==================== block 1
==> block_1/detail.png <==
Scale bar: 5 um. Region (39, 92) to (59, 112) um. Cells in grey, sequential cells in the stronger grey; small squares are vias.
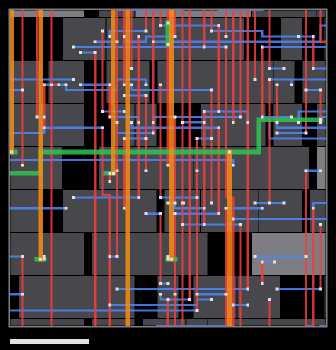

## src/rtl/lsu_pkg.sv

```systemverilog
// Shared definitions for the load/store unit: RV32I width codes, FSM states,
// default bus timeout and the op legality/alignment check.
package lsu_pkg;

  localparam int TIMEOUT_DEFAULT = 255;

  localparam logic [2:0] F3_B  = 3'b000;
  localparam logic [2:0] F3_H  = 3'b001;
  localparam logic [2:0] F3_W  = 3'b010;
  localparam logic [2:0] F3_BU = 3'b100;
  localparam logic [2:0] F3_HU = 3'b101;

  typedef enum logic [1:0] {
    S_IDLE = 2'd0,
    S_REQ  = 2'd1,
    S_WAIT = 2'd2,
    S_DONE = 2'd3
  } state_t;

  // Store width 11 has no RV32I meaning, so it is rejected alongside bit2=1.
  function automatic logic op_bad(input logic we, input logic [2:0] f3, input logic [1:0] a);
    logic illegal;
    logic mis;
    illegal = we ? (f3[2] || (f3[1:0] == 2'b11))
                 : ((f3 == 3'b011) || (f3[2:1] == 2'b11));
    mis = ((f3[1:0] == 2'b01) && a[0]) || ((f3[1:0] == 2'b10) && (a != 2'b00));
    return illegal || mis;
  endfunction

endpackage

```

## src/rtl/lsu_align.sv

```systemverilog
// Lane steering for the load/store unit: store byte enables and data
// replication, load lane extraction with sign/zero extension.
module lsu_align
  import lsu_pkg::*;
(
  input  logic [2:0]  funct3,
  input  logic [1:0]  addr_lo,
  input  logic [31:0] store_data,
  input  logic [31:0] bus_rdata,
  output logic [3:0]  be,
  output logic [31:0] wdata,
  output logic [31:0] load_data
);

  logic [31:0] shifted;
  logic signed [7:0]  byte_s;
  logic signed [15:0] half_s;

  always_comb begin
    be    = 4'b0000;
    wdata = store_data;
    case (funct3[1:0])
      2'b00: begin
        be    = 4'b0001 << addr_lo;
        wdata = {4{store_data[7:0]}};
      end
      2'b01: begin
        be    = 4'b0011 << {addr_lo[1], 1'b0};
        wdata = {2{store_data[15:0]}};
      end
      2'b10: be = 4'b1111;
      default: be = 4'b0000;
    endcase
  end

  assign shifted = bus_rdata >> {addr_lo, 3'b000};
  assign byte_s  = shifted[7:0];
  assign half_s  = shifted[15:0];

  always_comb begin
    load_data = bus_rdata;
    case (funct3)
      F3_B:    load_data = 32'(byte_s);
      F3_BU:   load_data = {24'd0, shifted[7:0]};
      F3_H:    load_data = 32'(half_s);
      F3_HU:   load_data = {16'd0, shifted[15:0]};
      default: load_data = bus_rdata;
    endcase
  end

endmodule

```

## src/rtl/load_store_unit.sv

```systemverilog
// RV32I load/store unit: latches one CPU memory op, runs a single-beat bus
// transaction with timeout, and returns the aligned/extended load result.
module load_store_unit
  import lsu_pkg::*;
#(
  parameter int TIMEOUT = TIMEOUT_DEFAULT
) (
  input  logic        I_clk,
  input  logic        I_rst,
  input  logic        I_req,
  input  logic        I_we,
  input  logic [2:0]  I_funct3,
  input  logic [31:0] I_address,
  input  logic [31:0] I_data,
  output logic [31:0] O_data,
  output logic        O_stall,
  output logic        O_done,
  output logic        O_misaligned,
  output logic        O_err,
  output logic        O_bus_valid,
  input  logic        I_bus_ready,
  output logic        O_bus_we,
  output logic [31:0] O_bus_addr,
  output logic [31:0] O_bus_wdata,
  output logic [3:0]  O_bus_be,
  input  logic [31:0] I_bus_rdata,
  input  logic        I_bus_rvalid
);

  localparam int CNT_W = $clog2(TIMEOUT + 1);

  state_t            state, state_nxt;
  logic              we_q;
  logic [2:0]        f3_q;
  logic [31:0]       addr_q;
  logic [31:0]       data_q;
  logic [31:0]       rdata_q;
  logic              mis_q;
  logic              err_q;
  logic [CNT_W-1:0]  cnt_q;

  logic              accept;
  logic              rd_cap;
  logic              err_set;
  logic              timeout_hit;
  logic [3:0]        be_al;
  logic [31:0]       wdata_al;
  logic [31:0]       load_al;

  assign accept      = (state == S_IDLE) && I_req;
  assign timeout_hit = (cnt_q == CNT_W'(TIMEOUT - 1));

  always_comb begin
    state_nxt = state;
    rd_cap    = 1'b0;
    err_set   = 1'b0;
    case (state)
      S_IDLE: if (I_req) state_nxt = op_bad(I_we, I_funct3, I_address[1:0]) ? S_DONE : S_REQ;
      S_REQ: begin
        if (I_bus_ready && (we_q || I_bus_rvalid)) begin
          state_nxt = S_DONE;
          rd_cap    = !we_q;
        end else if (timeout_hit) begin
          state_nxt = S_DONE;
          err_set   = 1'b1;
        end else if (I_bus_ready) begin
          state_nxt = S_WAIT;
        end
      end
      S_WAIT: begin
        if (I_bus_rvalid) begin
          state_nxt = S_DONE;
          rd_cap    = 1'b1;
        end else if (timeout_hit) begin
          state_nxt = S_DONE;
          err_set   = 1'b1;
        end
      end
      S_DONE: state_nxt = S_IDLE;
      default: state_nxt = S_IDLE;
    endcase
  end

  always_ff @(posedge I_clk) begin
    if (!I_rst) begin
      state   <= S_IDLE;
      we_q    <= 1'b0;
      f3_q    <= 3'd0;
      addr_q  <= 32'd0;
      data_q  <= 32'd0;
      rdata_q <= 32'd0;
      mis_q   <= 1'b0;
      err_q   <= 1'b0;
      cnt_q   <= '0;
    end else begin
      state <= state_nxt;
      if (accept) begin
        we_q    <= I_we;
        f3_q    <= I_funct3;
        addr_q  <= I_address;
        data_q  <= I_data;
        mis_q   <= op_bad(I_we, I_funct3, I_address[1:0]);
        err_q   <= 1'b0;
        rdata_q <= 32'd0;
        cnt_q   <= '0;
      end
      if ((state == S_REQ) || (state == S_WAIT)) cnt_q <= cnt_q + CNT_W'(1);
      if (rd_cap) rdata_q <= I_bus_rdata;
      if (err_set) err_q <= 1'b1;
    end
  end

  lsu_align u_align (
    .funct3     (f3_q),
    .addr_lo    (addr_q[1:0]),
    .store_data (data_q),
    .bus_rdata  (rdata_q),
    .be         (be_al),
    .wdata      (wdata_al),
    .load_data  (load_al)
  );

  // Bus side is only driven while a request is outstanding.
  assign O_bus_valid  = (state == S_REQ);
  assign O_bus_we     = O_bus_valid && we_q;
  assign O_bus_addr   = O_bus_valid ? {addr_q[31:2], 2'b00} : 32'd0;
  assign O_bus_wdata  = O_bus_we ? wdata_al : 32'd0;
  assign O_bus_be     = O_bus_we ? be_al : 4'b0000;

  assign O_stall      = accept || (state == S_REQ) || (state == S_WAIT);
  assign O_done       = (state == S_DONE);
  assign O_misaligned = O_done && mis_q;
  assign O_err        = O_done && err_q;
  assign O_data       = (O_done && !we_q && !mis_q && !err_q) ? load_al : 32'd0;

endmodule

```

## config.mk

```make
export PLATFORM = sky130hd
export DESIGN_NAME = load_store_unit
export DESIGN_NICKNAME = d
export VERILOG_FILES = /design/src/rtl/lsu_pkg.sv /design/src/rtl/lsu_align.sv /design/src/rtl/load_store_unit.sv
export SDC_FILE = /design/constraint.sdc
export NUM_CORES = 1
export LEC_CHECK = 0
export CAP_MARGIN = 10
export CORE_ASPECT_RATIO = 1.5
export CORE_MARGIN = 2
export CORE_UTILIZATION = 45
export DETAILED_ROUTE_END_ITERATION = 10
export PLACE_DENSITY_LB_ADDON = 0.2
export SYNTH_ARGS = -nofsm -noshare
export SYNTH_HDL_FRONTEND = slang
export SYNTH_SLANG_ARGS = --single-unit
```

## constraint.sdc

```tcl
create_clock -name I_clk -period 2.6 [get_ports I_clk]
set_input_delay 0.78 -clock I_clk [delete_from_list [all_inputs] [get_ports I_clk]]
set_output_delay 0.78 -clock I_clk [all_outputs]
set_load 0.05 [all_outputs]
```

==================== block 2
===== config.mk =====
export PLATFORM = sky130hd
export DESIGN_NAME = alu_issue_ctrl
export DESIGN_NICKNAME = d
export VERILOG_FILES = /design/src/rtl/alu_issue_ctrl.sv
export SDC_FILE = /design/constraint.sdc
export NUM_CORES = 1
export LEC_CHECK = 0
export CAP_MARGIN = 20
export CELL_PAD_IN_SITES_DETAIL_PLACEMENT = 1
export CELL_PAD_IN_SITES_GLOBAL_PLACEMENT = 1
export CORE_MARGIN = 2
export CORE_UTILIZATION = 30
export CTS_CLUSTER_DIAMETER = 80
export DETAILED_ROUTE_END_ITERATION = 8
export GPL_TIMING_DRIVEN = 0
export PLACE_DENSITY_LB_ADDON = 0.1
export RECOVER_POWER = 100
export SYNTH_ARGS = -nofsm -noshare
export SYNTH_HDL_FRONTEND = slang
export SYNTH_SLANG_ARGS = --single-unit

===== constraint.sdc =====
create_clock -name clk -period 1.7 [get_ports clk]
set_input_delay 0.17 -clock clk [delete_from_list [all_inputs] [get_ports clk]]
set_output_delay 0.17 -clock clk [all_outputs]
set_load 0.02 [all_outputs]

===== src/rtl/alu_issue_ctrl.sv =====
// Command sequencer in front of the ALU: owns ACC/B, issues one ALU op per command.
// Optional OP_COUNT_EN adds a 16-bit count of completed ALU operations.
module alu_issue_ctrl #(
  parameter int unsigned WIDTH = 8,
  parameter int unsigned OPW   = 3
) (
  input  logic             clk,
  input  logic             rst_n,
  input  logic             cmd_valid,
  output logic             cmd_ready,
  input  logic [1:0]       cmd_kind,
  input  logic [OPW-1:0]   cmd_op,
  input  logic [WIDTH-1:0] cmd_imm,
  output logic [WIDTH-1:0] alu_operand1,
  output logic [WIDTH-1:0] alu_operand2,
  output logic [OPW-1:0]   alu_operation,
  output logic             alu_enable,
  input  logic [WIDTH-1:0] alu_result,
  output logic [WIDTH-1:0] acc,
  output logic [WIDTH-1:0] b_reg,
  output logic             zero_flag,
  output logic             done
`ifdef OP_COUNT_EN
  ,
  output logic [15:0]      op_count
`endif
);

  typedef enum logic [1:0] {
    S_IDLE,
    S_ISSUE,
    S_DONE
  } state_t;

  typedef enum logic [1:0] {
    K_ALU   = 2'b00,
    K_LDACC = 2'b01,
    K_LDB   = 2'b10,
    K_NOP   = 2'b11
  } kind_t;

  state_t state;

  // Gated with rst_n so no command appears acceptable while reset is held.
  assign cmd_ready = rst_n && (state == S_IDLE);

  always_ff @(posedge clk or negedge rst_n) begin
    if (!rst_n) begin
      state         <= S_IDLE;
      acc           <= '0;
      b_reg         <= '0;
      alu_operand1  <= '0;
      alu_operand2  <= '0;
      alu_operation <= '0;
      alu_enable    <= 1'b0;
      zero_flag     <= 1'b0;
      done          <= 1'b0;
`ifdef OP_COUNT_EN
      op_count      <= '0;
`endif
    end else begin
      case (state)
        S_IDLE: begin
          done <= 1'b0;
          if (cmd_valid) begin
            case (cmd_kind)
              K_ALU: begin
                alu_operand1  <= acc;
                alu_operand2  <= b_reg;
                alu_operation <= cmd_op;
                alu_enable    <= 1'b1;
                state         <= S_ISSUE;
              end
              K_LDACC: begin
                acc   <= cmd_imm;
                done  <= 1'b1;
                state <= S_DONE;
              end
              K_LDB: begin
                b_reg <= cmd_imm;
                done  <= 1'b1;
                state <= S_DONE;
              end
              default: begin
                done  <= 1'b1;
                state <= S_DONE;
              end
            endcase
          end
        end
        S_ISSUE: begin
          acc        <= alu_result;
          zero_flag  <= (alu_result == '0);
          alu_enable <= 1'b0;
          done       <= 1'b1;
          state      <= S_DONE;
`ifdef OP_COUNT_EN
          op_count   <= op_count + 16'd1;
`endif
        end
        S_DONE: begin
          done  <= 1'b0;
          state <= S_IDLE;
        end
        default: begin
          alu_enable <= 1'b0;
          done       <= 1'b0;
          state      <= S_IDLE;
        end
      endcase
    end
  end

endmodule


==================== block 3
$ cat src/rtl/mem_arbiter_pkg.sv
// Shared types for the two-port memory arbiter: FSM states, port IDs and
// the width of the per-port wait counters.
package mem_arbiter_pkg;

    typedef enum logic [1:0] {
        FREE   = 2'd0,
        HELD_A = 2'd1,
        HELD_B = 2'd2
    } arb_state_e;

    typedef enum logic {
        PORT_A = 1'b0,
        PORT_B = 1'b1
    } port_e;

    // Wide enough for any MAX_WAIT in 1..255.
    localparam int unsigned WAIT_CNT_W = 8;

endpackage

$ cat src/rtl/mem_arbiter_wait_counter.sv
// Saturating count of consecutive refused cycles for one requester;
// flags starvation once the count reaches MAX_WAIT.
module arb_wait_counter
    import mem_arbiter_pkg::*;
#(
    parameter int unsigned MAX_WAIT = 8
) (
    input  logic clk,
    input  logic rstn,
    input  logic valid,
    input  logic ready,
    output logic starved
);

    logic [WAIT_CNT_W-1:0] count;

    always_ff @(posedge clk or negedge rstn) begin
        if (!rstn) begin
            count <= '0;
        end else if (!valid || ready) begin
            count <= '0;
        end else if (count != WAIT_CNT_W'(MAX_WAIT)) begin
            count <= count + 1'b1;
        end
    end

    assign starved = (count == WAIT_CNT_W'(MAX_WAIT));

endmodule

$ cat src/rtl/mem_arbiter.sv
// Two-requester arbiter for a single-port synchronous memory: round-robin
// with bus lock and a starvation bound, plus read-response routing.
module mem_arbiter
    import mem_arbiter_pkg::*;
#(
    parameter int unsigned ADDR_W   = 32,
    parameter int unsigned MAX_WAIT = 8
) (
    input  logic              clk,
    input  logic              rstn,
    input  logic              a_valid,
    input  logic              a_write,
    input  logic [3:0]        a_wmask,
    input  logic [31:0]       a_wdata,
    input  logic [ADDR_W-1:0] a_addr,
    input  logic              a_lock,
    output logic              a_ready,
    output logic              a_rvalid,
    output logic [31:0]       a_rdata,
    input  logic              b_valid,
    input  logic              b_write,
    input  logic [3:0]        b_wmask,
    input  logic [31:0]       b_wdata,
    input  logic [ADDR_W-1:0] b_addr,
    input  logic              b_lock,
    output logic              b_ready,
    output logic              b_rvalid,
    output logic [31:0]       b_rdata,
    output logic              m_valid,
    output logic              m_write,
    output logic [3:0]        m_wmask,
    output logic [31:0]       m_wdata,
    output logic [ADDR_W-1:0] m_addr,
    input  logic [31:0]       m_rdata
);

    arb_state_e state;
    port_e      last_grant;
    logic       a_starved;
    logic       b_starved;
    logic       grant_a;
    logic       grant_b;

    arb_wait_counter #(.MAX_WAIT(MAX_WAIT)) u_wait_a (
        .clk     (clk),
        .rstn    (rstn),
        .valid   (a_valid),
        .ready   (a_ready),
        .starved (a_starved)
    );

    arb_wait_counter #(.MAX_WAIT(MAX_WAIT)) u_wait_b (
        .clk     (clk),
        .rstn    (rstn),
        .valid   (b_valid),
        .ready   (b_ready),
        .starved (b_starved)
    );

    // Starvation only matters in a tie; while locked it is ignored entirely.
    always_comb begin
        grant_a = 1'b0;
        grant_b = 1'b0;
        case (state)
            HELD_A: grant_a = a_valid;
            HELD_B: grant_b = b_valid;
            default: begin
                if (a_valid && !b_valid) begin
                    grant_a = 1'b1;
                end else if (b_valid && !a_valid) begin
                    grant_b = 1'b1;
                end else if (a_valid && b_valid) begin
                    if (a_starved)                 grant_a = 1'b1;
                    else if (b_starved)            grant_b = 1'b1;
                    else if (last_grant == PORT_B) grant_a = 1'b1;
                    else                           grant_b = 1'b1;
                end
            end
        endcase
    end

    assign a_ready = grant_a;
    assign b_ready = grant_b;
    assign m_valid = grant_a | grant_b;

    always_comb begin
        m_write = 1'b0;
        m_wmask = '0;
        m_wdata = '0;
        m_addr  = '0;
        if (grant_a) begin
            m_write = a_write;
            m_wmask = a_wmask;
            m_wdata = a_wdata;
            m_addr  = a_addr;
        end else if (grant_b) begin
            m_write = b_write;
            m_wmask = b_wmask;
            m_wdata = b_wdata;
            m_addr  = b_addr;
        end
    end

    assign a_rdata = m_rdata;
    assign b_rdata = m_rdata;

    // The two rvalid flags double as the registered read owner.
    always_ff @(posedge clk or negedge rstn) begin
        if (!rstn) begin
            state      <= FREE;
            last_grant <= PORT_B;
            a_rvalid   <= 1'b0;
            b_rvalid   <= 1'b0;
        end else begin
            if (grant_a)      last_grant <= PORT_A;
            else if (grant_b) last_grant <= PORT_B;

            a_rvalid <= grant_a && !a_write;
            b_rvalid <= grant_b && !b_write;

            case (state)
                FREE: begin
                    if (grant_a && a_lock)      state <= HELD_A;
                    else if (grant_b && b_lock) state <= HELD_B;
                end
                HELD_A: begin
                    if ((grant_a && !a_lock) || (!a_valid && !a_lock)) state <= FREE;
                end
                HELD_B: begin
                    if ((grant_b && !b_lock) || (!b_valid && !b_lock)) state <= FREE;
                end
                default: state <= FREE;
            endcase
        end
    end

endmodule

$ cat config.mk
export PLATFORM = sky130hd
export DESIGN_NAME = mem_arbiter
export DESIGN_NICKNAME = d
export VERILOG_FILES = /design/src/rtl/mem_arbiter_pkg.sv /design/src/rtl/mem_arbiter_wait_counter.sv /design/src/rtl/mem_arbiter.sv
export SDC_FILE = /design/constraint.sdc
export NUM_CORES = 1
export LEC_CHECK = 0
export CORE_ASPECT_RATIO = 0.5
export CORE_MARGIN = 5
export CORE_UTILIZATION = 24
export DETAILED_ROUTE_END_ITERATION = 12
export GPL_TIMING_DRIVEN = 0
export PLACE_DENSITY = 0.85
export SKIP_LAST_GASP = 1
export SYNTH_ARGS = -nofsm -noshare
export SYNTH_HDL_FRONTEND = slang
export SYNTH_HIERARCHICAL = 1
export SYNTH_SLANG_ARGS = --single-unit
$ cat constraint.sdc
create_clock -name clk -period 2.8 [get_ports clk]
set_input_delay 0.84 -clock clk [delete_from_list [all_inputs] [get_ports clk]]
set_output_delay 0.84 -clock clk [all_outputs]
set_load 0.02 [all_outputs]
==> block_2/metal_density.png <==
16 x 16 tiles, from white (low) to dark blue (high), scaled to the fullest tile. Values are wire area over tile area, all layers added.
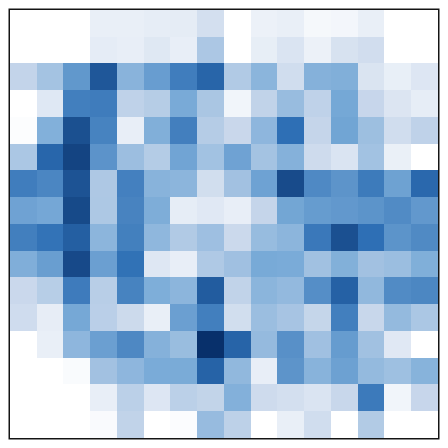
nearly empty tiles: 12%
fullest tile: 0.27
tiles over half the peak: 29%
densest ninth of the die: west

==> block_2/detail.png <==
Scale bar: 5 um. Region (30, 46) to (50, 66) um. Cells in grey, sequential cells in the stronger grey; small squares are vias.
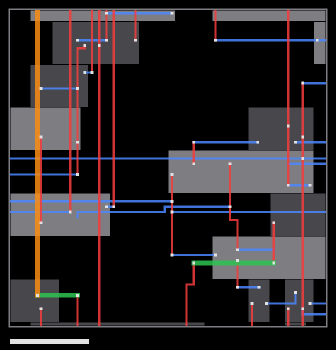
| layer | colour |
|---|---|
| metal 4 | orange |
| metal 3 | green |
| metal 1 | blue |
| metal 2 | red |
cells with their middle in the window: 10
sequential cells in the window: 3
most frequent: dfrtp_1 (3), clkbuf_8 (2)

==> CHANGELOG.md, block 2 <==
## Implementation

- H-tree levels: 2
- PwrDens: 1470 nW/um^2
- Setup crit end: alu_operand1[4]
- Yosys chip area: 1730 sq um
- Tmin final: 1.61 ns
- WHS: 0.484 ns
- RSZ-0062 raised after global routing: no
- Core area: 5540 sq um
- Clock skew: 0.00301 ns
- CLK BUF: 7
- Slew Limit Fails: 0
- #FFs+latches synth: 40
- Yosys cell types: 20
- Area fraction in mux cells: 0.318
- Seq/total area: 0.390
- GP Congestion: 0.748
- Total Wirelength: 3.98 mm
- Sequential cell area: 1000 sq um
- Main kind of combinational logic by area: multiplexers
- Vias: 1111
- WHS Endpoint: alu_enable
- Die Footprint: 6400 sq um
- Mapped Nets: 128
- Yosys cell count: 104
- Synth warn: 0
- Number of non-clock buffers: 68
- Clk root buf: clkbuf_8
- Critical Path RT: 1.86 ns
- Die height: 80.0 um
- Status: finished, final reports clean
- First-pass GRT wire length: 6.47 mm
- DP Wirelength: 2.96 mm
- Part of the cycle the worst path needs: 0.948
- Area share of the largest cell type after synthesis: 0.577
- CP max-delay cell: dfrtp_1
- Worst Min Path Start: alu_enable
- Wire per inst: 16.0 um
- CTS sink count: 40
- Mapped cell area: 1730 sq um
- CP arrival: 1.77 ns
- Commonest Layout Cell: dlygate4sd3_1
- FF-to-FF path depth: 4
- Final Hold Vio Count: 0
- Number of OpenROAD warnings: 26
- Pin count of the biggest net entering global routing: 29
-- block 2: metal layers --
metal  wire length, um  global-route usage  vias up
li1                  -                   -      516
met4                19              0.0305        0
met3               260              0.0430        2
met1              1810               0.176      552
met5                 0                   0        -
met2              1890               0.217       41
-- block 2: power breakdown --
group | leakage, nW | internal, mW | switching, mW
sequential | 0.479 | 1.27 | 0.199
clock | 0.0645 | 0.518 | 0.312
combinational | 0.562 | 0.815 | 0.672
==> block_1/clocks.png <==
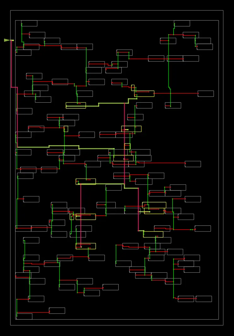
clk latency late pin: 0.35 ns
CLK BUF: 10
clock-net power: 1.35 mW
Flops: 112
CTS buffer count: 9

Notes on block_1/detail.png above:
| layer | colour |
|---|---|
| metal 1 | blue |
| metal 3 | green |
| metal 4 | orange |
| metal 2 | red |
cells with their middle in the window: 29
most frequent: nand2_1 (7), buf_12 (7), buf_4 (3)
netlist names of flops here include: addr_q (1)
sequential cells in the window: 1

==> CHANGELOG.md, block 1 <==
## Implementation

- Status: complete, but fails checks
- Failing checks: setup timing
- Hold-fix buffers, CTS: 0
- Largest class: logic gates
- Placed insts: 1121
- Die height: 146 um
- Critical Path RT: 1.82 ns
- Pin count of the biggest net entering global routing: 70
- Initial antenna violation count: 0
- H-tree levels: 3
- Nets@finish: 1091
- Slew Limit Fails: 0
- Synth top area cells: dfxtp_1, a21boi_0, nand2_1, and2_1, mux2i_1
- Most used cell along the critical path: buf_12
- Maximum clock frequency: 0.351 GHz
- WL met2: 10.6 mm
- RSZ-0062 raised after global routing: yes
- Final setup viols: 32
- Yosys cell count: 783
- Final Hold Vio Count: 0
- CTS sink count: 112
- IO buf count: 208
- CP max-delay cell: or4b_4
- GRT overflow: 0
- Ant. Diodes: 0
- Top Layout Cells: nand2_1, buf_12, dfxtp_1
- CTS tree: built
- Post-synth seq share: 0.370
- Drt pass-1 iters: 5
- Post-synth top area cell: dfxtp_1
- Worst Slack Setup Final: -0.249 ns
- GR Layer Usage met1: 0.298
- Worst relative slew slack: 0.506
- Buffer and inverter count on the worst path: 2
- Sequential share of power: 0.352
- IO Count: 211
- WHS Path Cells: 2
## block 1: power groups by stage
stage	Clock (mW)	Sequential [mW]	Combinational (mW)
6_report	1.35	2.22	2.74
2_1_floorplan	0	2.16	1.60
5_1_grt	1.44	2.24	2.95
3_5_place_dp	0	2.24	2.52
3_3_place_gp	0	2.22	2.47
4_1_cts	1.37	2.20	2.64
## block 1: state kept, by name, indices dropped and copies added, names as in the netlist
register,flops
addr_q,32
data_q,32
rdata_q,32
cnt_q,8
f3_q,3
state,2
err_q,1
mis_q,1
we_q,1
==> block_3/io_placement.png <==
Scale bar: 50 um. Pins as bars across the die edge, other pins in grey.
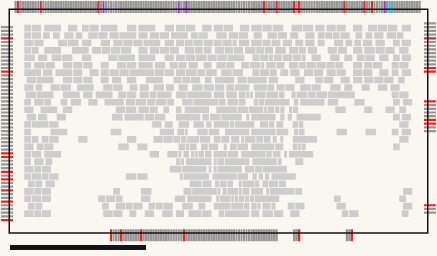
| port | colour | pins | direction | edge |
|---|---|---|---|---|
| a_wmask | purple | 4 | input | north |
| a_rdata | red | 32 | output | 10 north, 9 west, 7 east, 6 south |
| a_valid | cyan | 1 | input | north |

==> CHANGELOG.md, block 3 <==
## Implementation

- Crit path launch type: flip-flop
- Data buffer area share: 0.616
- Yosys cell types: 43
- Setup TNS: -33.64 ns
- Mapped Nets: 463
- Invs w/o clock: 10
- Layout fillers: 785
- Switching pwr: 2.20 mW
- First-pass GRT wire length: 21.8 mm
- GP Congestion: 0.931
- Area share of the largest cell type after synthesis: 0.247
- Share of cells above drive strength 1: 0.389
- Pwr top: combinational logic
- Worst Slack Setup Final: -0.512 ns
- Part of the power in the clock network: 0.063
- CTS sink count: 21
- Flop2flop setup slack: 0.29 ns
- Core area: 10100 sq um
- Clock skew: 0.00518 ns
- Synth Area in Adders: 0.0358
- CLK BUF: 4
- Final Util: 0.620
- Post-CTS sizing: 426
- Global route hottest layer: met2
- TAP cells: 140
- CTS buffer count: 3
- #FFs+latches synth: 21
- RR Endpoint: u_wait_b/count[2]
- Failing checks: setup timing
- Seq/total area: 0.0842
- Worst setup EP type: output pin
- Seq power: 0.402 mW
- FF-to-FF path depth: 12
- Clock-net power: 0.311 mW
- H-tree levels: 1
- Int Power: 2.76 mW
- Part of the cycle the worst path needs: 1.18
- Tightest Pin Transition: 0.964 ns
- Largest regs: u_wait_a/count: 8 flops, u_wait_b/count: 8 flops, state: 2 flops
- Placement Setup Slack: -1.14 ns
- MI comb area: 1590 sq um
- Via/cell ratio: 4.85
- Flops: 21
- Status: complete, but fails checks
- Final setup viols: 72
- Worst-path clk slew: 0.06 ns
- Pin count of the biggest net entering global routing: 22
- Slew Limit Fails: 0
- Worst Min Path Start: u_wait_a/count[7]
- Top Layout Cells: clkdlybuf4s50_1, buf_4, buf_6
- Maximum clock frequency: 0.302 GHz
- Reg-to-Reg Start: u_wait_b/count[0]
- IO buf count: 281
- Number of OpenROAD warnings: 33
- Yosys chip area: 2450 sq um
- IO Count: 314
- Combinational gate power: 4.25 mW
- Die height: 81.4 um
- Total Wirelength: 16.8 mm
- Crit Path Class: flip-flop to output pin
- DRC: 0
- Sequential share of power: 0.081
-- block 3: layer usage --
metal	wire length, um	vias to the layer above
met1	6020	1704
met2	8770	200
li1	-	1596
met5	0	-
met4	909	0
met3	1150	50
-- block 3: worst max-delay path by stage --
stage,start,to,depth (start not counted),slack (ns)
after floorplan,u_wait_b/count[0],m_addr[10],10,-0.04
after global placement,b_valid,m_addr[7],6,-1.12
after detailed placement,b_valid,m_addr[7],6,-1.14
after CTS,u_wait_b/count[1],m_wdata[7],11,-0.51
after global routing,u_wait_b/count[0],m_wdata[13],10,-0.56
final,u_wait_b/count[0],m_wdata[8],10,-0.51

==================== block 4
==> block_4/clocks.png <==
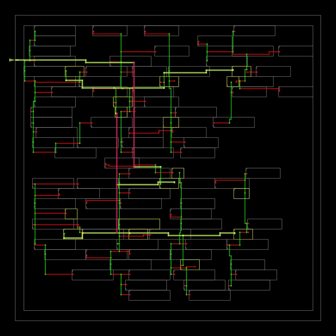

[config.mk]
export PLATFORM = sky130hd
export DESIGN_NAME = udl_cmd_sequencer
export DESIGN_NICKNAME = d
export VERILOG_FILES = /design/src/rtl/udl_pkg.sv /design/src/rtl/udl_cmd_fifo.sv /design/src/rtl/udl_cmd_sequencer.sv
export SDC_FILE = /design/constraint.sdc
export NUM_CORES = 1
export LEC_CHECK = 0
export CAP_MARGIN = 5
export CORE_MARGIN = 2
export CORE_UTILIZATION = 55
export DETAILED_ROUTE_END_ITERATION = 8
export GPL_ROUTABILITY_DRIVEN = 0
export PLACE_DENSITY = 0.78
export SETUP_SLACK_MARGIN = 0.3
export SLEW_MARGIN = 25
export SYNTH_ARGS = -nofsm -noshare
export SYNTH_HDL_FRONTEND = slang
export SYNTH_SLANG_ARGS = --single-unit
[constraint.sdc]
create_clock -name clk -period 3.6 [get_ports clk]
set_input_delay 0.72 -clock clk [delete_from_list [all_inputs] [get_ports clk]]
set_output_delay 0.72 -clock clk [all_outputs]
set_load 0.02 [all_outputs]
[src/rtl/udl_pkg.sv]
// udl_pkg: shared opcodes, FSM states and command field widths for the UDL command sequencer
package udl_pkg;
  localparam int OP_W = 3;
  localparam int SEL_W = 2;
  localparam logic [OP_W-1:0] OP_NOP = 3'b000;
  localparam logic [OP_W-1:0] OP_CLR = 3'b001;
  localparam logic [OP_W-1:0] OP_LOAD = 3'b010;
  localparam logic [OP_W-1:0] OP_INC = 3'b011;
  localparam logic [OP_W-1:0] OP_DEC = 3'b100;
  typedef enum logic {ST_IDLE = 1'b0, ST_ISSUE = 1'b1} state_t;
  function automatic int cmd_w(input int n, input int rw);
    return OP_W + 2 * SEL_W + n + rw;
  endfunction
endpackage

[src/rtl/udl_cmd_fifo.sv]
// udl_cmd_fifo: synchronous command FIFO with flush and async active-low reset
// ports: clk, rst_n, flush (drops all entries), push/din (write), pop/dout (head), full, empty
module udl_cmd_fifo #(
  parameter int DEPTH = 4,
  parameter int W = 8
) (
  input  logic         clk,
  input  logic         rst_n,
  input  logic         flush,
  input  logic         push,
  input  logic         pop,
  input  logic [W-1:0] din,
  output logic [W-1:0] dout,
  output logic         full,
  output logic         empty
);
  localparam int AW = $clog2(DEPTH);
  logic [W-1:0] mem [DEPTH];
  logic [AW-1:0] wp, rp;
  logic [AW:0] cnt;
  logic wr, rd;
  assign wr = push && !full && !flush;
  assign rd = pop && !empty && !flush;
  assign full = cnt == (AW+1)'(DEPTH);
  assign empty = cnt == '0;
  assign dout = mem[rp];
  always_ff @(posedge clk)
    if (wr) mem[wp] <= din;
  always_ff @(posedge clk or negedge rst_n)
    if (!rst_n) begin
      wp <= '0;
      rp <= '0;
      cnt <= '0;
    end else if (flush) begin
      wp <= '0;
      rp <= '0;
      cnt <= '0;
    end else begin
      wp <= wp + AW'(wr);
      rp <= rp + AW'(rd);
      cnt <= cnt + (AW+1)'(wr) - (AW+1)'(rd);
    end
endmodule

[src/rtl/udl_cmd_sequencer.sv]
// udl_cmd_sequencer: queues commands and drives the UDL counter bank controls, repeating each rep+1 cycles
// ports: clk, rst_n (async, active-low), flush; cmd_valid/cmd_ready handshake with cmd_op/rs/rd/imm/rep;
//        bank_rst/up/down/load/in/rs/rd to the bank (registered); busy, done (final issue cycle)
module udl_cmd_sequencer
  import udl_pkg::*;
#(
  parameter int N = 4,
  parameter int DEPTH = 4,
  parameter int RW = 4
) (
  input  logic          clk,
  input  logic          rst_n,
  input  logic          flush,
  input  logic          cmd_valid,
  output logic          cmd_ready,
  input  logic [2:0]    cmd_op,
  input  logic [1:0]    cmd_rs,
  input  logic [1:0]    cmd_rd,
  input  logic [N-1:0]  cmd_imm,
  input  logic [RW-1:0] cmd_rep,
  output logic          bank_rst,
  output logic          bank_up,
  output logic          bank_down,
  output logic          bank_load,
  output logic [N-1:0]  bank_in,
  output logic [1:0]    bank_rs,
  output logic [1:0]    bank_rd,
  output logic          busy,
  output logic          done
);
  localparam int CW = cmd_w(N, RW);
  state_t state, state_nx;
  logic [RW-1:0] cnt, cnt_nx;
  logic [CW-1:0] head;
  logic [OP_W-1:0] h_op;
  logic [SEL_W-1:0] h_rs, h_rd;
  logic [N-1:0] h_imm, in_nx;
  logic [RW-1:0] h_rep;
  logic [1:0] rs_nx, rd_nx;
  logic full, empty, last, load, idle;
  logic rst_nx, up_nx, down_nx, load_nx;
  assign {h_op, h_rs, h_rd, h_imm, h_rep} = head;
  udl_cmd_fifo #(.DEPTH(DEPTH), .W(CW)) u_fifo (
    .clk(clk),
    .rst_n(rst_n),
    .flush(flush),
    .push(cmd_valid && !full),
    .pop(load),
    .din({cmd_op, cmd_rs, cmd_rd, cmd_imm, cmd_rep}),
    .dout(head),
    .full(full),
    .empty(empty)
  );
  // the head is popped into the output registers as it starts issuing, so a
  // finishing command hands over to the next one on the same edge
  assign cmd_ready = !full;
  assign last = state == ST_ISSUE && cnt == '0;
  assign load = !flush && !empty && (state == ST_IDLE || last);
  assign idle = flush || (last && !load);
  assign done = last && !flush;
  assign busy = state == ST_ISSUE || !empty;
  always_comb begin
    state_nx = idle ? ST_IDLE : load ? ST_ISSUE : state;
    cnt_nx = load ? h_rep : state == ST_ISSUE ? cnt - RW'(1) : cnt;
    rst_nx = load ? h_op == OP_CLR : !idle && bank_rst;
    up_nx = load ? h_op == OP_INC : !idle && bank_up;
    down_nx = load ? h_op == OP_DEC : !idle && bank_down;
    load_nx = load ? h_op == OP_LOAD : !idle && bank_load;
    in_nx = load ? (h_op == OP_LOAD ? h_imm : '0) : idle ? '0 : bank_in;
    rs_nx = load ? h_rs : idle ? '0 : bank_rs;
    rd_nx = load ? h_rd : idle ? '0 : bank_rd;
  end
  always_ff @(posedge clk or negedge rst_n)
    if (!rst_n) begin
      state <= ST_IDLE;
      cnt <= '0;
      bank_rst <= 1'b0;
      bank_up <= 1'b0;
      bank_down <= 1'b0;
      bank_load <= 1'b0;
      bank_in <= '0;
      bank_rs <= '0;
      bank_rd <= '0;
    end else begin
      state <= state_nx;
      cnt <= cnt_nx;
      bank_rst <= rst_nx;
      bank_up <= up_nx;
      bank_down <= down_nx;
      bank_load <= load_nx;
      bank_in <= in_nx;
      bank_rs <= rs_nx;
      bank_rd <= rd_nx;
    end
endmodule

==================== block 5
File: src/rtl/wb_ctl_pipe.sv
// Writeback-control pipeline: decodes write-back source / register-write
// enable from each issued RV32I instruction and carries them with rd through
// STAGES registers, exposing per-stage hazard taps and a retire counter.
module wb_ctl_pipe #(
  parameter int STAGES      = 3,
  parameter int FLUSH_DEPTH = 2,
  parameter int CNT_W       = 32
) (
  input  logic                  clk,
  input  logic                  rst,
  input  logic                  in_valid,
  input  logic [31:0]           instruction,
  input  logic                  stall,
  input  logic                  flush,
  output logic [1:0]            wb_sel,
  output logic                  regWEn,
  output logic [4:0]            wb_rd,
  output logic [STAGES-1:0]     hz_we,
  output logic [5*STAGES-1:0]   hz_rd,
  output logic [STAGES-1:0]     hz_load,
  output logic [CNT_W-1:0]      retired
);

  localparam logic [6:0] OP_LUI    = 7'b0110111;
  localparam logic [6:0] OP_AUIPC  = 7'b0010111;
  localparam logic [6:0] OP_IMM    = 7'b0010011;
  localparam logic [6:0] OP_OP     = 7'b0110011;
  localparam logic [6:0] OP_JAL    = 7'b1101111;
  localparam logic [6:0] OP_JALR   = 7'b1100111;
  localparam logic [6:0] OP_LOAD   = 7'b0000011;

  localparam logic [1:0] SEL_MEM = 2'b00;
  localparam logic [1:0] SEL_ALU = 2'b01;
  localparam logic [1:0] SEL_PC4 = 2'b10;

  typedef struct packed {
    logic       v;
    logic       we;
    logic       ld;
    logic [1:0] sel;
    logic [4:0] rd;
  } stage_t;

  stage_t              dec;
  stage_t              st_reg [STAGES];
  stage_t              prev   [STAGES];
  logic [STAGES-1:0]   kill;
  logic [CNT_W-1:0]    retired_reg;

  // Upper instruction bits carry immediates/funct fields this block ignores.
  logic unused_instr_bits;
  assign unused_instr_bits = ^instruction[31:12];

  // Decode the issuing instruction into the stage tuple; rd==x0 never writes.
  always_comb begin
    dec     = '0;
    dec.v   = in_valid;
    dec.rd  = instruction[11:7];
    case (instruction[6:0])
      OP_LUI, OP_AUIPC, OP_IMM, OP_OP: begin
        dec.we  = 1'b1;
        dec.sel = SEL_ALU;
      end
      OP_JAL, OP_JALR: begin
        dec.we  = 1'b1;
        dec.sel = SEL_PC4;
      end
      OP_LOAD: begin
        dec.we  = 1'b1;
        dec.ld  = 1'b1;
        dec.sel = SEL_MEM;
      end
      default: begin
        dec.we  = 1'b0;
        dec.sel = SEL_MEM;
      end
    endcase
    if (dec.rd == 5'd0) dec.we = 1'b0;
  end

  // Per-stage source selection, flush kill mask and hazard taps.
  genvar gi;
  generate
    for (gi = 0; gi < STAGES; gi++) begin : g_stage
      if (gi == 0) begin : g_head
        assign prev[gi] = dec;
      end else begin : g_body
        assign prev[gi] = st_reg[gi-1];
      end
      assign kill[gi]           = flush && (gi < FLUSH_DEPTH);
      assign hz_we[gi]          = st_reg[gi].v & st_reg[gi].we;
      assign hz_load[gi]        = st_reg[gi].v & st_reg[gi].ld;
      assign hz_rd[5*gi +: 5]   = st_reg[gi].rd;
    end
  endgenerate

  // Shift the pipe when not stalled; flush clears valid of the young stages
  // whether or not the pipe moves this edge.
  always_ff @(posedge clk or negedge rst) begin
    if (!rst) begin
      for (int i = 0; i < STAGES; i++) st_reg[i] <= '0;
    end else begin
      for (int i = 0; i < STAGES; i++) begin
        if (!stall) st_reg[i] <= prev[i];
        if (kill[i]) st_reg[i].v <= 1'b0;
      end
    end
  end

  // Count instructions leaving the final stage while valid (wraps freely).
  always_ff @(posedge clk or negedge rst) begin
    if (!rst) begin
      retired_reg <= '0;
    end else if (!stall && st_reg[STAGES-1].v) begin
      retired_reg <= retired_reg + CNT_W'(1);
    end
  end

  assign retired = retired_reg;
  assign regWEn  = st_reg[STAGES-1].v & st_reg[STAGES-1].we;
  assign wb_sel  = st_reg[STAGES-1].v ? st_reg[STAGES-1].sel : 2'b00;
  assign wb_rd   = st_reg[STAGES-1].v ? st_reg[STAGES-1].rd  : 5'd0;

endmodule

File: config.mk
export PLATFORM = sky130hd
export DESIGN_NAME = wb_ctl_pipe
export DESIGN_NICKNAME = d
export VERILOG_FILES = /design/src/rtl/wb_ctl_pipe.sv
export SDC_FILE = /design/constraint.sdc
export NUM_CORES = 1
export LEC_CHECK = 0
export CAP_MARGIN = 15
export CORE_UTILIZATION = 45
export CTS_CLUSTER_SIZE = 24
export DETAILED_ROUTE_END_ITERATION = 8
export GPL_TIMING_DRIVEN = 0
export PLACE_DENSITY = 0.76
export SETUP_SLACK_MARGIN = 0.5
export SYNTH_ARGS = -nofsm -noshare
export SYNTH_HDL_FRONTEND = slang
export SYNTH_SLANG_ARGS = --single-unit
File: constraint.sdc
create_clock -name clk -period 2.1 [get_ports clk]
set_input_delay 0.21 -clock clk [delete_from_list [all_inputs] [get_ports clk]]
set_output_delay 0.21 -clock clk [all_outputs]
set_load 0.005 [all_outputs]
==================== block 6
--- src/rtl/serial_mult_scheduler.sv ---
// Round-robin front end for one bit-serial multiplier: grant, load B, stream A, collect c, return tagged result.
// Latency ack->done is 1+AW+RW cycles with a prompt datapath; req is ignored (no ack) while busy.
module serial_mult_scheduler #(
  parameter int AW      = 8,
  parameter int BW      = 4,
  parameter int RW      = 12,
  parameter int TIMEOUT = 16
) (
  input  logic          clk,
  input  logic          reset,
  input  logic [1:0]    req,
  input  logic [AW-1:0] a0,
  input  logic [AW-1:0] a1,
  input  logic [BW-1:0] b0,
  input  logic [BW-1:0] b1,
  output logic [1:0]    ack,
  output logic          done,
  output logic          done_id,
  output logic [RW-1:0] result,
  output logic          err,
  output logic          busy,
  output logic          dp_load_b,
  output logic [BW-1:0] dp_B,
  output logic          dp_start_a,
  output logic          dp_A,
  input  logic          dp_start_c,
  input  logic          dp_c
);

  localparam int CW = $clog2(RW + 1);
  localparam int KW = $clog2(AW + 1);
  localparam int TW = $clog2(TIMEOUT + 1);

  typedef enum logic [2:0] {S_IDLE, S_LOAD, S_STREAM, S_DRAIN, S_DONE} state_t;

  state_t        r_state;
  logic          r_rr;
  logic          r_g;
  logic          r_err;
  logic [AW-1:0] r_a;
  logic [BW-1:0] r_b;
  logic [RW-1:0] r_shift;
  logic [RW-1:0] r_result;
  logic [CW-1:0] r_bitcnt;
  logic [KW-1:0] r_k;
  logic [TW-1:0] r_tcnt;

  logic [1:0]    w_grant;
  logic          w_cap_en;
  logic          w_bit;
  logic          w_full;
  logic          w_short;
  logic          w_tmo;
  logic [RW-1:0] w_shift_nxt;

  always_comb begin
    w_grant = req;
    if (req == 2'b11) w_grant = r_rr ? 2'b10 : 2'b01;
  end

  // Capture runs in STREAM too, so a fast datapath may return bits before A is fully sent.
  assign w_cap_en    = (r_state == S_STREAM) || (r_state == S_DRAIN);
  assign w_bit       = w_cap_en && dp_start_c;
  assign w_shift_nxt = {dp_c, r_shift[RW-1:1]};
  assign w_full      = w_bit && (r_bitcnt == CW'(RW - 1));
  assign w_short     = w_cap_en && !dp_start_c && (r_bitcnt != '0);
  assign w_tmo       = (r_state == S_DRAIN) && !dp_start_c && (r_bitcnt == '0) &&
                       (r_tcnt == TW'(TIMEOUT - 1));

  always_ff @(posedge clk or negedge reset) begin
    if (!reset) begin
      r_state  <= S_IDLE;
      r_rr     <= 1'b0;
      r_g      <= 1'b0;
      r_err    <= 1'b0;
      r_a      <= '0;
      r_b      <= '0;
      r_shift  <= '0;
      r_result <= '0;
      r_bitcnt <= '0;
      r_k      <= '0;
      r_tcnt   <= '0;
    end else begin
      case (r_state)
        S_IDLE: begin
          if (|req) begin
            r_g      <= w_grant[1];
            r_a      <= w_grant[1] ? a1 : a0;
            r_b      <= w_grant[1] ? b1 : b0;
            r_shift  <= '0;
            r_bitcnt <= '0;
            r_k      <= '0;
            r_tcnt   <= '0;
            r_err    <= 1'b0;
            r_state  <= S_LOAD;
          end
        end
        S_LOAD: r_state <= S_STREAM;
        S_STREAM, S_DRAIN: begin
          if (w_bit) begin
            r_shift  <= w_shift_nxt;
            r_bitcnt <= r_bitcnt + CW'(1);
          end
          if (w_full) begin
            r_result <= w_shift_nxt;
            r_err    <= 1'b0;
            r_state  <= S_DONE;
          end else if (w_short || w_tmo) begin
            r_result <= r_shift;
            r_err    <= 1'b1;
            r_state  <= S_DONE;
          end else if (r_state == S_STREAM) begin
            r_a <= r_a >> 1;
            r_k <= r_k + KW'(1);
            if (r_k == KW'(AW - 1)) begin
              r_tcnt  <= '0;
              r_state <= S_DRAIN;
            end
          end else if (!dp_start_c && (r_bitcnt == '0)) begin
            r_tcnt <= r_tcnt + TW'(1);
          end
        end
        S_DONE: begin
          r_rr    <= ~r_g;
          r_state <= S_IDLE;
        end
        default: r_state <= S_IDLE;
      endcase
    end
  end

  // ack is decided in the IDLE cycle itself; gating with reset keeps it low while held in reset.
  assign ack        = ((r_state == S_IDLE) && reset) ? w_grant : 2'b00;
  assign busy       = (r_state != S_IDLE);
  assign done       = (r_state == S_DONE);
  assign done_id    = done & r_g;
  assign err        = done & r_err;
  assign result     = r_result;
  assign dp_load_b  = (r_state == S_LOAD);
  assign dp_start_a = (r_state == S_STREAM);
  assign dp_A       = (r_state == S_STREAM) & r_a[0];
  assign dp_B       = ((r_state == S_LOAD) || (r_state == S_STREAM)) ? r_b : '0;

endmodule
--- config.mk ---
export PLATFORM = sky130hd
export DESIGN_NAME = serial_mult_scheduler
export DESIGN_NICKNAME = d
export VERILOG_FILES = /design/src/rtl/serial_mult_scheduler.sv
export SDC_FILE = /design/constraint.sdc
export NUM_CORES = 1
export LEC_CHECK = 0
export CAP_MARGIN = 25
export CORE_MARGIN = 5
export CORE_UTILIZATION = 45
export CTS_BUF_LIST = sky130_fd_sc_hd__clkbuf_16
export CTS_CLUSTER_SIZE = 8
export DETAILED_ROUTE_END_ITERATION = 7
export GPL_TIMING_DRIVEN = 0
export HOLD_SLACK_MARGIN = 0.1
export PLACE_DENSITY = 0.77
export SLEW_MARGIN = 20
export SYNTH_ARGS = -nofsm -noshare
export SYNTH_HDL_FRONTEND = slang
export SYNTH_SLANG_ARGS = --single-unit
--- constraint.sdc ---
create_clock -name clk -period 2.35 [get_ports clk]
set_input_delay 0.3525 -clock clk [delete_from_list [all_inputs] [get_ports clk]]
set_output_delay 0.3525 -clock clk [all_outputs]
set_load 0.05 [all_outputs]
==> block_4/io_placement.png <==
Scale bar: 20 um. Pins as bars across the die edge, other pins in grey.
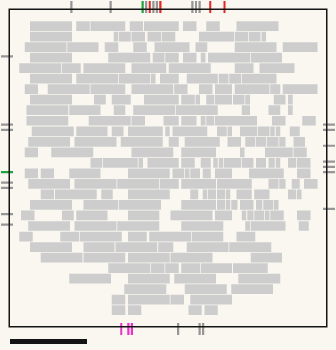
| port | colour | pins | direction | edge |
|---|---|---|---|---|
| bank_in | red | 4 | output | north |
| cmd_op | magenta | 3 | input | south |
| bank_rd | green | 2 | output | 1 north, 1 west |
die height: 81.7 um
Die W: 81.7 um
IO buf count: 33

Notes on block_4/clocks.png above:
clock skew: 0.00844 ns
Flops: 84
CLK BUF: 9

==> CHANGELOG.md, block 4 <==
## Implementation

- Number of non-clock buffers: 43
- Final Hold Vio Count: 0
- Layout fillers: 400
- Clk root buf: clkbuf_8
- #FFs+latches synth: 84
- Clock Path Buffers: 2
- Flop2flop setup slack: 0.99 ns
- Part of the power in the clock network: 0.261
- Global route hottest layer: met2
- Combinational share of power: 0.277
- MI comb area: 851 sq um
- Worst path cell trace: clkdlybuf4s50_1, nand2b_1, nor2_1, clkdlybuf4s50_1
- Tmin final: 3.02 ns
- WL met2: 2.89 mm
- Post-place instance area: 3800 sq um
- Main kind of combinational logic by area: multiplexers
- Slew Limit Fails: 0
- Data buffer area share: 0.101
- CTS buffer count: 9
- Maxcap violations: 0
- WHS Path Cells: 1
- First-pass GRT wire length: 9.09 mm
- Pwr top: registers
- Setup TNS: 0 ns
- Worst Slack Setup Final: 0.579 ns
- Net Sw Frac: 0.307
- Drt pass-1 iters: 4
- Status: finished, final reports clean
- Pin count of the biggest net entering global routing: 25
- Vias in the first global route: 1741
- Vias: 1767
- Row count: 28
- Int Power: 1.86 mW
- Crit path launch type: primary input
- Critical Path RT: 2.88 ns
- Yosys top cell by instances: edfxtp_1
- Final setup viols: 0
-- block 4: sequential cells by signal (all words and copies together) (netlist names) --
signal      count
state           1
u_fifo.cnt      3
bank_load       1
bank_rs         2
u_fifo.wp       2
u_fifo.rp       2
bank_up         1
bank_down       1
bank_in         4
bank_rst        1
u_fifo.mem     60
bank_rd         2
cnt             4
-- block 4: stage by stage --
step | hold WS [ns] | utilization
finish | 0.487 | 0.681
global placement | 0.467 | 0.645
floorplan | 0.424 | -
detailed placement | 0.469 | 0.645
CTS | 0.492 | 0.681
global route | 0.522 | 0.681
==> block_6/clocks.png <==
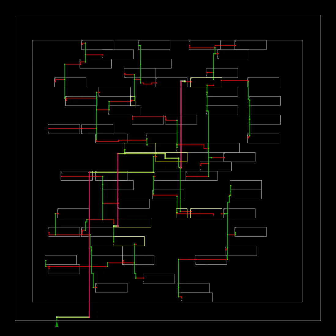
CTS sink count: 55
clk latency late pin: 0.29 ns
CLK BUF: 5
CTS buffer count: 5
clock-net power: 0.839 mW

==> CHANGELOG.md, block 6 <==
## Implementation

- Clock Network Area Fraction: 0.0460
- Hold-fix buffers, CTS: 0
- Hold crit path type: primary input to asynchronous set/reset pin
- Setup TNS: 0 ns
- Row count: 28
- Post-place instance area: 3440 sq um
- Flop2flop setup slack: 0.21 ns
- Number of non-clock buffers: 71
- Yosys chip area: 2810 sq um
- Part of the power in the clock network: 0.195
- Top Layout Cells: nand2_1, dfrtp_1, clkdlybuf4s50_1
- #FFs+latches synth: 55
- Tmin final: 2.18 ns
- Post-Layout Cell Count: 427
- IO buf count: 54
- CTS tree: built
- Worst Slack Setup Final: 0.170 ns
- Status: finished, final reports clean
- Switching pwr: 1.83 mW
- Part of the cycle the worst path needs: 0.928
- Area share of the largest cell type after synthesis: 0.491
- Overall routing resource usage: 0.183
- Mapped Nets: 323
- WL met1: 2.82 mm
- MI comb area: 1340 sq um
- CP arrival: 1.83 ns
- Leakage power: 1.70 nW
- Avg Inst Size Synth: 9.74 sq um
- Initial antenna violation count: 0
- Family with the most delay on the worst path: buffers and inverters
- First-pass GRT wire length: 11.1 mm
- Final Hold Vio Count: 0
- Crit path launch type: primary input
- Synth warn: 0
- Synth Area in Adders: 0.0223
- Mapped cell area: 2810 sq um
- Net Sw Frac: 0.425
- RSZ-0062 raised after global routing: no
- Number of OpenROAD warnings: 27
- # Post-CTS Setup Buffers: 0
- Yosys cell count: 288
- Post-synth top flop: dfrtp_1
- Nets@finish: 386
- Maximum clock frequency: 0.459 GHz
- Pin count of the biggest net entering global routing: 57
- Vias in the first global route: 2341
- Clock skew: 0.00772 ns
- GRT overflow: 0
- GP Congestion: 0.766
- Vias: 2270
- Comb area share: 0.368
- Int Power: 2.47 mW
- Post-CTS sizing: 28
- Share of cells above drive strength 1: 0.122
- Largest class: flip-flops and latches
- Slowest cell delay on critical path: 0.57 ns
- Worst setup EP type: output pin
- Worst Path Max Fanout: 10
- Total Wirelength: 6.49 mm
- Placed insts: 417
- Clk root buf: clkbuf_16
==> block 6: worst register-to-register path: stages, from the launching register on <==
cell	delay, ns
dfrtp_1	0.41
ha_1	0.24
and3_1	0.19
ha_1	0.19
nand2_1	0.11
a211oi_4	0.09
nor3_4	0.29
buf_6	0.19
mux2_1	0.33
==> block 6: sequential cells by signal, indices dropped and copies added (netlist names) <==
register and count:
result 12, r_bitcnt 4, r_b 4, r_state 3, r_shift 12, r_g 1
r_err 1, r_rr 1, r_a 8, r_k 4, r_tcnt 5
==> block_5/clocks.png <==
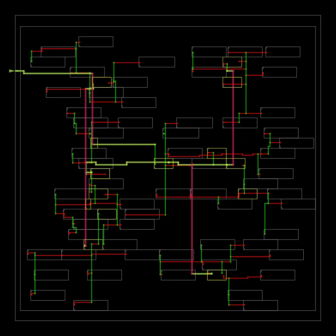
clk latency late pin: 0.34 ns
Flops: 62
clock-net power: 0.940 mW
clock skew: 0.00857 ns

==> CHANGELOG.md, block 5 <==
## Implementation

- Pin count of the biggest net entering global routing: 42
- Switching pwr: 0.655 mW
- Global-route met2 utilization: 0.326
- Placement Setup Slack: 0.247 ns
- Yosys cell types: 33
- Hold crit path type: primary input to flip-flop
- Status: finished, final reports clean
- Sequential cell area: 1560 sq um
- Part of the cycle the worst path needs: 0.832
- Peak VDD IR: 407 uV
- Die height: 81.9 um
- Ant. Diodes: 0
- CTS sink count: 62
- Total Wirelength: 6.03 mm
- CTS tree: built
## block 5: worst max-delay path, stage by stage (launching register included)
cell and delay (ns):
dfrtp_2 0.39, ha_4 0.16, nand4b_4 0.09, or4_4 0.49, buf_8 0.17, nor4_4 0.21, xor2_1 0.15
## block 5: cells in the mapped netlist, drive strengths merged, types with 4 or more instances
master	count	share of area
and2	13	0.028
buf	18	0.050
clkbuf	5	0.0065
dfrtp	62	0.54
mux2	25	0.098
nand2	12	0.016
nand3	12	0.021
nand4	10	0.022
nor2	13	0.017
nor3	7	0.012
nor4	4	0.019
xnor2	18	0.055
xor2	13	0.040

## Gallery

Wire density map.
Plate I
16 x 16 tiles, from white (low) to dark blue (high), scaled to the fullest tile. Values are wire area over tile area, all layers added.
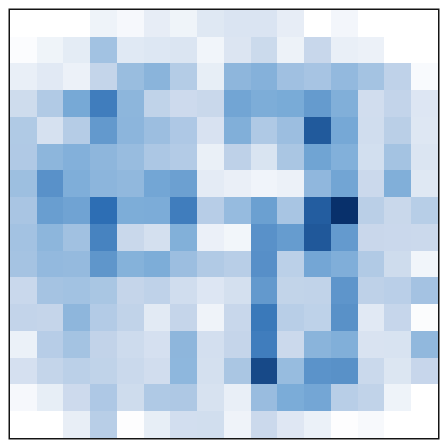
Plate II
16 x 16 tiles, from white (low) to dark blue (high), scaled to the fullest tile. Values are wire area over tile area, all layers added.
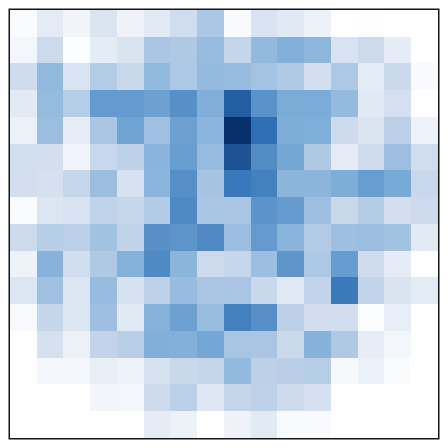
Plate III
18 x 18 tiles, from white (low) to dark blue (high), scaled to the fullest tile. Values are wire area over tile area, all layers added.
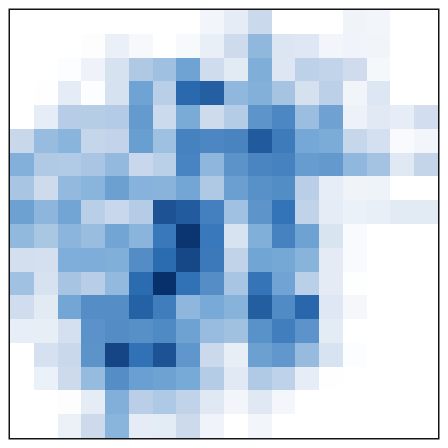
block 4 -> Plate II
block 6 -> Plate III
block 5 -> Plate I


==================== block 7
==> block_7/detail.png <==
Scale bar: 5 um. Region (34, 63) to (54, 83) um. Cells in grey, sequential cells in the stronger grey; small squares are vias.
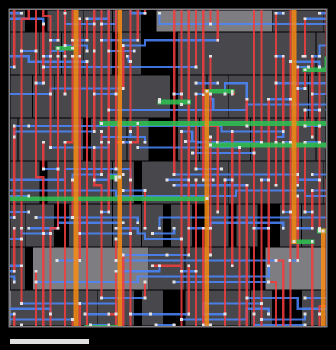

[src/rtl/buffer_2l_filler_pkg.sv]
// Shared state encoding and word/byte helpers for the two-line buffer filler.
package buffer_2l_filler_pkg;

  typedef enum logic [1:0] {
    ST_IDLE  = 2'd0,
    ST_FETCH = 2'd1,
    ST_PRIME = 2'd2,
    ST_READY = 2'd3
  } state_t;

  function automatic int word_bytes(input int data_bits);
    return data_bits / 8;
  endfunction

endpackage

[src/rtl/buffer_2l_filler.sv]
// Write-side controller for a two-line ping-pong buffer: fetches lines over an ack bus.
// Optional build macro FILLER_UNDERRUN_CNT_EN adds a saturating underrun counter port.
//
// state | meaning
// IDLE  | frame finished or not started; waits for frame_start
// FETCH | mem_cs held, one buffer write per mem_ack
// PRIME | line 0 filled; unconditional switch so line 1 can be fetched
// READY | line filled; waits for line_req (or a pending one) to switch
module buffer_2l_filler
  import buffer_2l_filler_pkg::*;
#(
  parameter int DATA_BITS     = 32,
  parameter int ADDR_BITS     = 8,
  parameter int LINE_WORDS    = 256,
  parameter int LINE_COUNT    = 480,
  parameter int MEM_ADDR_BITS = 32
) (
  input  logic                     clk,
  input  logic                     rst_n,
  input  logic                     frame_start,
  input  logic [MEM_ADDR_BITS-1:0] base_addr,
  input  logic                     line_req,
  output logic                     mem_cs,
  output logic [MEM_ADDR_BITS-1:0] mem_addr,
  input  logic [DATA_BITS-1:0]     mem_din,
  input  logic                     mem_ack,
  output logic                     buf_switch,
  output logic                     buf_en_w,
  output logic [ADDR_BITS-1:0]     buf_addr_w,
  output logic [DATA_BITS-1:0]     buf_data_w,
  output logic                     line_ready,
  output logic                     underrun
`ifdef FILLER_UNDERRUN_CNT_EN
  ,
  output logic [15:0]              underrun_cnt
`endif
);

  localparam int LC_W = $clog2(LINE_COUNT + 1);
  localparam logic [MEM_ADDR_BITS-1:0] STEP      = MEM_ADDR_BITS'(word_bytes(DATA_BITS));
  localparam logic [ADDR_BITS-1:0]     LAST_WORD = ADDR_BITS'(LINE_WORDS - 1);
  localparam logic [LC_W-1:0]          LAST_LINE = LC_W'(LINE_COUNT);

  state_t                   state;
  logic [ADDR_BITS-1:0]     word_cnt;
  logic [LC_W-1:0]          line_cnt;
  logic                     pending;
  logic [MEM_ADDR_BITS-1:0] addr;

  logic run;
  logic ack_ok;
  logic early;
  logic sw_ready;

  // frame_start and reset both override anything else happening this cycle
  always_comb begin
    run      = rst_n && !frame_start;
    ack_ok   = run && (state == ST_FETCH) && mem_ack;
    early    = run && line_req && ((state == ST_FETCH) || (state == ST_PRIME));
    sw_ready = run && (state == ST_READY) && (line_req || pending);
  end

  assign mem_cs     = rst_n && (state == ST_FETCH);
  assign mem_addr   = addr;
  assign buf_en_w   = ack_ok;
  assign buf_addr_w = ack_ok ? word_cnt : '0;
  assign buf_data_w = ack_ok ? mem_din : '0;
  assign buf_switch = (rst_n && (state == ST_PRIME)) || sw_ready;
  assign line_ready = rst_n && (state == ST_READY);
  assign underrun   = early;

  always_ff @(posedge clk) begin
    if (!rst_n) begin
      state    <= ST_IDLE;
      word_cnt <= '0;
      line_cnt <= '0;
      pending  <= 1'b0;
      addr     <= '0;
    end else if (frame_start) begin
      state    <= ST_FETCH;
      word_cnt <= '0;
      line_cnt <= '0;
      pending  <= 1'b0;
      addr     <= base_addr;
    end else begin
      case (state)
        ST_IDLE: begin
        end
        ST_FETCH: begin
          if (line_req) pending <= 1'b1;
          if (mem_ack) begin
            addr <= addr + STEP;
            if (word_cnt == LAST_WORD) begin
              word_cnt <= '0;
              line_cnt <= line_cnt + LC_W'(1);
              state    <= (line_cnt == '0) ? ST_PRIME : ST_READY;
            end else begin
              word_cnt <= word_cnt + ADDR_BITS'(1);
            end
          end
        end
        ST_PRIME: begin
          if (line_cnt == LAST_LINE) begin
            state   <= ST_IDLE;
            pending <= 1'b0;
          end else begin
            state <= ST_FETCH;
            if (line_req) pending <= 1'b1;
          end
        end
        ST_READY: begin
          if (line_req || pending) begin
            pending <= 1'b0;
            state   <= (line_cnt == LAST_LINE) ? ST_IDLE : ST_FETCH;
          end
        end
        default: state <= ST_IDLE;
      endcase
    end
  end

`ifdef FILLER_UNDERRUN_CNT_EN
  always_ff @(posedge clk) begin
    if (!rst_n || frame_start) begin
      underrun_cnt <= '0;
    end else if (early && (underrun_cnt != 16'hFFFF)) begin
      underrun_cnt <= underrun_cnt + 16'd1;
    end
  end
`endif

endmodule

[config.mk]
export PLATFORM = sky130hd
export DESIGN_NAME = buffer_2l_filler
export DESIGN_NICKNAME = d
export VERILOG_FILES = /design/src/rtl/buffer_2l_filler_pkg.sv /design/src/rtl/buffer_2l_filler.sv
export SDC_FILE = /design/constraint.sdc
export NUM_CORES = 1
export LEC_CHECK = 0
export ABC_AREA = 1
export CAP_MARGIN = 20
export CORE_ASPECT_RATIO = 1.2
export CORE_MARGIN = 2
export CORE_UTILIZATION = 44
export CTS_CLUSTER_SIZE = 40
export DETAILED_ROUTE_END_ITERATION = 8
export GPL_ROUTABILITY_DRIVEN = 0
export GPL_TIMING_DRIVEN = 0
export PLACE_DENSITY = 0.87
export SYNTH_ARGS = -nofsm -noshare
export SYNTH_HDL_FRONTEND = slang
export SYNTH_SLANG_ARGS = --single-unit
[constraint.sdc]
create_clock -name clk -period 1.9 [get_ports clk]
set_input_delay 0.19 -clock clk [delete_from_list [all_inputs] [get_ports clk]]
set_output_delay 0.19 -clock clk [all_outputs]
set_load 0.01 [all_outputs]
==================== block 8
<file path="config.mk">
export PLATFORM = sky130hd
export DESIGN_NAME = branch_predictor_flat
export DESIGN_NICKNAME = d
export VERILOG_FILES = /design/src/rtl/branch_predictor_pkg.sv /design/src/rtl/branch_predictor_if.sv /design/src/rtl/branch_predictor.sv /design/src/flat_wrapper.sv
export SDC_FILE = /design/constraint.sdc
export NUM_CORES = 2
export LEC_CHECK = 0
export CORE_MARGIN = 3
export CORE_UTILIZATION = 55
export CTS_BUF_LIST = sky130_fd_sc_hd__clkbuf_8 sky130_fd_sc_hd__clkbuf_16
export CTS_CLUSTER_DIAMETER = 30
export CTS_CLUSTER_SIZE = 14
export DETAILED_ROUTE_END_ITERATION = 16
export DONT_BUFFER_PORTS = 1
export GPL_TIMING_DRIVEN = 0
export PLACE_DENSITY = 0.72
export SETUP_SLACK_MARGIN = 0.4
export SYNTH_ARGS = -nofsm -noshare
export SYNTH_HDL_FRONTEND = slang
export SYNTH_SLANG_ARGS = --single-unit
</file>
<file path="constraint.sdc">
create_clock -name clk -period 5.1 [get_ports clk]
set_clock_uncertainty 0.05 [all_clocks]
set_input_delay 1.02 -clock clk [delete_from_list [all_inputs] [get_ports clk]]
set_output_delay 1.02 -clock clk [all_outputs]
set_load 0.05 [all_outputs]
</file>
<file path="src/rtl/branch_predictor_pkg.sv">
// Shared types for the fetch-stage branch predictor: counter encodings and
// the default table depth.
package branch_predictor_pkg;

    localparam int unsigned BP_ENTRIES_DEFAULT = 16;

    typedef enum logic [1:0] {
        BP_STRONG_NT = 2'b00,
        BP_WEAK_NT   = 2'b01,
        BP_WEAK_T    = 2'b10,
        BP_STRONG_T  = 2'b11
    } bp_ctr_e;

endpackage

</file>
<file path="src/rtl/branch_predictor_if.sv">
// Lookup and training port bundle between the pipeline (master) and the
// branch predictor (slave).
interface branch_predictor_if;

    logic [31:0] if_pc;
    logic        branch_estimation;
    logic [31:0] branch_target_estimated;
    logic        update_valid;
    logic [31:0] update_pc;
    logic        update_taken;
    logic [31:0] update_target;

    modport master (
        output if_pc,
        output update_valid,
        output update_pc,
        output update_taken,
        output update_target,
        input  branch_estimation,
        input  branch_target_estimated
    );

    modport slave (
        input  if_pc,
        input  update_valid,
        input  update_pc,
        input  update_taken,
        input  update_target,
        output branch_estimation,
        output branch_target_estimated
    );

endinterface

</file>
<file path="src/rtl/branch_predictor.sv">
// Direct-mapped BTB with a 2-bit saturating counter per entry. Lookup is
// combinational from the registered tables; EX-stage outcomes train them.
module branch_predictor
    import branch_predictor_pkg::*;
#(
    parameter int unsigned ENTRIES = BP_ENTRIES_DEFAULT
) (
    input  logic                clk,
    input  logic                reset,
    branch_predictor_if.slave   bp
);

    localparam int unsigned INDEX_BITS = $clog2(ENTRIES);
    localparam int unsigned TAG_BITS   = 30 - INDEX_BITS;

    logic                  valid_q  [ENTRIES];
    logic                  valid_d  [ENTRIES];
    logic [TAG_BITS-1:0]   tag_q    [ENTRIES];
    logic [TAG_BITS-1:0]   tag_d    [ENTRIES];
    logic [31:0]           target_q [ENTRIES];
    logic [31:0]           target_d [ENTRIES];
    bp_ctr_e               ctr_q    [ENTRIES];
    bp_ctr_e               ctr_d    [ENTRIES];

    logic [INDEX_BITS-1:0] lk_idx;
    logic [TAG_BITS-1:0]   lk_tag;
    logic                  lk_hit;
    logic [INDEX_BITS-1:0] up_idx;
    logic [TAG_BITS-1:0]   up_tag;
    logic                  up_hit;
    logic [3:0]            unused_pc_bits;

    function automatic bp_ctr_e ctr_next(input bp_ctr_e c, input logic taken);
        ctr_next = c;
        case (c)
            BP_STRONG_NT: ctr_next = taken ? BP_WEAK_NT  : BP_STRONG_NT;
            BP_WEAK_NT:   ctr_next = taken ? BP_WEAK_T   : BP_STRONG_NT;
            BP_WEAK_T:    ctr_next = taken ? BP_STRONG_T : BP_WEAK_NT;
            BP_STRONG_T:  ctr_next = taken ? BP_STRONG_T : BP_WEAK_T;
            default:      ctr_next = c;
        endcase
    endfunction

    // Word-aligned PCs: the low two bits never select an entry.
    assign unused_pc_bits = {bp.if_pc[1:0], bp.update_pc[1:0]};

    always_comb begin
        lk_idx = bp.if_pc[INDEX_BITS+1:2];
        lk_tag = bp.if_pc[31:INDEX_BITS+2];
        lk_hit = valid_q[lk_idx] && (tag_q[lk_idx] == lk_tag);

        bp.branch_estimation       = lk_hit && ctr_q[lk_idx][1];
        bp.branch_target_estimated = bp.branch_estimation ? target_q[lk_idx]
                                                          : bp.if_pc + 32'd4;
    end

    always_comb begin
        valid_d  = valid_q;
        tag_d    = tag_q;
        target_d = target_q;
        ctr_d    = ctr_q;

        up_idx = bp.update_pc[INDEX_BITS+1:2];
        up_tag = bp.update_pc[31:INDEX_BITS+2];
        up_hit = valid_q[up_idx] && (tag_q[up_idx] == up_tag);

        if (bp.update_valid) begin
            if (up_hit) begin
                ctr_d[up_idx] = ctr_next(ctr_q[up_idx], bp.update_taken);
                if (bp.update_taken) begin
                    target_d[up_idx] = bp.update_target;
                end
            end else if (bp.update_taken) begin
                // Miss-taken allocates (and evicts any alias); miss-not-taken is ignored.
                valid_d[up_idx]  = 1'b1;
                tag_d[up_idx]    = up_tag;
                target_d[up_idx] = bp.update_target;
                ctr_d[up_idx]    = BP_WEAK_T;
            end
        end
    end

    always_ff @(posedge clk) begin
        if (reset) begin
            for (int unsigned i = 0; i < ENTRIES; i++) begin
                valid_q[i]  <= 1'b0;
                tag_q[i]    <= '0;
                target_q[i] <= '0;
                ctr_q[i]    <= BP_WEAK_NT;
            end
        end else begin
            valid_q  <= valid_d;
            tag_q    <= tag_d;
            target_q <= target_d;
            ctr_q    <= ctr_d;
        end
    end

endmodule

</file>
<file path="src/flat_wrapper.sv">
// flat-port wrapper written by rule: the top's interface ports become plain ports
module branch_predictor_flat import branch_predictor_pkg::*;
#(
    parameter int unsigned ENTRIES = BP_ENTRIES_DEFAULT
)
  (clk, reset, bp_if_pc, bp_update_valid, bp_update_pc, bp_update_taken, bp_update_target, bp_branch_estimation, bp_branch_target_estimated);
  branch_predictor_if bp_i ();
  input  logic clk;
  input  logic reset;
  input wire logic [$bits(bp_i.if_pc)-1:0] bp_if_pc;
  input wire logic [$bits(bp_i.update_valid)-1:0] bp_update_valid;
  input wire logic [$bits(bp_i.update_pc)-1:0] bp_update_pc;
  input wire logic [$bits(bp_i.update_taken)-1:0] bp_update_taken;
  input wire logic [$bits(bp_i.update_target)-1:0] bp_update_target;
  output wire logic [$bits(bp_i.branch_estimation)-1:0] bp_branch_estimation;
  output wire logic [$bits(bp_i.branch_target_estimated)-1:0] bp_branch_target_estimated;
  assign bp_i.if_pc = bp_if_pc;
  assign bp_i.update_valid = bp_update_valid;
  assign bp_i.update_pc = bp_update_pc;
  assign bp_i.update_taken = bp_update_taken;
  assign bp_i.update_target = bp_update_target;
  assign bp_branch_estimation = bp_i.branch_estimation;
  assign bp_branch_target_estimated = bp_i.branch_target_estimated;
  branch_predictor #(.ENTRIES(ENTRIES)) u_core (.clk(clk), .reset(reset), .bp(bp_i));
endmodule
</file>
==================== block 9
[config.mk]
export PLATFORM = sky130hd
export DESIGN_NAME = seg7_scan_ctrl
export DESIGN_NICKNAME = d
export VERILOG_FILES = /design/src/rtl/seg7_pkg.sv /design/src/rtl/seg7_hex_decode.sv /design/src/rtl/seg7_scan_ctrl.sv
export SDC_FILE = /design/constraint.sdc
export NUM_CORES = 1
export LEC_CHECK = 0
export CORE_MARGIN = 2
export CORE_UTILIZATION = 50
export DETAILED_ROUTE_END_ITERATION = 8
export MAX_ROUTING_LAYER = met4
export PLACE_DENSITY_LB_ADDON = 0.15
export SLEW_MARGIN = 20
export SYNTH_ARGS = -nofsm -noshare
export SYNTH_HDL_FRONTEND = slang
export SYNTH_SLANG_ARGS = --single-unit
[constraint.sdc]
create_clock -name clk -period 2.7 [get_ports clk]
set_clock_uncertainty 0.2 [all_clocks]
set_input_delay 0.54 -clock clk [delete_from_list [all_inputs] [get_ports clk]]
set_output_delay 0.54 -clock clk [all_outputs]
set_load 0.02 [all_outputs]
[src/rtl/seg7_pkg.sv]
// Shared definitions for the 7-segment display blocks: blanking constants,
// the active-low hex pattern table and the digit index type.
package seg7_pkg;

    localparam logic [7:0] SEG_BLANK = 8'hFF;
    localparam logic [7:0] AN_OFF    = 8'hFF;

    // Active-low g..a patterns; entry n is the glyph for hex digit n.
    localparam logic [15:0][6:0] HEX_PAT = {
        7'h0E, 7'h06, 7'h21, 7'h46,   // F E d C
        7'h03, 7'h08, 7'h18, 7'h00,   // b A 9 8
        7'h78, 7'h02, 7'h12, 7'h19,   // 7 6 5 4
        7'h30, 7'h24, 7'h79, 7'h40    // 3 2 1 0
    };

    typedef logic [2:0] digit_idx_t;

endpackage

[src/rtl/seg7_hex_decode.sv]
// Combinational hex nibble to active-low 7-segment (g..a) pattern.
module seg7_hex_decode
    import seg7_pkg::*;
(
    input  logic [3:0] nib_i,
    output logic [6:0] pat_o
);

    // Plain table lookup; kept as its own block so other displays can reuse it.
    always_comb begin
        pat_o = HEX_PAT[nib_i];
    end

endmodule

[src/rtl/seg7_scan_ctrl.sv]
// Scan controller for an 8-digit common-anode 7-segment display.
// One anode is driven at a time; a new image is loaded through a
// valid/ready port and only becomes active at a frame boundary.
// Optional macro SEG7_LZ_BLANK_EN enables leading-zero blanking.
module seg7_scan_ctrl
    import seg7_pkg::*;
#(
    parameter int unsigned SCAN_DIV = 100000
) (
    input  logic        clk,
    input  logic        rst_n,
    input  logic        load_valid,
    output logic        load_ready,
    input  logic [31:0] load_data,
    input  logic [7:0]  load_en,
    input  logic [7:0]  load_dp,
    output logic [7:0]  seg,
    output logic [7:0]  an,
    output logic        frame_tick
);

    localparam int unsigned DIV_W = (SCAN_DIV > 2) ? $clog2(SCAN_DIV) : 1;
    localparam logic [DIV_W-1:0] DIV_LAST = DIV_W'(SCAN_DIV - 1);

    logic [DIV_W-1:0] div_q;
    digit_idx_t       idx_q;
    logic             alive_q;

    logic [31:0] pend_data_q;
    logic [7:0]  pend_en_q;
    logic [7:0]  pend_dp_q;
    logic        pend_full_q;

    logic [31:0] act_data_q;
    logic [7:0]  act_en_q;
    logic [7:0]  act_dp_q;

    logic [7:0]  seg_q, seg_d;
    logic [7:0]  an_q, an_d;
    logic        tick_q;

    logic        boundary;
    logic        xfer;
    logic [3:0]  cur_nib;
    logic [6:0]  cur_pat;
    logic        lz_blank;

    assign boundary   = (div_q == DIV_LAST) && (idx_q == 3'd7);
    // alive_q holds ready low while reset is asserted and until the first clock after release.
    assign load_ready = alive_q && !pend_full_q;
    assign xfer       = load_valid && load_ready;
    assign cur_nib    = act_data_q[{idx_q, 2'b00} +: 4];

    seg7_hex_decode u_dec (
        .nib_i (cur_nib),
        .pat_o (cur_pat)
    );

    // Slot divider and digit index; idx advances when the divider wraps.
    always_ff @(posedge clk or negedge rst_n) begin
        if (!rst_n) begin
            div_q   <= '0;
            idx_q   <= '0;
            alive_q <= 1'b0;
        end else begin
            alive_q <= 1'b1;
            if (div_q == DIV_LAST) begin
                div_q <= '0;
                idx_q <= idx_q + 3'd1;
            end else begin
                div_q <= div_q + DIV_W'(1);
            end
        end
    end

    // Pending image capture and commit to the active set at the frame boundary.
    // A capture in the boundary cycle itself waits for the following boundary
    // because pend_full_q is still 0 there.
    always_ff @(posedge clk or negedge rst_n) begin
        if (!rst_n) begin
            pend_data_q <= '0;
            pend_en_q   <= '0;
            pend_dp_q   <= '0;
            pend_full_q <= 1'b0;
            act_data_q  <= '0;
            act_en_q    <= '0;
            act_dp_q    <= '0;
        end else begin
            if (xfer) begin
                pend_data_q <= load_data;
                pend_en_q   <= load_en;
                pend_dp_q   <= load_dp;
                pend_full_q <= 1'b1;
            end else if (boundary && pend_full_q) begin
                act_data_q  <= pend_data_q;
                act_en_q    <= pend_en_q;
                act_dp_q    <= pend_dp_q;
                pend_full_q <= 1'b0;
            end
        end
    end

`ifdef SEG7_LZ_BLANK_EN
    digit_idx_t lz_top;

    // Highest enabled digit with a nonzero nibble; digits above it are blank unless their dp is lit.
    always_comb begin
        lz_top = '0;
        for (int k = 1; k < 8; k++) begin
            if (act_en_q[k] && (act_data_q[4*k +: 4] != 4'h0)) begin
                lz_top = digit_idx_t'(k);
            end
        end
        lz_blank = (idx_q > lz_top) && !act_dp_q[idx_q];
    end
`else
    // Without leading-zero blanking only the per-digit enable blanks a digit.
    always_comb begin
        lz_blank = 1'b0;
    end
`endif

    // Next segment/anode values for the current slot, with an anode dead cycle at slot start.
    always_comb begin
        seg_d = SEG_BLANK;
        an_d  = AN_OFF;
        if (act_en_q[idx_q] && !lz_blank) begin
            seg_d = {~act_dp_q[idx_q], cur_pat};
            if (div_q != '0) begin
                an_d = ~(8'b1 << idx_q);
            end
        end
    end

    // Registered display outputs and frame pulse.
    always_ff @(posedge clk or negedge rst_n) begin
        if (!rst_n) begin
            seg_q  <= SEG_BLANK;
            an_q   <= AN_OFF;
            tick_q <= 1'b0;
        end else begin
            seg_q  <= seg_d;
            an_q   <= an_d;
            tick_q <= boundary;
        end
    end

    assign seg        = seg_q;
    assign an         = an_q;
    assign frame_tick = tick_q;

endmodule


==> gallery <==
I/O pins on the die edge.
image #1
Scale bar: 20 um. Pins as bars across the die edge, other pins in grey.
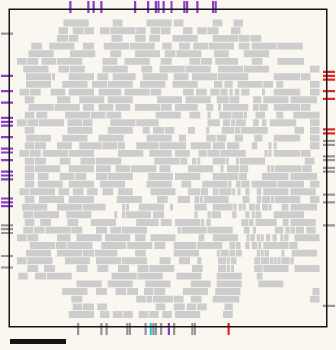
image #2
Scale bar: 20 um. Pins as bars across the die edge, other pins in grey.
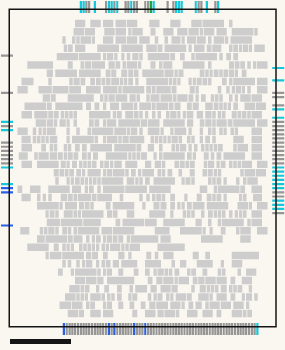
image #3
Scale bar: 100 um. Pins as bars across the die edge, other pins in grey.
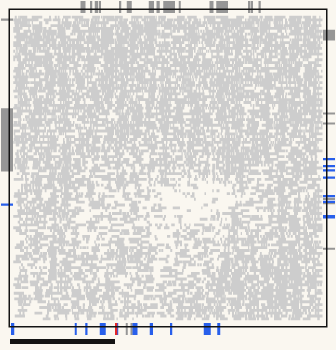
image #1: block 9
image #2: block 7
image #3: block 8

Key to image #2:
| port | colour | pins | direction | edge |
|---|---|---|---|---|
| frame_start | green | 1 | input | north |
| base_addr | cyan | 32 | input | 14 north, 13 east, 4 west, 1 south |
| buf_addr_w | blue | 8 | output | 5 south, 3 west |

==> block_7/clocks.png <==
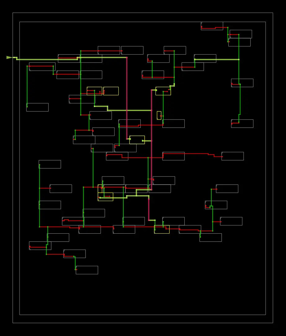
clock skew: 0.0146 ns
Flops: 52
CTS sink count: 52
clock-net power: 0.681 mW

## Picture notes: block_7/detail.png
| layer | colour |
|---|---|
| metal 2 | red |
| metal 3 | green |
| metal 1 | blue |
| metal 4 | orange |
netlist names of flops here include: mem_addr (3)
sequential cells in the window: 3
most frequent: nand2_1 (8), nor2_4 (6), inv_1 (6)
cells with their middle in the window: 53

==> CHANGELOG.md, block 7 <==
## Implementation

- Combinational gate power: 0.595 mW
- Peak VDD IR: 340 uV
- GR Layer Usage met1: 0.310
- Clock Network Area Fraction: 0.0167
- Clock Path Buffers: 2
- And-or/or-and share of the synthesized area: 0.125
- Combinational share of power: 0.240
- First-pass GRT wire length: 19.5 mm
- Final setup viols: 0
- Number of OpenROAD warnings: 31
- CTS tree: built
- Floorplan core density: 0.452
- Slew Limit Fails: 0
- IO Count: 146
- Buffer and inverter count on the worst path: 4
- Core area: 8060 sq um
- Worst path cell trace: clkdlybuf4s15_2, clkbuf_1, nand2_1, inv_1, clkdlybuf4s50_1
- Nets@finish: 832
- Main kind of combinational logic by area: simple AND/OR/NAND/NOR gates
- Data buffer area share: 0.277
- Tot Pwr: 2.48 mW
- Seq/total area: 0.194
- Maxcap violations: 0
- WL met2: 6.10 mm
- Placement Setup Slack: -0.477 ns
- Antenna-violating nets left: 0
- Status: finished, final reports clean
- Sequential cell area: 1050 sq um
- #FFs+latches synth: 52
- Maximum clock frequency: 0.555 GHz
- Post-synth seq share: 0.286
- Crit Path Class: primary input to output pin
- RSZ-0062 raised after global routing: no
- Wire per inst: 13.9 um
- MI comb area: 2250 sq um
- Switching pwr: 0.733 mW
- Setup TNS: 0 ns
- Iter 0 DRT Violations: 213
- Tightest Pin Transition: 0.562 ns
- Yosys cell count: 597
- Ant. Diodes: 0
- Final Hold Vio Count: 0
- CTS buffer count: 5
- Yosys xor share: 0.0216
- Invs w/o clock: 102
- Critical Path RT: 1.71 ns
- Die height: 104 um
- Family with the most delay on the worst path: buffers and inverters
- Hold-fix buffers, CTS: 0
## block 7: worst reg2reg max path: stages (launching register included)
cell and delay (ns):
dfxtp_4 0.37, inv_4 0.07, ha_4 0.16, nand2_4 0.10
buf_4 0.20, nor2_4 0.24, clkbuf_4 0.28, nand3_1 0.09
a31oi_1 0.13
## block 7: worst paths after layout
kind | depth (start not counted) | slack (ns) | start | endpoint
setup / recovery | 5 | 0.1 | rst_n | mem_cs
hold / removal | 3 | 0.32 | rst_n | mem_addr[9]
setup reg to reg | 8 | 0.20 | state[1] | mem_addr[4]
hold reg to reg | 2 | 0.50 | pending | pending
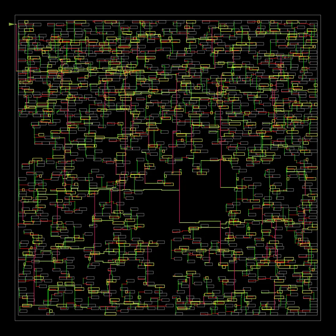
(block_8/clocks.png)
clk latency late pin: 0.84 ns
CTS sink count: 976

==> block_8/metal_density.png <==
30 x 30 tiles, from white (low) to dark blue (high), scaled to the fullest tile. Values are wire area over tile area, all layers added.
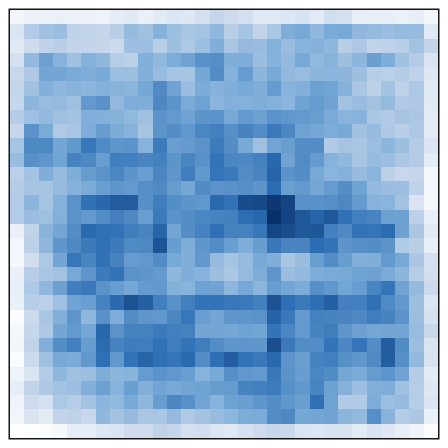
nearly empty tiles: 0.30%
tiles over half the peak: 49%
mean over tiles: 0.52
fullest tile: 1.1
Total Wirelength: 245 mm
wire per inst: 35.3 um
vias: 49400
overall routing resource usage: 0.527

==> CHANGELOG.md, block 8 <==
## Implementation

- Die height: 302 um
- Yosys top cell by instances: nand2_1
- Clk root buf: clkbuf_16
- RSZ-0062 raised after global routing: yes
- DP Wirelength: 173 mm
- Yosys cell types: 64
- Final setup viols: 33
- Mapped Nets: 5452
- Layout fillers: 6678
- Mapped cell area: 48100 sq um
- Worst Min Path Start: bp_update_pc[31]
- Crit path depth: 13
- Worst Slack Setup Final: -0.545 ns
- Failing checks: setup timing
- Maximum clock frequency: 0.177 GHz
- Buffer and inverter count on the worst path: 5
- Status: complete, but fails checks
- Antenna-violating nets left: 0
- Switching pwr: 5.97 mW
- Reg-to-Reg Start: u_core.tag_q[239]
- Global route hottest layer: met2
## block 8: sequential cells by signal, summed over array words and instances, names as in the netlist
signal,cells
u_core.target_q,512
u_core.tag_q,416
u_core.valid_q,16
u_core.ctr_q,32
## block 8: area by class of cell
type                    count  area share
flip-flops and latches    976       0.328
inverters                   8    0.000568
repair buffers             55      0.0115
well taps                1144      0.0241
multi-input cells        3803       0.455
diodes                      8    0.000337
plain buffers             563      0.0541
clock inverters           146      0.0309
clock buffers             241      0.0955
==> block_9/metal_density.png <==
22 x 22 tiles, from white (low) to dark blue (high), scaled to the fullest tile. Values are wire area over tile area, all layers added.
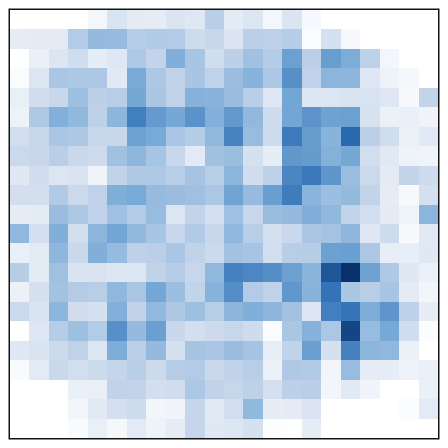
nearly empty tiles: 8.9%
fullest tile: 0.48
tiles over half the peak: 11%
mean over tiles: 0.13
overall routing resource usage: 0.192
Total Wirelength: 10.5 mm
wire per inst: 16.4 um
vias: 3354

==> block_9/detail.png <==
Scale bar: 5 um. Region (46, 68) to (66, 88) um. Cells in grey, sequential cells in the stronger grey; small squares are vias.
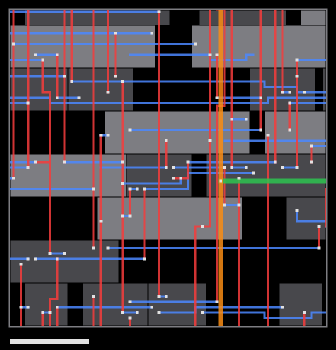
| layer | colour |
|---|---|
| metal 3 | green |
| metal 1 | blue |
| metal 4 | orange |
| metal 2 | red |
netlist names of flops here include: act_data_q (5)
sequential cells in the window: 5
most frequent: mux2_2 (5), dfrtp_1 (5)
cells with their middle in the window: 15

==> CHANGELOG.md, block 9 <==
## Implementation

- Worst Min Path Start: pend_dp_q[2]
- Top sig layer: met4
- RR Endpoint: seg[3]
- Die Footprint: 12600 sq um
- Synth top area cells: dfrtp_1, mux2_2, dfstp_2, mux2_4, mux4_2
- Status: finished, final reports clean
- Worst relative slew slack: 0.637
- Largest regs: act_data_q: 32 flops, pend_data_q: 32 flops, div_q: 17 flops
- DP Wirelength: 7.22 mm
- Post-synth top flop: dfrtp_1
- Leakage power: 3.56 nW
- Nets@finish: 550
- Mapped cell area: 5840 sq um
- Crit path launch type: flip-flop
- Die height: 112 um
- Largest class: flip-flops and latches
- Asr flop ratio synth: 1.00
- GR Layer Usage met1: 0.252
- Drt pass-1 iters: 4
- Tmin final: 2.60 ns
- GR Layer Usage met3: 0.0616
- IO Count: 69
- Post-CTS sizing: 0
- Commonest Layout Cell: dfrtp_1
- MI comb area: 2310 sq um
- WL met1: 4.97 mm
- Switching pwr: 0.856 mW
- First-pass GRT wire length: 18.2 mm
- Final Util: 0.643
- Crit path depth: 8
- IO buf count: 68
- Core area: 11400 sq um
- Post-synth top area cell: dfrtp_1
- Simple-Gate Area Share: 0.0628
- Worst path cell trace: mux4_2, mux2_2, inv_1, ha_1, inv_2, mux2_2, o22ai_1, o21ai_0
- Share of cells above drive strength 1: 0.351
- Most used cell along the critical path: mux2_2
- Data buffer area share: 0.115
- Worst setup EP type: flip-flop
- Pin count of the biggest net entering global routing: 61
- Yosys top cell by instances: dfrtp_1
- Area share of the largest cell type after synthesis: 0.510
- WL met2: 5.01 mm
- Post-place instance area: 6760 sq um
- Part of the power in the clock network: 0.506
- Worst Slack Setup Final: 0.100 ns
- GP Congestion: 0.901
## block 9: power groups by stage
| stage | Clock [mW] | Sequential [mW] | Combinational (mW) |
|---|---|---|---|
| floorplan | 0 | 2.06 | 0.00111 |
| global placement | 0 | 2.06 | 0.120 |
| detailed placement | 0 | 2.06 | 0.122 |
| finish | 2.19 | 2.03 | 0.118 |
| global route | 2.33 | 2.03 | 0.132 |
| CTS | 2.23 | 2.03 | 0.123 |

==================== block 10
## config.mk

```make
export PLATFORM = sky130hd
export DESIGN_NAME = pixel_draw_mux
export DESIGN_NICKNAME = d
export VERILOG_FILES = /design/src/rtl/pixel_draw_pkg.sv /design/src/rtl/pixel_draw_mux_rr_arbiter.sv /design/src/rtl/pixel_draw_mux.sv
export SDC_FILE = /design/constraint.sdc
export NUM_CORES = 1
export LEC_CHECK = 0
export CAP_MARGIN = 20
export CORE_AREA = 2 2 74 76
export DETAILED_ROUTE_END_ITERATION = 7
export DIE_AREA = 0 0 76 78
export DONT_BUFFER_PORTS = 1
export PLACE_DENSITY_LB_ADDON = 0.1
export SETUP_SLACK_MARGIN = 0.3
export SLEW_MARGIN = 40
export SYNTH_ARGS = -nofsm -noshare
export SYNTH_HDL_FRONTEND = slang
export SYNTH_SLANG_ARGS = --single-unit
```

## constraint.sdc

```tcl
create_clock -name clk -period 2.7 [get_ports clk]
set_clock_uncertainty 0.15 [all_clocks]
set_input_delay 0.54 -clock clk [delete_from_list [all_inputs] [get_ports clk]]
set_output_delay 0.54 -clock clk [all_outputs]
set_load 0.01 [all_outputs]
```

## src/rtl/pixel_draw_pkg.sv

```systemverilog
// Shared definitions for the pixel multiplexer and the object drawing FSMs
// that feed it: draw FSM states and default coordinate/colour widths.
package pixel_draw_pkg;

  localparam int DEF_X_W     = 8;
  localparam int DEF_Y_W     = 7;
  localparam int DEF_COLOR_W = 3;
  localparam int PIX_COUNT_W = 16;

  typedef enum logic [1:0] {
    ST_ARB   = 2'd0,
    ST_SETUP = 2'd1,
    ST_PLOT  = 2'd2
  } draw_state_t;

endpackage

```

## src/rtl/pixel_draw_mux_rr_arbiter.sv

```systemverilog
// Grant selection for the pixel multiplexer: fixed time slots (mode 0) or
// round-robin that skips idle channels (mode 1). Purely combinational.
module rr_arbiter #(
  parameter int N = 4,
  localparam int PW = $clog2(N)
) (
  input  logic [N-1:0]  valid,
  input  logic [PW-1:0] ptr,
  input  logic          mode,
  output logic [N-1:0]  grant,
  output logic [PW-1:0] next_ptr
);

  logic [PW-1:0] scan_idx;
  logic [PW-1:0] win_idx;
  logic          found;

  // (base + off) mod N without a divider; base < N and off < N always hold.
  function automatic logic [PW-1:0] wrap_add(input logic [PW-1:0] base,
                                             input int unsigned   off);
    logic [PW:0] sum;
    sum = {1'b0, base} + (PW+1)'(off);
    if (sum >= (PW+1)'(N)) sum = sum - (PW+1)'(N);
    return sum[PW-1:0];
  endfunction

  always_comb begin
    // NOTE: every output of this block gets a default first so no path leaves
    // a value unassigned, which would otherwise infer a latch.
    grant    = '0;
    next_ptr = ptr;
    scan_idx = ptr;
    win_idx  = ptr;
    found    = 1'b0;
    // NOTE: blocking assignments here, so the scan sees its own earlier
    // results within the same evaluation ('found' stops at the first hit).
    if (mode) begin
      for (int k = 0; k < N; k++) begin
        scan_idx = wrap_add(ptr, int'(k));
        if (!found && valid[scan_idx]) begin
          found   = 1'b1;
          win_idx = scan_idx;
        end
      end
    end else begin
      found = valid[ptr];
    end

    if (found) grant[win_idx] = 1'b1;

    // Slot mode advances every cycle it is consulted; round-robin only moves
    // past a winner so an idle scan keeps its priority position.
    if (mode) next_ptr = found ? wrap_add(win_idx, 1) : ptr;
    else      next_ptr = wrap_add(ptr, 1);
  end

endmodule

```

## src/rtl/pixel_draw_mux.sv

```systemverilog
// Arbitrates NUM_CH pixel sources, registers the winner's x/y/colour and
// strobes ld after SETUP_CYCLES of stable data, for the VGA adapter.
module pixel_draw_mux
  import pixel_draw_pkg::*;
#(
  parameter int NUM_CH       = 4,
  parameter int X_W          = DEF_X_W,
  parameter int Y_W          = DEF_Y_W,
  parameter int COLOR_W      = DEF_COLOR_W,
  parameter int SETUP_CYCLES = 1,
  parameter int ARB_MODE     = 1
) (
  input  logic                        clk,
  input  logic                        reset_co,
  input  logic                        en,
  input  logic [NUM_CH-1:0]           req_valid,
  output logic [NUM_CH-1:0]           req_ready,
  input  logic [NUM_CH*X_W-1:0]       req_x,
  input  logic [NUM_CH*Y_W-1:0]       req_y,
  input  logic [NUM_CH*COLOR_W-1:0]   req_color,
  output logic [X_W-1:0]              x,
  output logic [Y_W-1:0]              y,
  output logic [COLOR_W-1:0]          color_f,
  output logic                        ld,
  output logic                        busy,
  output logic [PIX_COUNT_W-1:0]      pix_count
);

  localparam int         PW         = $clog2(NUM_CH);
  localparam logic [2:0] SETUP_LOAD = 3'(SETUP_CYCLES - 1);
  localparam logic       MODE_RR    = (ARB_MODE != 0);

  draw_state_t         state;
  logic [PW-1:0]       ptr;
  logic [PW-1:0]       next_ptr;
  logic [NUM_CH-1:0]   grant;
  logic [2:0]          setup_cnt;
  logic                arb_active;
  logic                xfer;
  logic [X_W-1:0]      sel_x;
  logic [Y_W-1:0]      sel_y;
  logic [COLOR_W-1:0]  sel_color;

  rr_arbiter #(.N(NUM_CH)) u_arb (
    .valid    (req_valid),
    .ptr      (ptr),
    .mode     (MODE_RR),
    .grant    (grant),
    .next_ptr (next_ptr)
  );

  // Ready depends only on state, en, valid and ptr -- never on the payload.
  assign arb_active = (state == ST_ARB) && en;
  assign req_ready  = arb_active ? grant : '0;
  assign xfer       = |req_ready;

  always_comb begin
    sel_x     = '0;
    sel_y     = '0;
    sel_color = '0;
    for (int i = 0; i < NUM_CH; i++) begin
      if (grant[i]) begin
        sel_x     = sel_x     | req_x[i*X_W +: X_W];
        sel_y     = sel_y     | req_y[i*Y_W +: Y_W];
        sel_color = sel_color | req_color[i*COLOR_W +: COLOR_W];
      end
    end
  end

  // NOTE: non-blocking assignments for all state so every register samples
  // the pre-edge values regardless of statement order.
  always_ff @(posedge clk or posedge reset_co) begin
    if (reset_co) begin
      state     <= ST_ARB;
      ptr       <= '0;
      setup_cnt <= '0;
      x         <= '0;
      y         <= '0;
      color_f   <= '0;
      ld        <= 1'b0;
      busy      <= 1'b0;
      pix_count <= '0;
    end else begin
      ld <= 1'b0;
      case (state)
        ST_ARB: begin
          if (arb_active) ptr <= next_ptr;
          if (xfer) begin
            x         <= sel_x;
            y         <= sel_y;
            color_f   <= sel_color;
            setup_cnt <= SETUP_LOAD;
            busy      <= 1'b1;
            state     <= ST_SETUP;
          end
        end
        ST_SETUP: begin
          if (setup_cnt == 3'd0) begin
            ld    <= 1'b1;
            state <= ST_PLOT;
          end else begin
            setup_cnt <= setup_cnt - 3'd1;
          end
        end
        ST_PLOT: begin
          pix_count <= pix_count + 16'd1;
          busy      <= 1'b0;
          state     <= ST_ARB;
        end
        default: begin
          busy  <= 1'b0;
          state <= ST_ARB;
        end
      endcase
    end
  end

endmodule

```

==================== block 11
## config.mk

```make
export PLATFORM = sky130hd
export DESIGN_NAME = seg_scan_controller
export DESIGN_NICKNAME = d
export VERILOG_FILES = /design/src/rtl/seg_scan_controller.sv
export SDC_FILE = /design/constraint.sdc
export NUM_CORES = 1
export LEC_CHECK = 0
export CAP_MARGIN = 20
export CORE_ASPECT_RATIO = 1.2
export CORE_MARGIN = 1.5
export CORE_UTILIZATION = 54
export CTS_CLUSTER_DIAMETER = 120
export CTS_CLUSTER_SIZE = 25
export DETAILED_ROUTE_END_ITERATION = 6
export HOLD_SLACK_MARGIN = 0.05
export PLACE_DENSITY = 0.91
export SKIP_CTS_REPAIR_TIMING = 1
export SLEW_MARGIN = 20
export SYNTH_ARGS = -nofsm -noshare
export SYNTH_HDL_FRONTEND = slang
export SYNTH_SLANG_ARGS = --single-unit
```

## constraint.sdc

```tcl
create_clock -name clk -period 2.8 [get_ports clk]
set_input_delay 0.84 -clock clk [delete_from_list [all_inputs] [get_ports clk]]
set_output_delay 0.84 -clock clk [all_outputs]
set_load 0.05 [all_outputs]
```

## src/rtl/seg_scan_controller.sv

```systemverilog
// seg_scan_controller: time-multiplexes one shared BCD-to-7-segment decoder across DIGITS digits.
// Optional build macro LEADING_ZERO_BLANK_EN keeps anodes dark for leading-zero digits.
module seg_scan_controller #(
  parameter int DIGITS      = 4,
  parameter int REFRESH_DIV = 1000,
  parameter int BLANK_CYC   = 2
) (
  input  logic                clk,
  input  logic                reset,
  input  logic [4*DIGITS-1:0] bcd_in,
  input  logic                load,
  output logic                load_ack,
  output logic [3:0]          num,
  input  logic [6:0]          seg_in,
  output logic [6:0]          seg,
  output logic [DIGITS-1:0]   an,
  output logic                frame_done
);

  localparam int PMAX = (REFRESH_DIV > BLANK_CYC) ? REFRESH_DIV : BLANK_CYC;
  localparam int PW   = $clog2(PMAX + 1);
  localparam int DW   = (DIGITS > 1) ? $clog2(DIGITS) : 1;

  localparam logic [PW-1:0] BLANK_LAST = PW'(BLANK_CYC - 1);
  localparam logic [PW-1:0] DRIVE_LAST = PW'(REFRESH_DIV - 1);
  localparam logic [DW-1:0] DIGIT_LAST = DW'(DIGITS - 1);

  localparam logic [0:0] ST_BLANK = 1'b0;
  localparam logic [0:0] ST_DRIVE = 1'b1;

  logic [0:0]          state_r, state_s;
  logic [PW-1:0]       phase_r, phase_s;
  logic [DW-1:0]       digit_r, digit_s;
  logic                wrap_s;
  logic [4*DIGITS-1:0] shadow_r, shadow_s;
  logic [4*DIGITS-1:0] pend_data_r, pend_data_s;
  logic                pend_r, pend_s, pend_hit_s;
  logic                ack_s;
  logic                drive_s;
  logic                frame_end_s;
  logic [3:0]          num_r, num_s;
  logic [6:0]          seg_r, seg_s;
  logic [DIGITS-1:0]   an_r, an_s;
  logic                load_ack_r;
  logic                frame_done_r;

  function automatic logic [3:0] digit_code(input logic [4*DIGITS-1:0] vec,
                                            input logic [DW-1:0] d);
    logic [3:0] code;
    code = 4'd0;
    for (int k = 0; k < DIGITS; k++) begin
      if (DW'(k) == d) code = vec[4*k +: 4];
      else             code = code;
    end
    return code;
  endfunction

`ifdef LEADING_ZERO_BLANK_EN
  // True when digit d and every more significant digit hold zero (digit 0 never qualifies).
  function automatic logic leading_zero(input logic [4*DIGITS-1:0] vec,
                                        input logic [DW-1:0] d);
    logic nonzero;
    nonzero = 1'b0;
    for (int k = 0; k < DIGITS; k++) begin
      if ((DW'(k) >= d) && (vec[4*k +: 4] != 4'd0)) nonzero = 1'b1;
      else                                          nonzero = nonzero;
    end
    return (d != {DW{1'b0}}) && !nonzero;
  endfunction
`endif

  // Slot sequencing: BLANK then DRIVE per digit, digit index advancing after each DRIVE.
  always_comb begin
    state_s = state_r;
    phase_s = phase_r;
    digit_s = digit_r;
    wrap_s  = 1'b0;
    case (state_r)
      ST_BLANK: begin
        if (phase_r == BLANK_LAST) begin
          state_s = ST_DRIVE;
          phase_s = {PW{1'b0}};
        end else begin
          phase_s = phase_r + PW'(1);
        end
      end
      ST_DRIVE: begin
        if (phase_r == DRIVE_LAST) begin
          state_s = ST_BLANK;
          phase_s = {PW{1'b0}};
          if (digit_r == DIGIT_LAST) begin
            digit_s = {DW{1'b0}};
            wrap_s  = 1'b1;
          end else begin
            digit_s = digit_r + DW'(1);
          end
        end else begin
          phase_s = phase_r + PW'(1);
        end
      end
      default: begin
        state_s = ST_BLANK;
        phase_s = {PW{1'b0}};
        digit_s = {DW{1'b0}};
      end
    endcase
  end

  // Load handshake: a LOAD seen on the wrap edge itself still makes this boundary (last wins).
  always_comb begin
    pend_data_s = load ? bcd_in : pend_data_r;
    pend_hit_s  = load | pend_r;
    if (wrap_s && pend_hit_s) begin
      shadow_s = pend_data_s;
      ack_s    = 1'b1;
      pend_s   = 1'b0;
    end else begin
      shadow_s = shadow_r;
      ack_s    = 1'b0;
      pend_s   = pend_hit_s;
    end
  end

  // Output decode from the next-cycle state so every output is a register.
  always_comb begin
    num_s   = digit_code(shadow_s, digit_s);
    drive_s = (state_s == ST_DRIVE);
`ifdef LEADING_ZERO_BLANK_EN
    if (leading_zero(shadow_s, digit_s)) drive_s = 1'b0;
    else                                 drive_s = drive_s;
`endif
    an_s = {DIGITS{1'b1}};
    for (int k = 0; k < DIGITS; k++) begin
      an_s[k] = !(drive_s && (DW'(k) == digit_s));
    end
    frame_end_s = (state_s == ST_DRIVE) && (digit_s == DIGIT_LAST) && (phase_s == DRIVE_LAST);
    // SEG tracks the decoder only while blanked, so it is frozen before the anode turns on.
    seg_s = (state_r == ST_BLANK) ? seg_in : seg_r;
  end

  // Sequencer, shadow and pending registers.
  always_ff @(posedge clk or posedge reset) begin
    if (reset) begin
      state_r     <= ST_BLANK;
      phase_r     <= {PW{1'b0}};
      digit_r     <= {DW{1'b0}};
      shadow_r    <= {(4*DIGITS){1'b0}};
      pend_data_r <= {(4*DIGITS){1'b0}};
      pend_r      <= 1'b0;
    end else begin
      state_r     <= state_s;
      phase_r     <= phase_s;
      digit_r     <= digit_s;
      shadow_r    <= shadow_s;
      pend_data_r <= pend_data_s;
      pend_r      <= pend_s;
    end
  end

  // Registered display outputs.
  always_ff @(posedge clk or posedge reset) begin
    if (reset) begin
      num_r        <= 4'd0;
      seg_r        <= 7'd0;
      an_r         <= {DIGITS{1'b1}};
      load_ack_r   <= 1'b0;
      frame_done_r <= 1'b0;
    end else begin
      num_r        <= num_s;
      seg_r        <= seg_s;
      an_r         <= an_s;
      load_ack_r   <= ack_s;
      frame_done_r <= frame_end_s;
    end
  end

  assign num        = num_r;
  assign seg        = seg_r;
  assign an         = an_r;
  assign load_ack   = load_ack_r;
  assign frame_done = frame_done_r;

endmodule
```

==================== block 12
`config.mk`:
```
export PLATFORM = sky130hd
export DESIGN_NAME = reset_sequencer
export DESIGN_NICKNAME = d
export VERILOG_FILES = /design/src/rtl/reset_sequencer.sv
export SDC_FILE = /design/constraint.sdc
export NUM_CORES = 1
export LEC_CHECK = 0
export ABC_AREA = 1
export CELL_PAD_IN_SITES_DETAIL_PLACEMENT = 0
export CELL_PAD_IN_SITES_GLOBAL_PLACEMENT = 2
export CORE_MARGIN = 10
export CORE_UTILIZATION = 35
export CTS_CLUSTER_SIZE = 30
export DETAILED_ROUTE_END_ITERATION = 7
export PLACE_DENSITY = 0.87
export SYNTH_ARGS = -nofsm -noshare
export SYNTH_HDL_FRONTEND = slang
export SYNTH_SLANG_ARGS = --single-unit
export TNS_END_PERCENT = 20
```
`constraint.sdc`:
```
create_clock -name clock -period 2.45 [get_ports clock]
set_input_delay 0.49 -clock clock [delete_from_list [all_inputs] [get_ports clock]]
set_output_delay 0.49 -clock clock [all_outputs]
set_load 0.03 [all_outputs]
```
`src/rtl/reset_sequencer.sv`:
```
// Purpose: orders board reset + PLL lock into staged active-high resets (mem -> periph -> cpu) with lock-loss and warm-reset handling.
// Latency: mem release SYNC_STAGES+LOCK_CYCLES+1 edges after reset_n rises; each later stage STAGE_GAP edges apart; lock loss seen SYNC_STAGES+1 edges after pll_locked falls.
// Backpressure: none; sw_reset_req is a level sampled only in RUN and must drop low before it can trigger again.
module reset_sequencer #(
    parameter int SYNC_STAGES = 2,
    parameter int LOCK_CYCLES = 16,
    parameter int STAGE_GAP   = 8,
    parameter int SW_HOLD     = 16
) (
    input  logic       clock,
    input  logic       reset_n,
    input  logic       pll_locked,
    input  logic       sw_reset_req,
    output logic       mem_reset,
    output logic       periph_reset,
    output logic       cpu_reset,
    output logic       seq_done,
    output logic [1:0] reset_cause
);

    // One counter serves every timed state, so it is sized for the longest wait.
    // SW_HOLD needs one extra count: the hold lasts SW_HOLD+1 cycles before periph release.
    localparam int MAX_LG  = (LOCK_CYCLES > STAGE_GAP) ? LOCK_CYCLES : STAGE_GAP;
    localparam int CNT_MAX = (MAX_LG > SW_HOLD) ? MAX_LG : SW_HOLD;
    localparam int CW      = $clog2(CNT_MAX + 1);

    localparam logic [CW-1:0] LOCK_LAST = CW'(LOCK_CYCLES - 1);
    localparam logic [CW-1:0] GAP_LAST  = CW'(STAGE_GAP - 1);
    localparam logic [CW-1:0] HOLD_LAST = CW'(SW_HOLD);

    localparam logic [1:0] CAUSE_PIN  = 2'b01;
    localparam logic [1:0] CAUSE_LOCK = 2'b10;
    localparam logic [1:0] CAUSE_SW   = 2'b11;

    typedef enum logic [2:0] {
        ST_ASSERT    = 3'd0,
        ST_WAIT_LOCK = 3'd1,
        ST_REL_MEM   = 3'd2,
        ST_REL_PERI  = 3'd3,
        ST_REL_CPU   = 3'd4,
        ST_RUN       = 3'd5,
        ST_SW_HOLD   = 3'd6
    } state_t;

    logic [SYNC_STAGES-1:0] rst_sync_q;
    logic [SYNC_STAGES-1:0] lock_sync_q;
    logic                   rst_ok;
    logic                   lock_s;

    state_t        state_q, state_d;
    logic [CW-1:0] cnt_q, cnt_d;
    logic [1:0]    cause_q, cause_d;
    logic          sw_armed_q, sw_armed_d;
    logic          mem_rst_q, peri_rst_q, cpu_rst_q, done_q;

    assign rst_ok = rst_sync_q[SYNC_STAGES-1];
    assign lock_s = lock_sync_q[SYNC_STAGES-1];

    // Synchronize reset release and PLL lock into the clock domain; both clear on reset_n.
    always_ff @(posedge clock or negedge reset_n) begin
        if (!reset_n) begin
            rst_sync_q  <= '0;
            lock_sync_q <= '0;
        end else begin
            rst_sync_q  <= {rst_sync_q[SYNC_STAGES-2:0], 1'b1};
            lock_sync_q <= {lock_sync_q[SYNC_STAGES-2:0], pll_locked};
        end
    end

    // Next-state logic: lock loss outranks stage advancement and warm-reset requests.
    always_comb begin
        state_d    = state_q;
        cnt_d      = cnt_q;
        cause_d    = cause_q;
        sw_armed_d = sw_armed_q;
        // A request must be seen low before it can start another warm reset.
        if (!sw_reset_req) begin
            sw_armed_d = 1'b1;
        end
        if (!rst_ok) begin
            state_d = ST_ASSERT;
            cnt_d   = '0;
        end else begin
            case (state_q)
                ST_ASSERT: begin
                    state_d = ST_WAIT_LOCK;
                    cnt_d   = '0;
                end
                ST_WAIT_LOCK: begin
                    if (!lock_s) begin
                        cnt_d = '0;
                    end else if (cnt_q == LOCK_LAST) begin
                        state_d = ST_REL_MEM;
                        cnt_d   = '0;
                    end else begin
                        cnt_d = cnt_q + CW'(1);
                    end
                end
                ST_REL_MEM, ST_REL_PERI, ST_REL_CPU, ST_RUN, ST_SW_HOLD: begin
                    if (!lock_s) begin
                        state_d = ST_ASSERT;
                        cnt_d   = '0;
                        cause_d = CAUSE_LOCK;
                    end else begin
                        case (state_q)
                            ST_REL_MEM: begin
                                if (cnt_q == GAP_LAST) begin
                                    state_d = ST_REL_PERI;
                                    cnt_d   = '0;
                                end else begin
                                    cnt_d = cnt_q + CW'(1);
                                end
                            end
                            ST_REL_PERI: begin
                                if (cnt_q == GAP_LAST) begin
                                    state_d = ST_REL_CPU;
                                    cnt_d   = '0;
                                end else begin
                                    cnt_d = cnt_q + CW'(1);
                                end
                            end
                            ST_REL_CPU: begin
                                state_d = ST_RUN;
                                cnt_d   = '0;
                            end
                            ST_RUN: begin
                                if (sw_reset_req && sw_armed_q) begin
                                    state_d    = ST_SW_HOLD;
                                    cnt_d      = '0;
                                    cause_d    = CAUSE_SW;
                                    sw_armed_d = 1'b0;
                                end
                            end
                            default: begin
                                if (cnt_q == HOLD_LAST) begin
                                    state_d = ST_REL_PERI;
                                    cnt_d   = '0;
                                end else begin
                                    cnt_d = cnt_q + CW'(1);
                                end
                            end
                        endcase
                    end
                end
                default: begin
                    state_d = ST_ASSERT;
                    cnt_d   = '0;
                end
            endcase
        end
    end

    // State, counter, cause and outputs; outputs are decoded from the next state so they
    // move on the same edge as the state, and reset_n sets every reset asynchronously.
    always_ff @(posedge clock or negedge reset_n) begin
        if (!reset_n) begin
            state_q    <= ST_ASSERT;
            cnt_q      <= '0;
            cause_q    <= CAUSE_PIN;
            sw_armed_q <= 1'b1;
            mem_rst_q  <= 1'b1;
            peri_rst_q <= 1'b1;
            cpu_rst_q  <= 1'b1;
            done_q     <= 1'b0;
        end else begin
            state_q    <= state_d;
            cnt_q      <= cnt_d;
            cause_q    <= cause_d;
            sw_armed_q <= sw_armed_d;
            mem_rst_q  <= (state_d == ST_ASSERT) || (state_d == ST_WAIT_LOCK);
            peri_rst_q <= (state_d == ST_ASSERT) || (state_d == ST_WAIT_LOCK) ||
                          (state_d == ST_REL_MEM) || (state_d == ST_SW_HOLD);
            cpu_rst_q  <= (state_d != ST_REL_CPU) && (state_d != ST_RUN);
            done_q     <= (state_d == ST_RUN);
        end
    end

    assign mem_reset    = mem_rst_q;
    assign periph_reset = peri_rst_q;
    assign cpu_reset    = cpu_rst_q;
    assign seq_done     = done_q;
    assign reset_cause  = cause_q;

endmodule

```

## Gallery

Gate-type map.
panel A
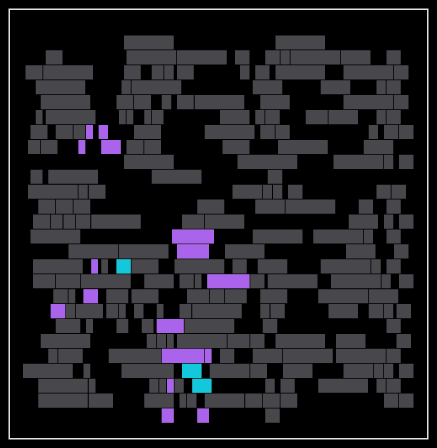
panel B
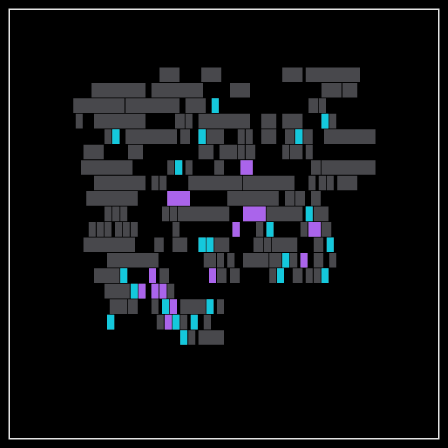
panel C
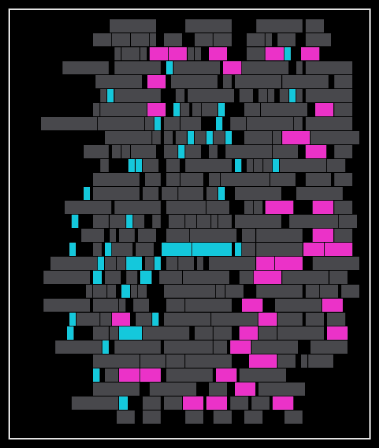
panel C -> block 11
panel B -> block 12
panel A -> block 10
- fewest cells: panel B
- most cells: panel C

Key to panel A:
| family | colour | cells |
|---|---|---|
| NOR gates | purple | 16 |
| AND-OR and OR-AND gates | cyan | 3 |

==> block_11/detail.png <==
Scale bar: 5 um. Region (25, 48) to (45, 68) um. Cells in grey, sequential cells in the stronger grey; small squares are vias.
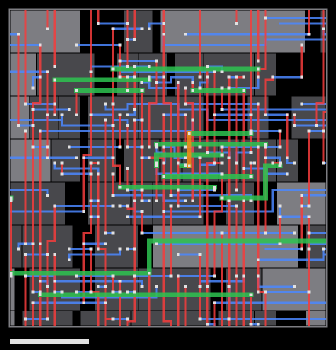
| layer | colour |
|---|---|
| metal 2 | red |
| metal 4 | orange |
| metal 1 | blue |
| metal 3 | green |
most frequent: nor2_1 (10)
netlist names of flops here include: digit_r (1), shadow_r (1)
cells with their middle in the window: 36
sequential cells in the window: 2

==> block_11/io_placement.png <==
Scale bar: 20 um. Pins as bars across the die edge, other pins in grey.
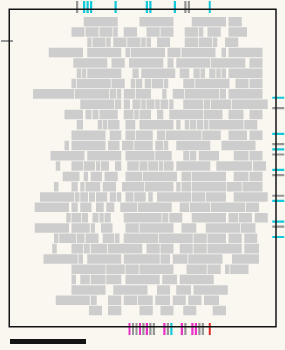
| port | colour | pins | direction | edge |
|---|---|---|---|---|
| reset | red | 1 | input | south |
| seg_in | magenta | 7 | input | south |
| bcd_in | cyan | 16 | input | 8 north, 7 east, 1 south |
all pins by edge: 18 south, 13 east, 11 north, 1 west
Die W: 69.9 um
IO buf count: 42
die height: 83.3 um

==> CHANGELOG.md, block 11 <==
## Implementation

- Crit path launch type: flip-flop
- Final setup viols: 0
- Die Footprint: 5830 sq um
- Slowest cell delay on critical path: 0.79 ns
- GR Layer Usage met3: 0.0607
- GRT overflow: 0
- RR Endpoint: frame_done
- Simple-Gate Area Share: 0.143
- CP max-delay cell: clkdlybuf4s50_1
- WHS Path Cells: 2
- Overall routing resource usage: 0.215
- Pin count of the biggest net entering global routing: 46
- WHS: 0.496 ns
- Vias in the first global route: 2050
- Status: finished, final reports clean
- Mapped cell area: 2900 sq um
- PwrDens: 527 nW/um^2
- Clk latency late pin: 0.35 ns
- WHS Endpoint: pend_data_r[7]
- Crit. Startpoint: an[0]
- Net Sw Frac: 0.223
- Iter 0 DRT Violations: 162
- Worst-path clk slew: 0.08 ns
- Global route hottest layer: met2
- Total Wirelength: 5.85 mm
- Post-synth top flop: dfrtp_1
- Area Growth Syn to Fin: 23.1%
- Mapped Nets: 267
- Area fraction in mux cells: 0.134
- Placed insts: 337
- Clock-net power: 0.800 mW
- Logic Gate Count: 152
- Wire per inst: 16.6 um
- Slew Limit Fails: 0
- GR Layer Usage met1: 0.272
- Switching pwr: 0.420 mW
- Avg Inst Size Synth: 12.2 sq um
- Seq power: 0.947 mW
- IO Count: 43
- Largest class: flip-flops and latches
- Pwr top: registers
- CTS sink count: 63
- Part of the cycle the worst path needs: 0.890
block 11: cells in the mapped netlist, drive strengths merged, types with 4 or more instances:
cell,count,area (sq um)
dfrtp,59,1480
nor2,30,113
mux2,21,259
a21oi,14,70.1
mux2i,13,130
inv,12,45.0
nand3,11,65.1
buf,9,77.6
nand2,6,25.0
xnor2,5,43.8
dfstp,4,105
nor3,4,31.3
o211ai,4,30.0
block 11: through the flow:
stage                     power [mW]  area, sq um
after floorplan                 1.03         2900
after global placement          1.10         3370
after detailed placement        1.10         3370
after CTS                       1.90         3570
after global routing            1.95         3570
final                           1.88         3570
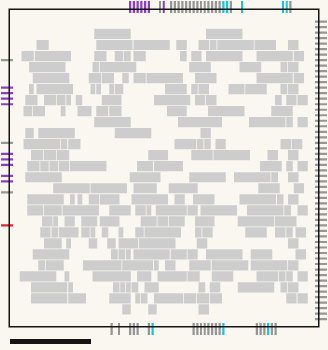
(block_10/io_placement.png)
Scale bar: 20 um. Pins as bars across the die edge, other pins in grey.
| port | colour | pins | direction | edge |
|---|---|---|---|---|
| ld | red | 1 | output | west |
| pix_count | purple | 16 | output | 9 west, 7 north |
| x | cyan | 8 | output | 5 north, 3 south |
all pins by edge: 55 east, 29 north, 22 south, 13 west

==> block_10/clocks.png <==
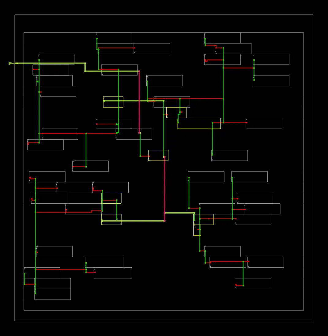
clk latency late pin: 0.29 ns
CLK BUF: 6

==> CHANGELOG.md, block 10 <==
## Implementation

- Status: finished, final reports clean
- Switching pwr: 1.27 mW
- Seq power: 1.20 mW
- Slowest cell delay on critical path: 0.45 ns
- Combinational share of power: 0.502
- Area fraction in mux cells: 0.121
- Int Power: 2.15 mW
- WL met1: 2.31 mm
- Clock Path Buffers: 2
- IO Count: 119
- Main kind of combinational logic by area: AND-OR/OR-AND gates
- Global route hottest layer: met2
- Antenna-violating nets left: 0
- Logic Gate Count: 156
- Area Growth Syn to Fin: 18.8%
- Post-CTS sizing: 17
- TAP cells: 70
- Peak VDD IR: 588 uV
- Setup TNS: 0 ns
- Iter 0 DRT Violations: 63
- Met3 wire len: 459 um
- Floorplan core density: 0.487
==> block 10: per-stage QoR <==
| stage | utilization | area (sq um) | instances | setup slack, ns | power (mW) |
|---|---|---|---|---|---|
| detailed placement | 0.505 | 2540 | 283 | 0.0457 | 2.55 |
| global route | 0.579 | 2920 | 304 | 0.0885 | 3.65 |
| finish | 0.579 | 2920 | 304 | 0.146 | 3.43 |
| CTS | 0.552 | 2790 | 298 | 0.160 | 3.24 |
| floorplan | - | 2530 | 219 | 0.217 | 2.32 |
| global placement | 0.504 | 2540 | 283 | 0.126 | 2.47 |
==> block_12/detail.png <==
Scale bar: 5 um. Region (28, 43) to (48, 63) um. Cells in grey, sequential cells in the stronger grey; small squares are vias.
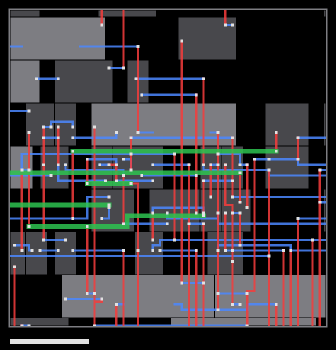
| layer | colour |
|---|---|
| metal 2 | red |
| metal 3 | green |
| metal 1 | blue |
netlist names of flops here include: state_q (2)
sequential cells in the window: 4
most frequent: nand2_1 (6), inv_1 (3), dfrtp_1 (3)
cells with their middle in the window: 25

==> block_12/metal_density.png <==
15 x 15 tiles, from white (low) to dark blue (high), scaled to the fullest tile. Values are wire area over tile area, all layers added.
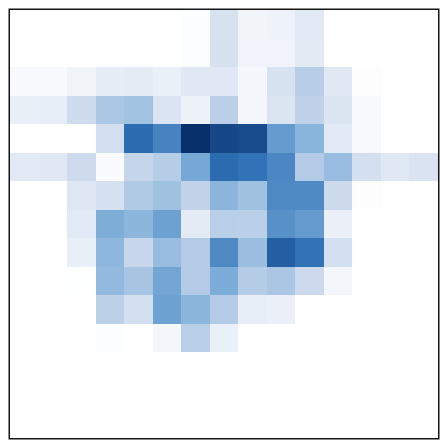
tiles over half the peak: 8.9%
emptiest ninth of the die: south-east
densest ninth of the die: centre
mean over tiles: 0.060

==> CHANGELOG.md, block 12 <==
## Implementation

- Status: finished, final reports clean
- Data buffer area share: 0.0787
- FF-to-FF path depth: 11
- Worst Path Max Fanout: 2
- Yosys cell count: 137
- Int Power: 0.391 mW
- Synth Area in Adders: 0.0701
- DP Wirelength: 1.79 mm
- Post-synth top area cell: dfrtp_1
- Synth warn: 0
- Worst-path clk slew: 0.11 ns
- Setup crit end: reset_cause[0]
- Maxcap violations: 0
- H-tree levels: 1
- Maximum clock frequency: 0.499 GHz
- IO buf count: 9
- WHS Endpoint: lock_sync_q[1]
- Placed insts: 180
- Floorplan core density: 0.360
- Hold-fix buffers, CTS: 0
- Worst Min Path Start: lock_sync_q[0]
- Invs w/o clock: 22
- Clk latency late pin: 0.30 ns
- Vias: 855
- PwrDens: 415 nW/um^2
- Tmin final: 2.00 ns
- IO Count: 10
- Family with the most delay on the worst path: buffers and inverters
- Gate count after technology mapping: 137
- Yosys chip area: 1070 sq um
- Yosys xor share: 0.00818
- WHS Path Cells: 0
- EDFF count, synth: 0
- Peak VDD IR: 306 uV
- Post-Layout Cell Count: 184
- Overall routing resource usage: 0.0840
- RR Endpoint: seq_done
- Total Wirelength: 2.16 mm
- Post-synth top flop: dfrtp_1
- #FFs+latches synth: 19
- Area fraction in mux cells: 0
- Final setup viols: 0
- Final Hold Vio Count: 0
- Iter 0 DRT Violations: 76
- Yosys cell types: 25
- Avg Inst Size Synth: 7.82 sq um
- CLK BUF: 3
- Pin count of the biggest net entering global routing: 20
- Crit Path Class: flip-flop to output pin
- Net Sw Frac: 0.239
- Part of the power in the clock network: 0.316
- Main kind of combinational logic by area: simple AND/OR/NAND/NOR gates
- CTS buffer count: 3
- Logic Gate Count: 96
- Crit path depth: 1
- Leakage power: 0.595 nW
- Post-CTS sizing: 0
- Simple-Gate Area Share: 0.319
- And-or/or-and share of the synthesized area: 0.0724
- Seq/total area: 0.388
- Combinational share of power: 0.050
- Post-synth seq share: 0.450
- Synth top area cells: dfrtp_1, nand2_1, dfstp_2, ha_1, inv_1
==> block 12: per-stage QoR <==
stage | hold slack (ns) | total power, mW | instance area (sq um) | utilization
final | 0.364 | 0.514 | 1240 | 0.416
after global routing | 0.375 | 0.543 | 1240 | 0.416
after global placement | 0.335 | 0.357 | 1210 | 0.406
after CTS | 0.368 | 0.522 | 1240 | 0.416
after detailed placement | 0.340 | 0.358 | 1210 | 0.406
after floorplan | 0.194 | 0.341 | 1070 | -
==> block 12: sequential cells by signal (all words and copies together), names as in the netlist, 2 cells and up <==
name         flops
state_q          3
cnt_q            5
reset_cause      2
lock_sync_q      2
rst_sync_q       2


==> layout pictures side by side <==
Wire density map.
picture 1
14 x 17 tiles, from white (low) to dark blue (high), scaled to the fullest tile. Values are wire area over tile area, all layers added.
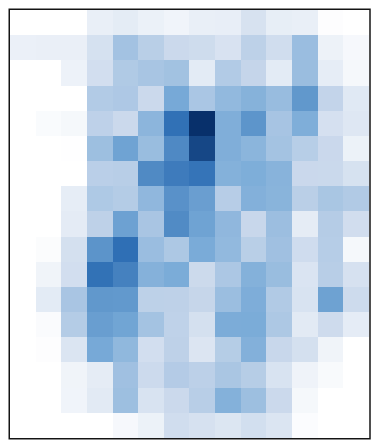
picture 2
20 x 29 tiles, from white (low) to dark blue (high), scaled to the fullest tile. Values are wire area over tile area, all layers added.
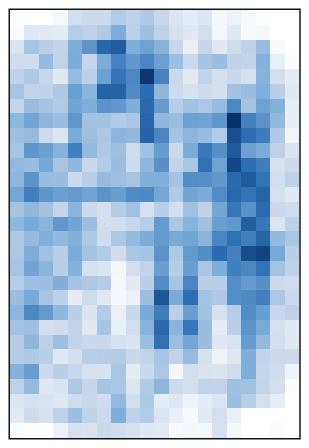
picture 3
31 x 16 tiles, from white (low) to dark blue (high), scaled to the fullest tile. Values are wire area over tile area, all layers added.
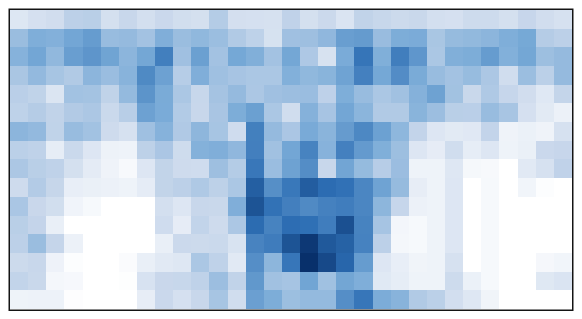
picture 4
17 x 21 tiles, from white (low) to dark blue (high), scaled to the fullest tile. Values are wire area over tile area, all layers added.
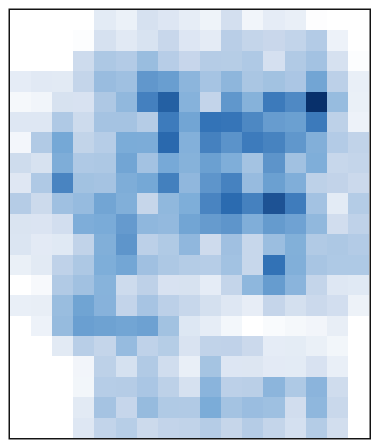
picture 5
15 x 16 tiles, from white (low) to dark blue (high), scaled to the fullest tile. Values are wire area over tile area, all layers added.
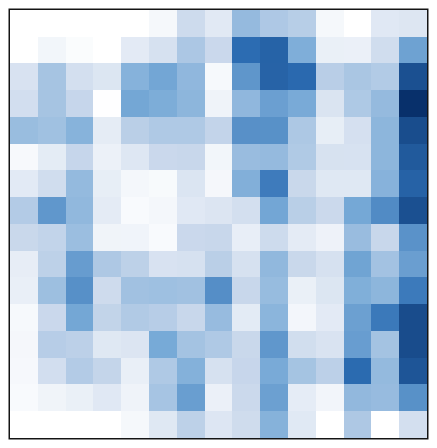
Picture 1 is block 11.
Picture 3 is block 3.
Picture 5 is block 10.
Picture 2 is block 1.
Picture 4 is block 7.


==> notes/layouts.md <==
Pictures saved along the way, in no particular order.

Gate-type map.
(a)
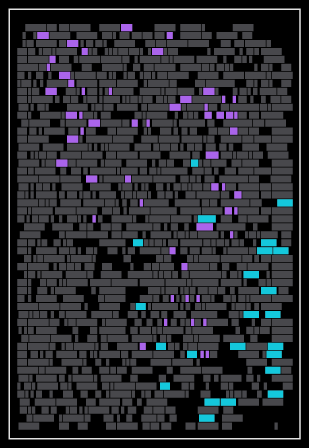
(b)
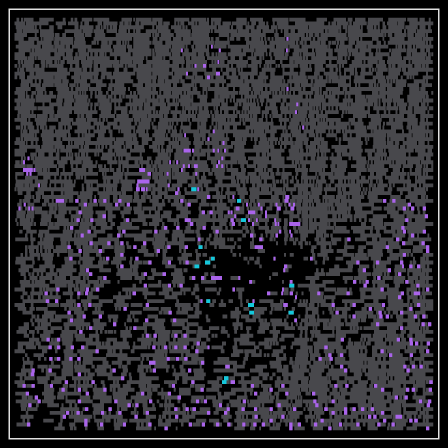
(c)
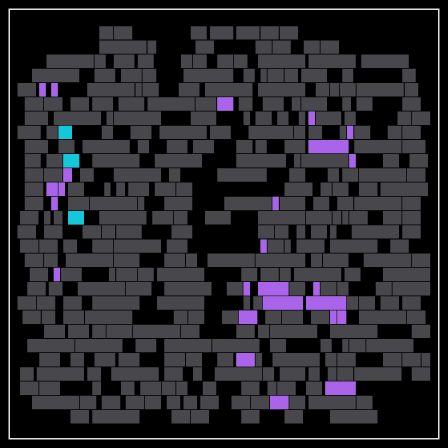
(d)
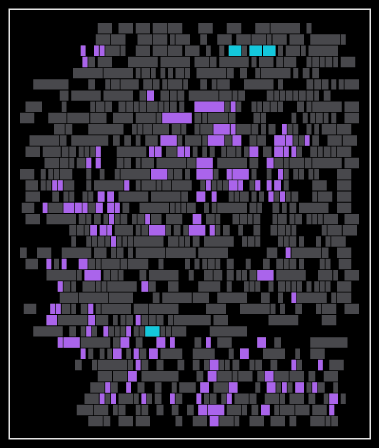
(e)
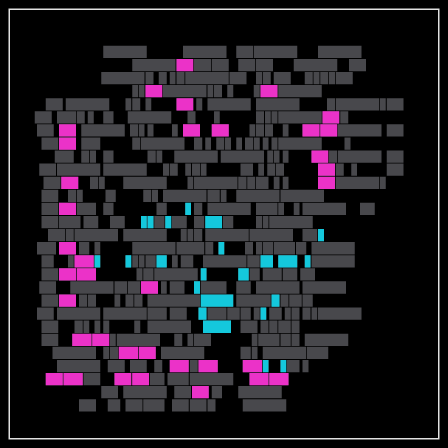
(f)
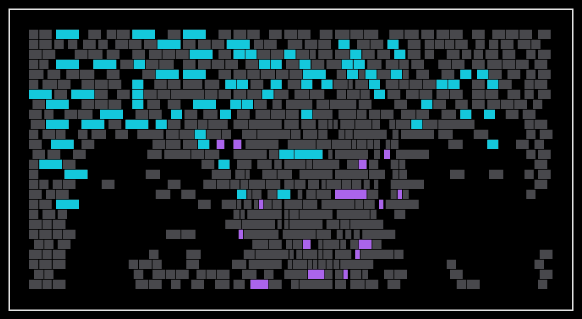
The one with the most cells is (b).
- block 3 = (f)
- block 6 = (e)
- block 7 = (d)
- block 1 = (a)
- block 8 = (b)
- block 5 = (c)

Power figures rest on the tool's default switching activity, not on a simulated workload.
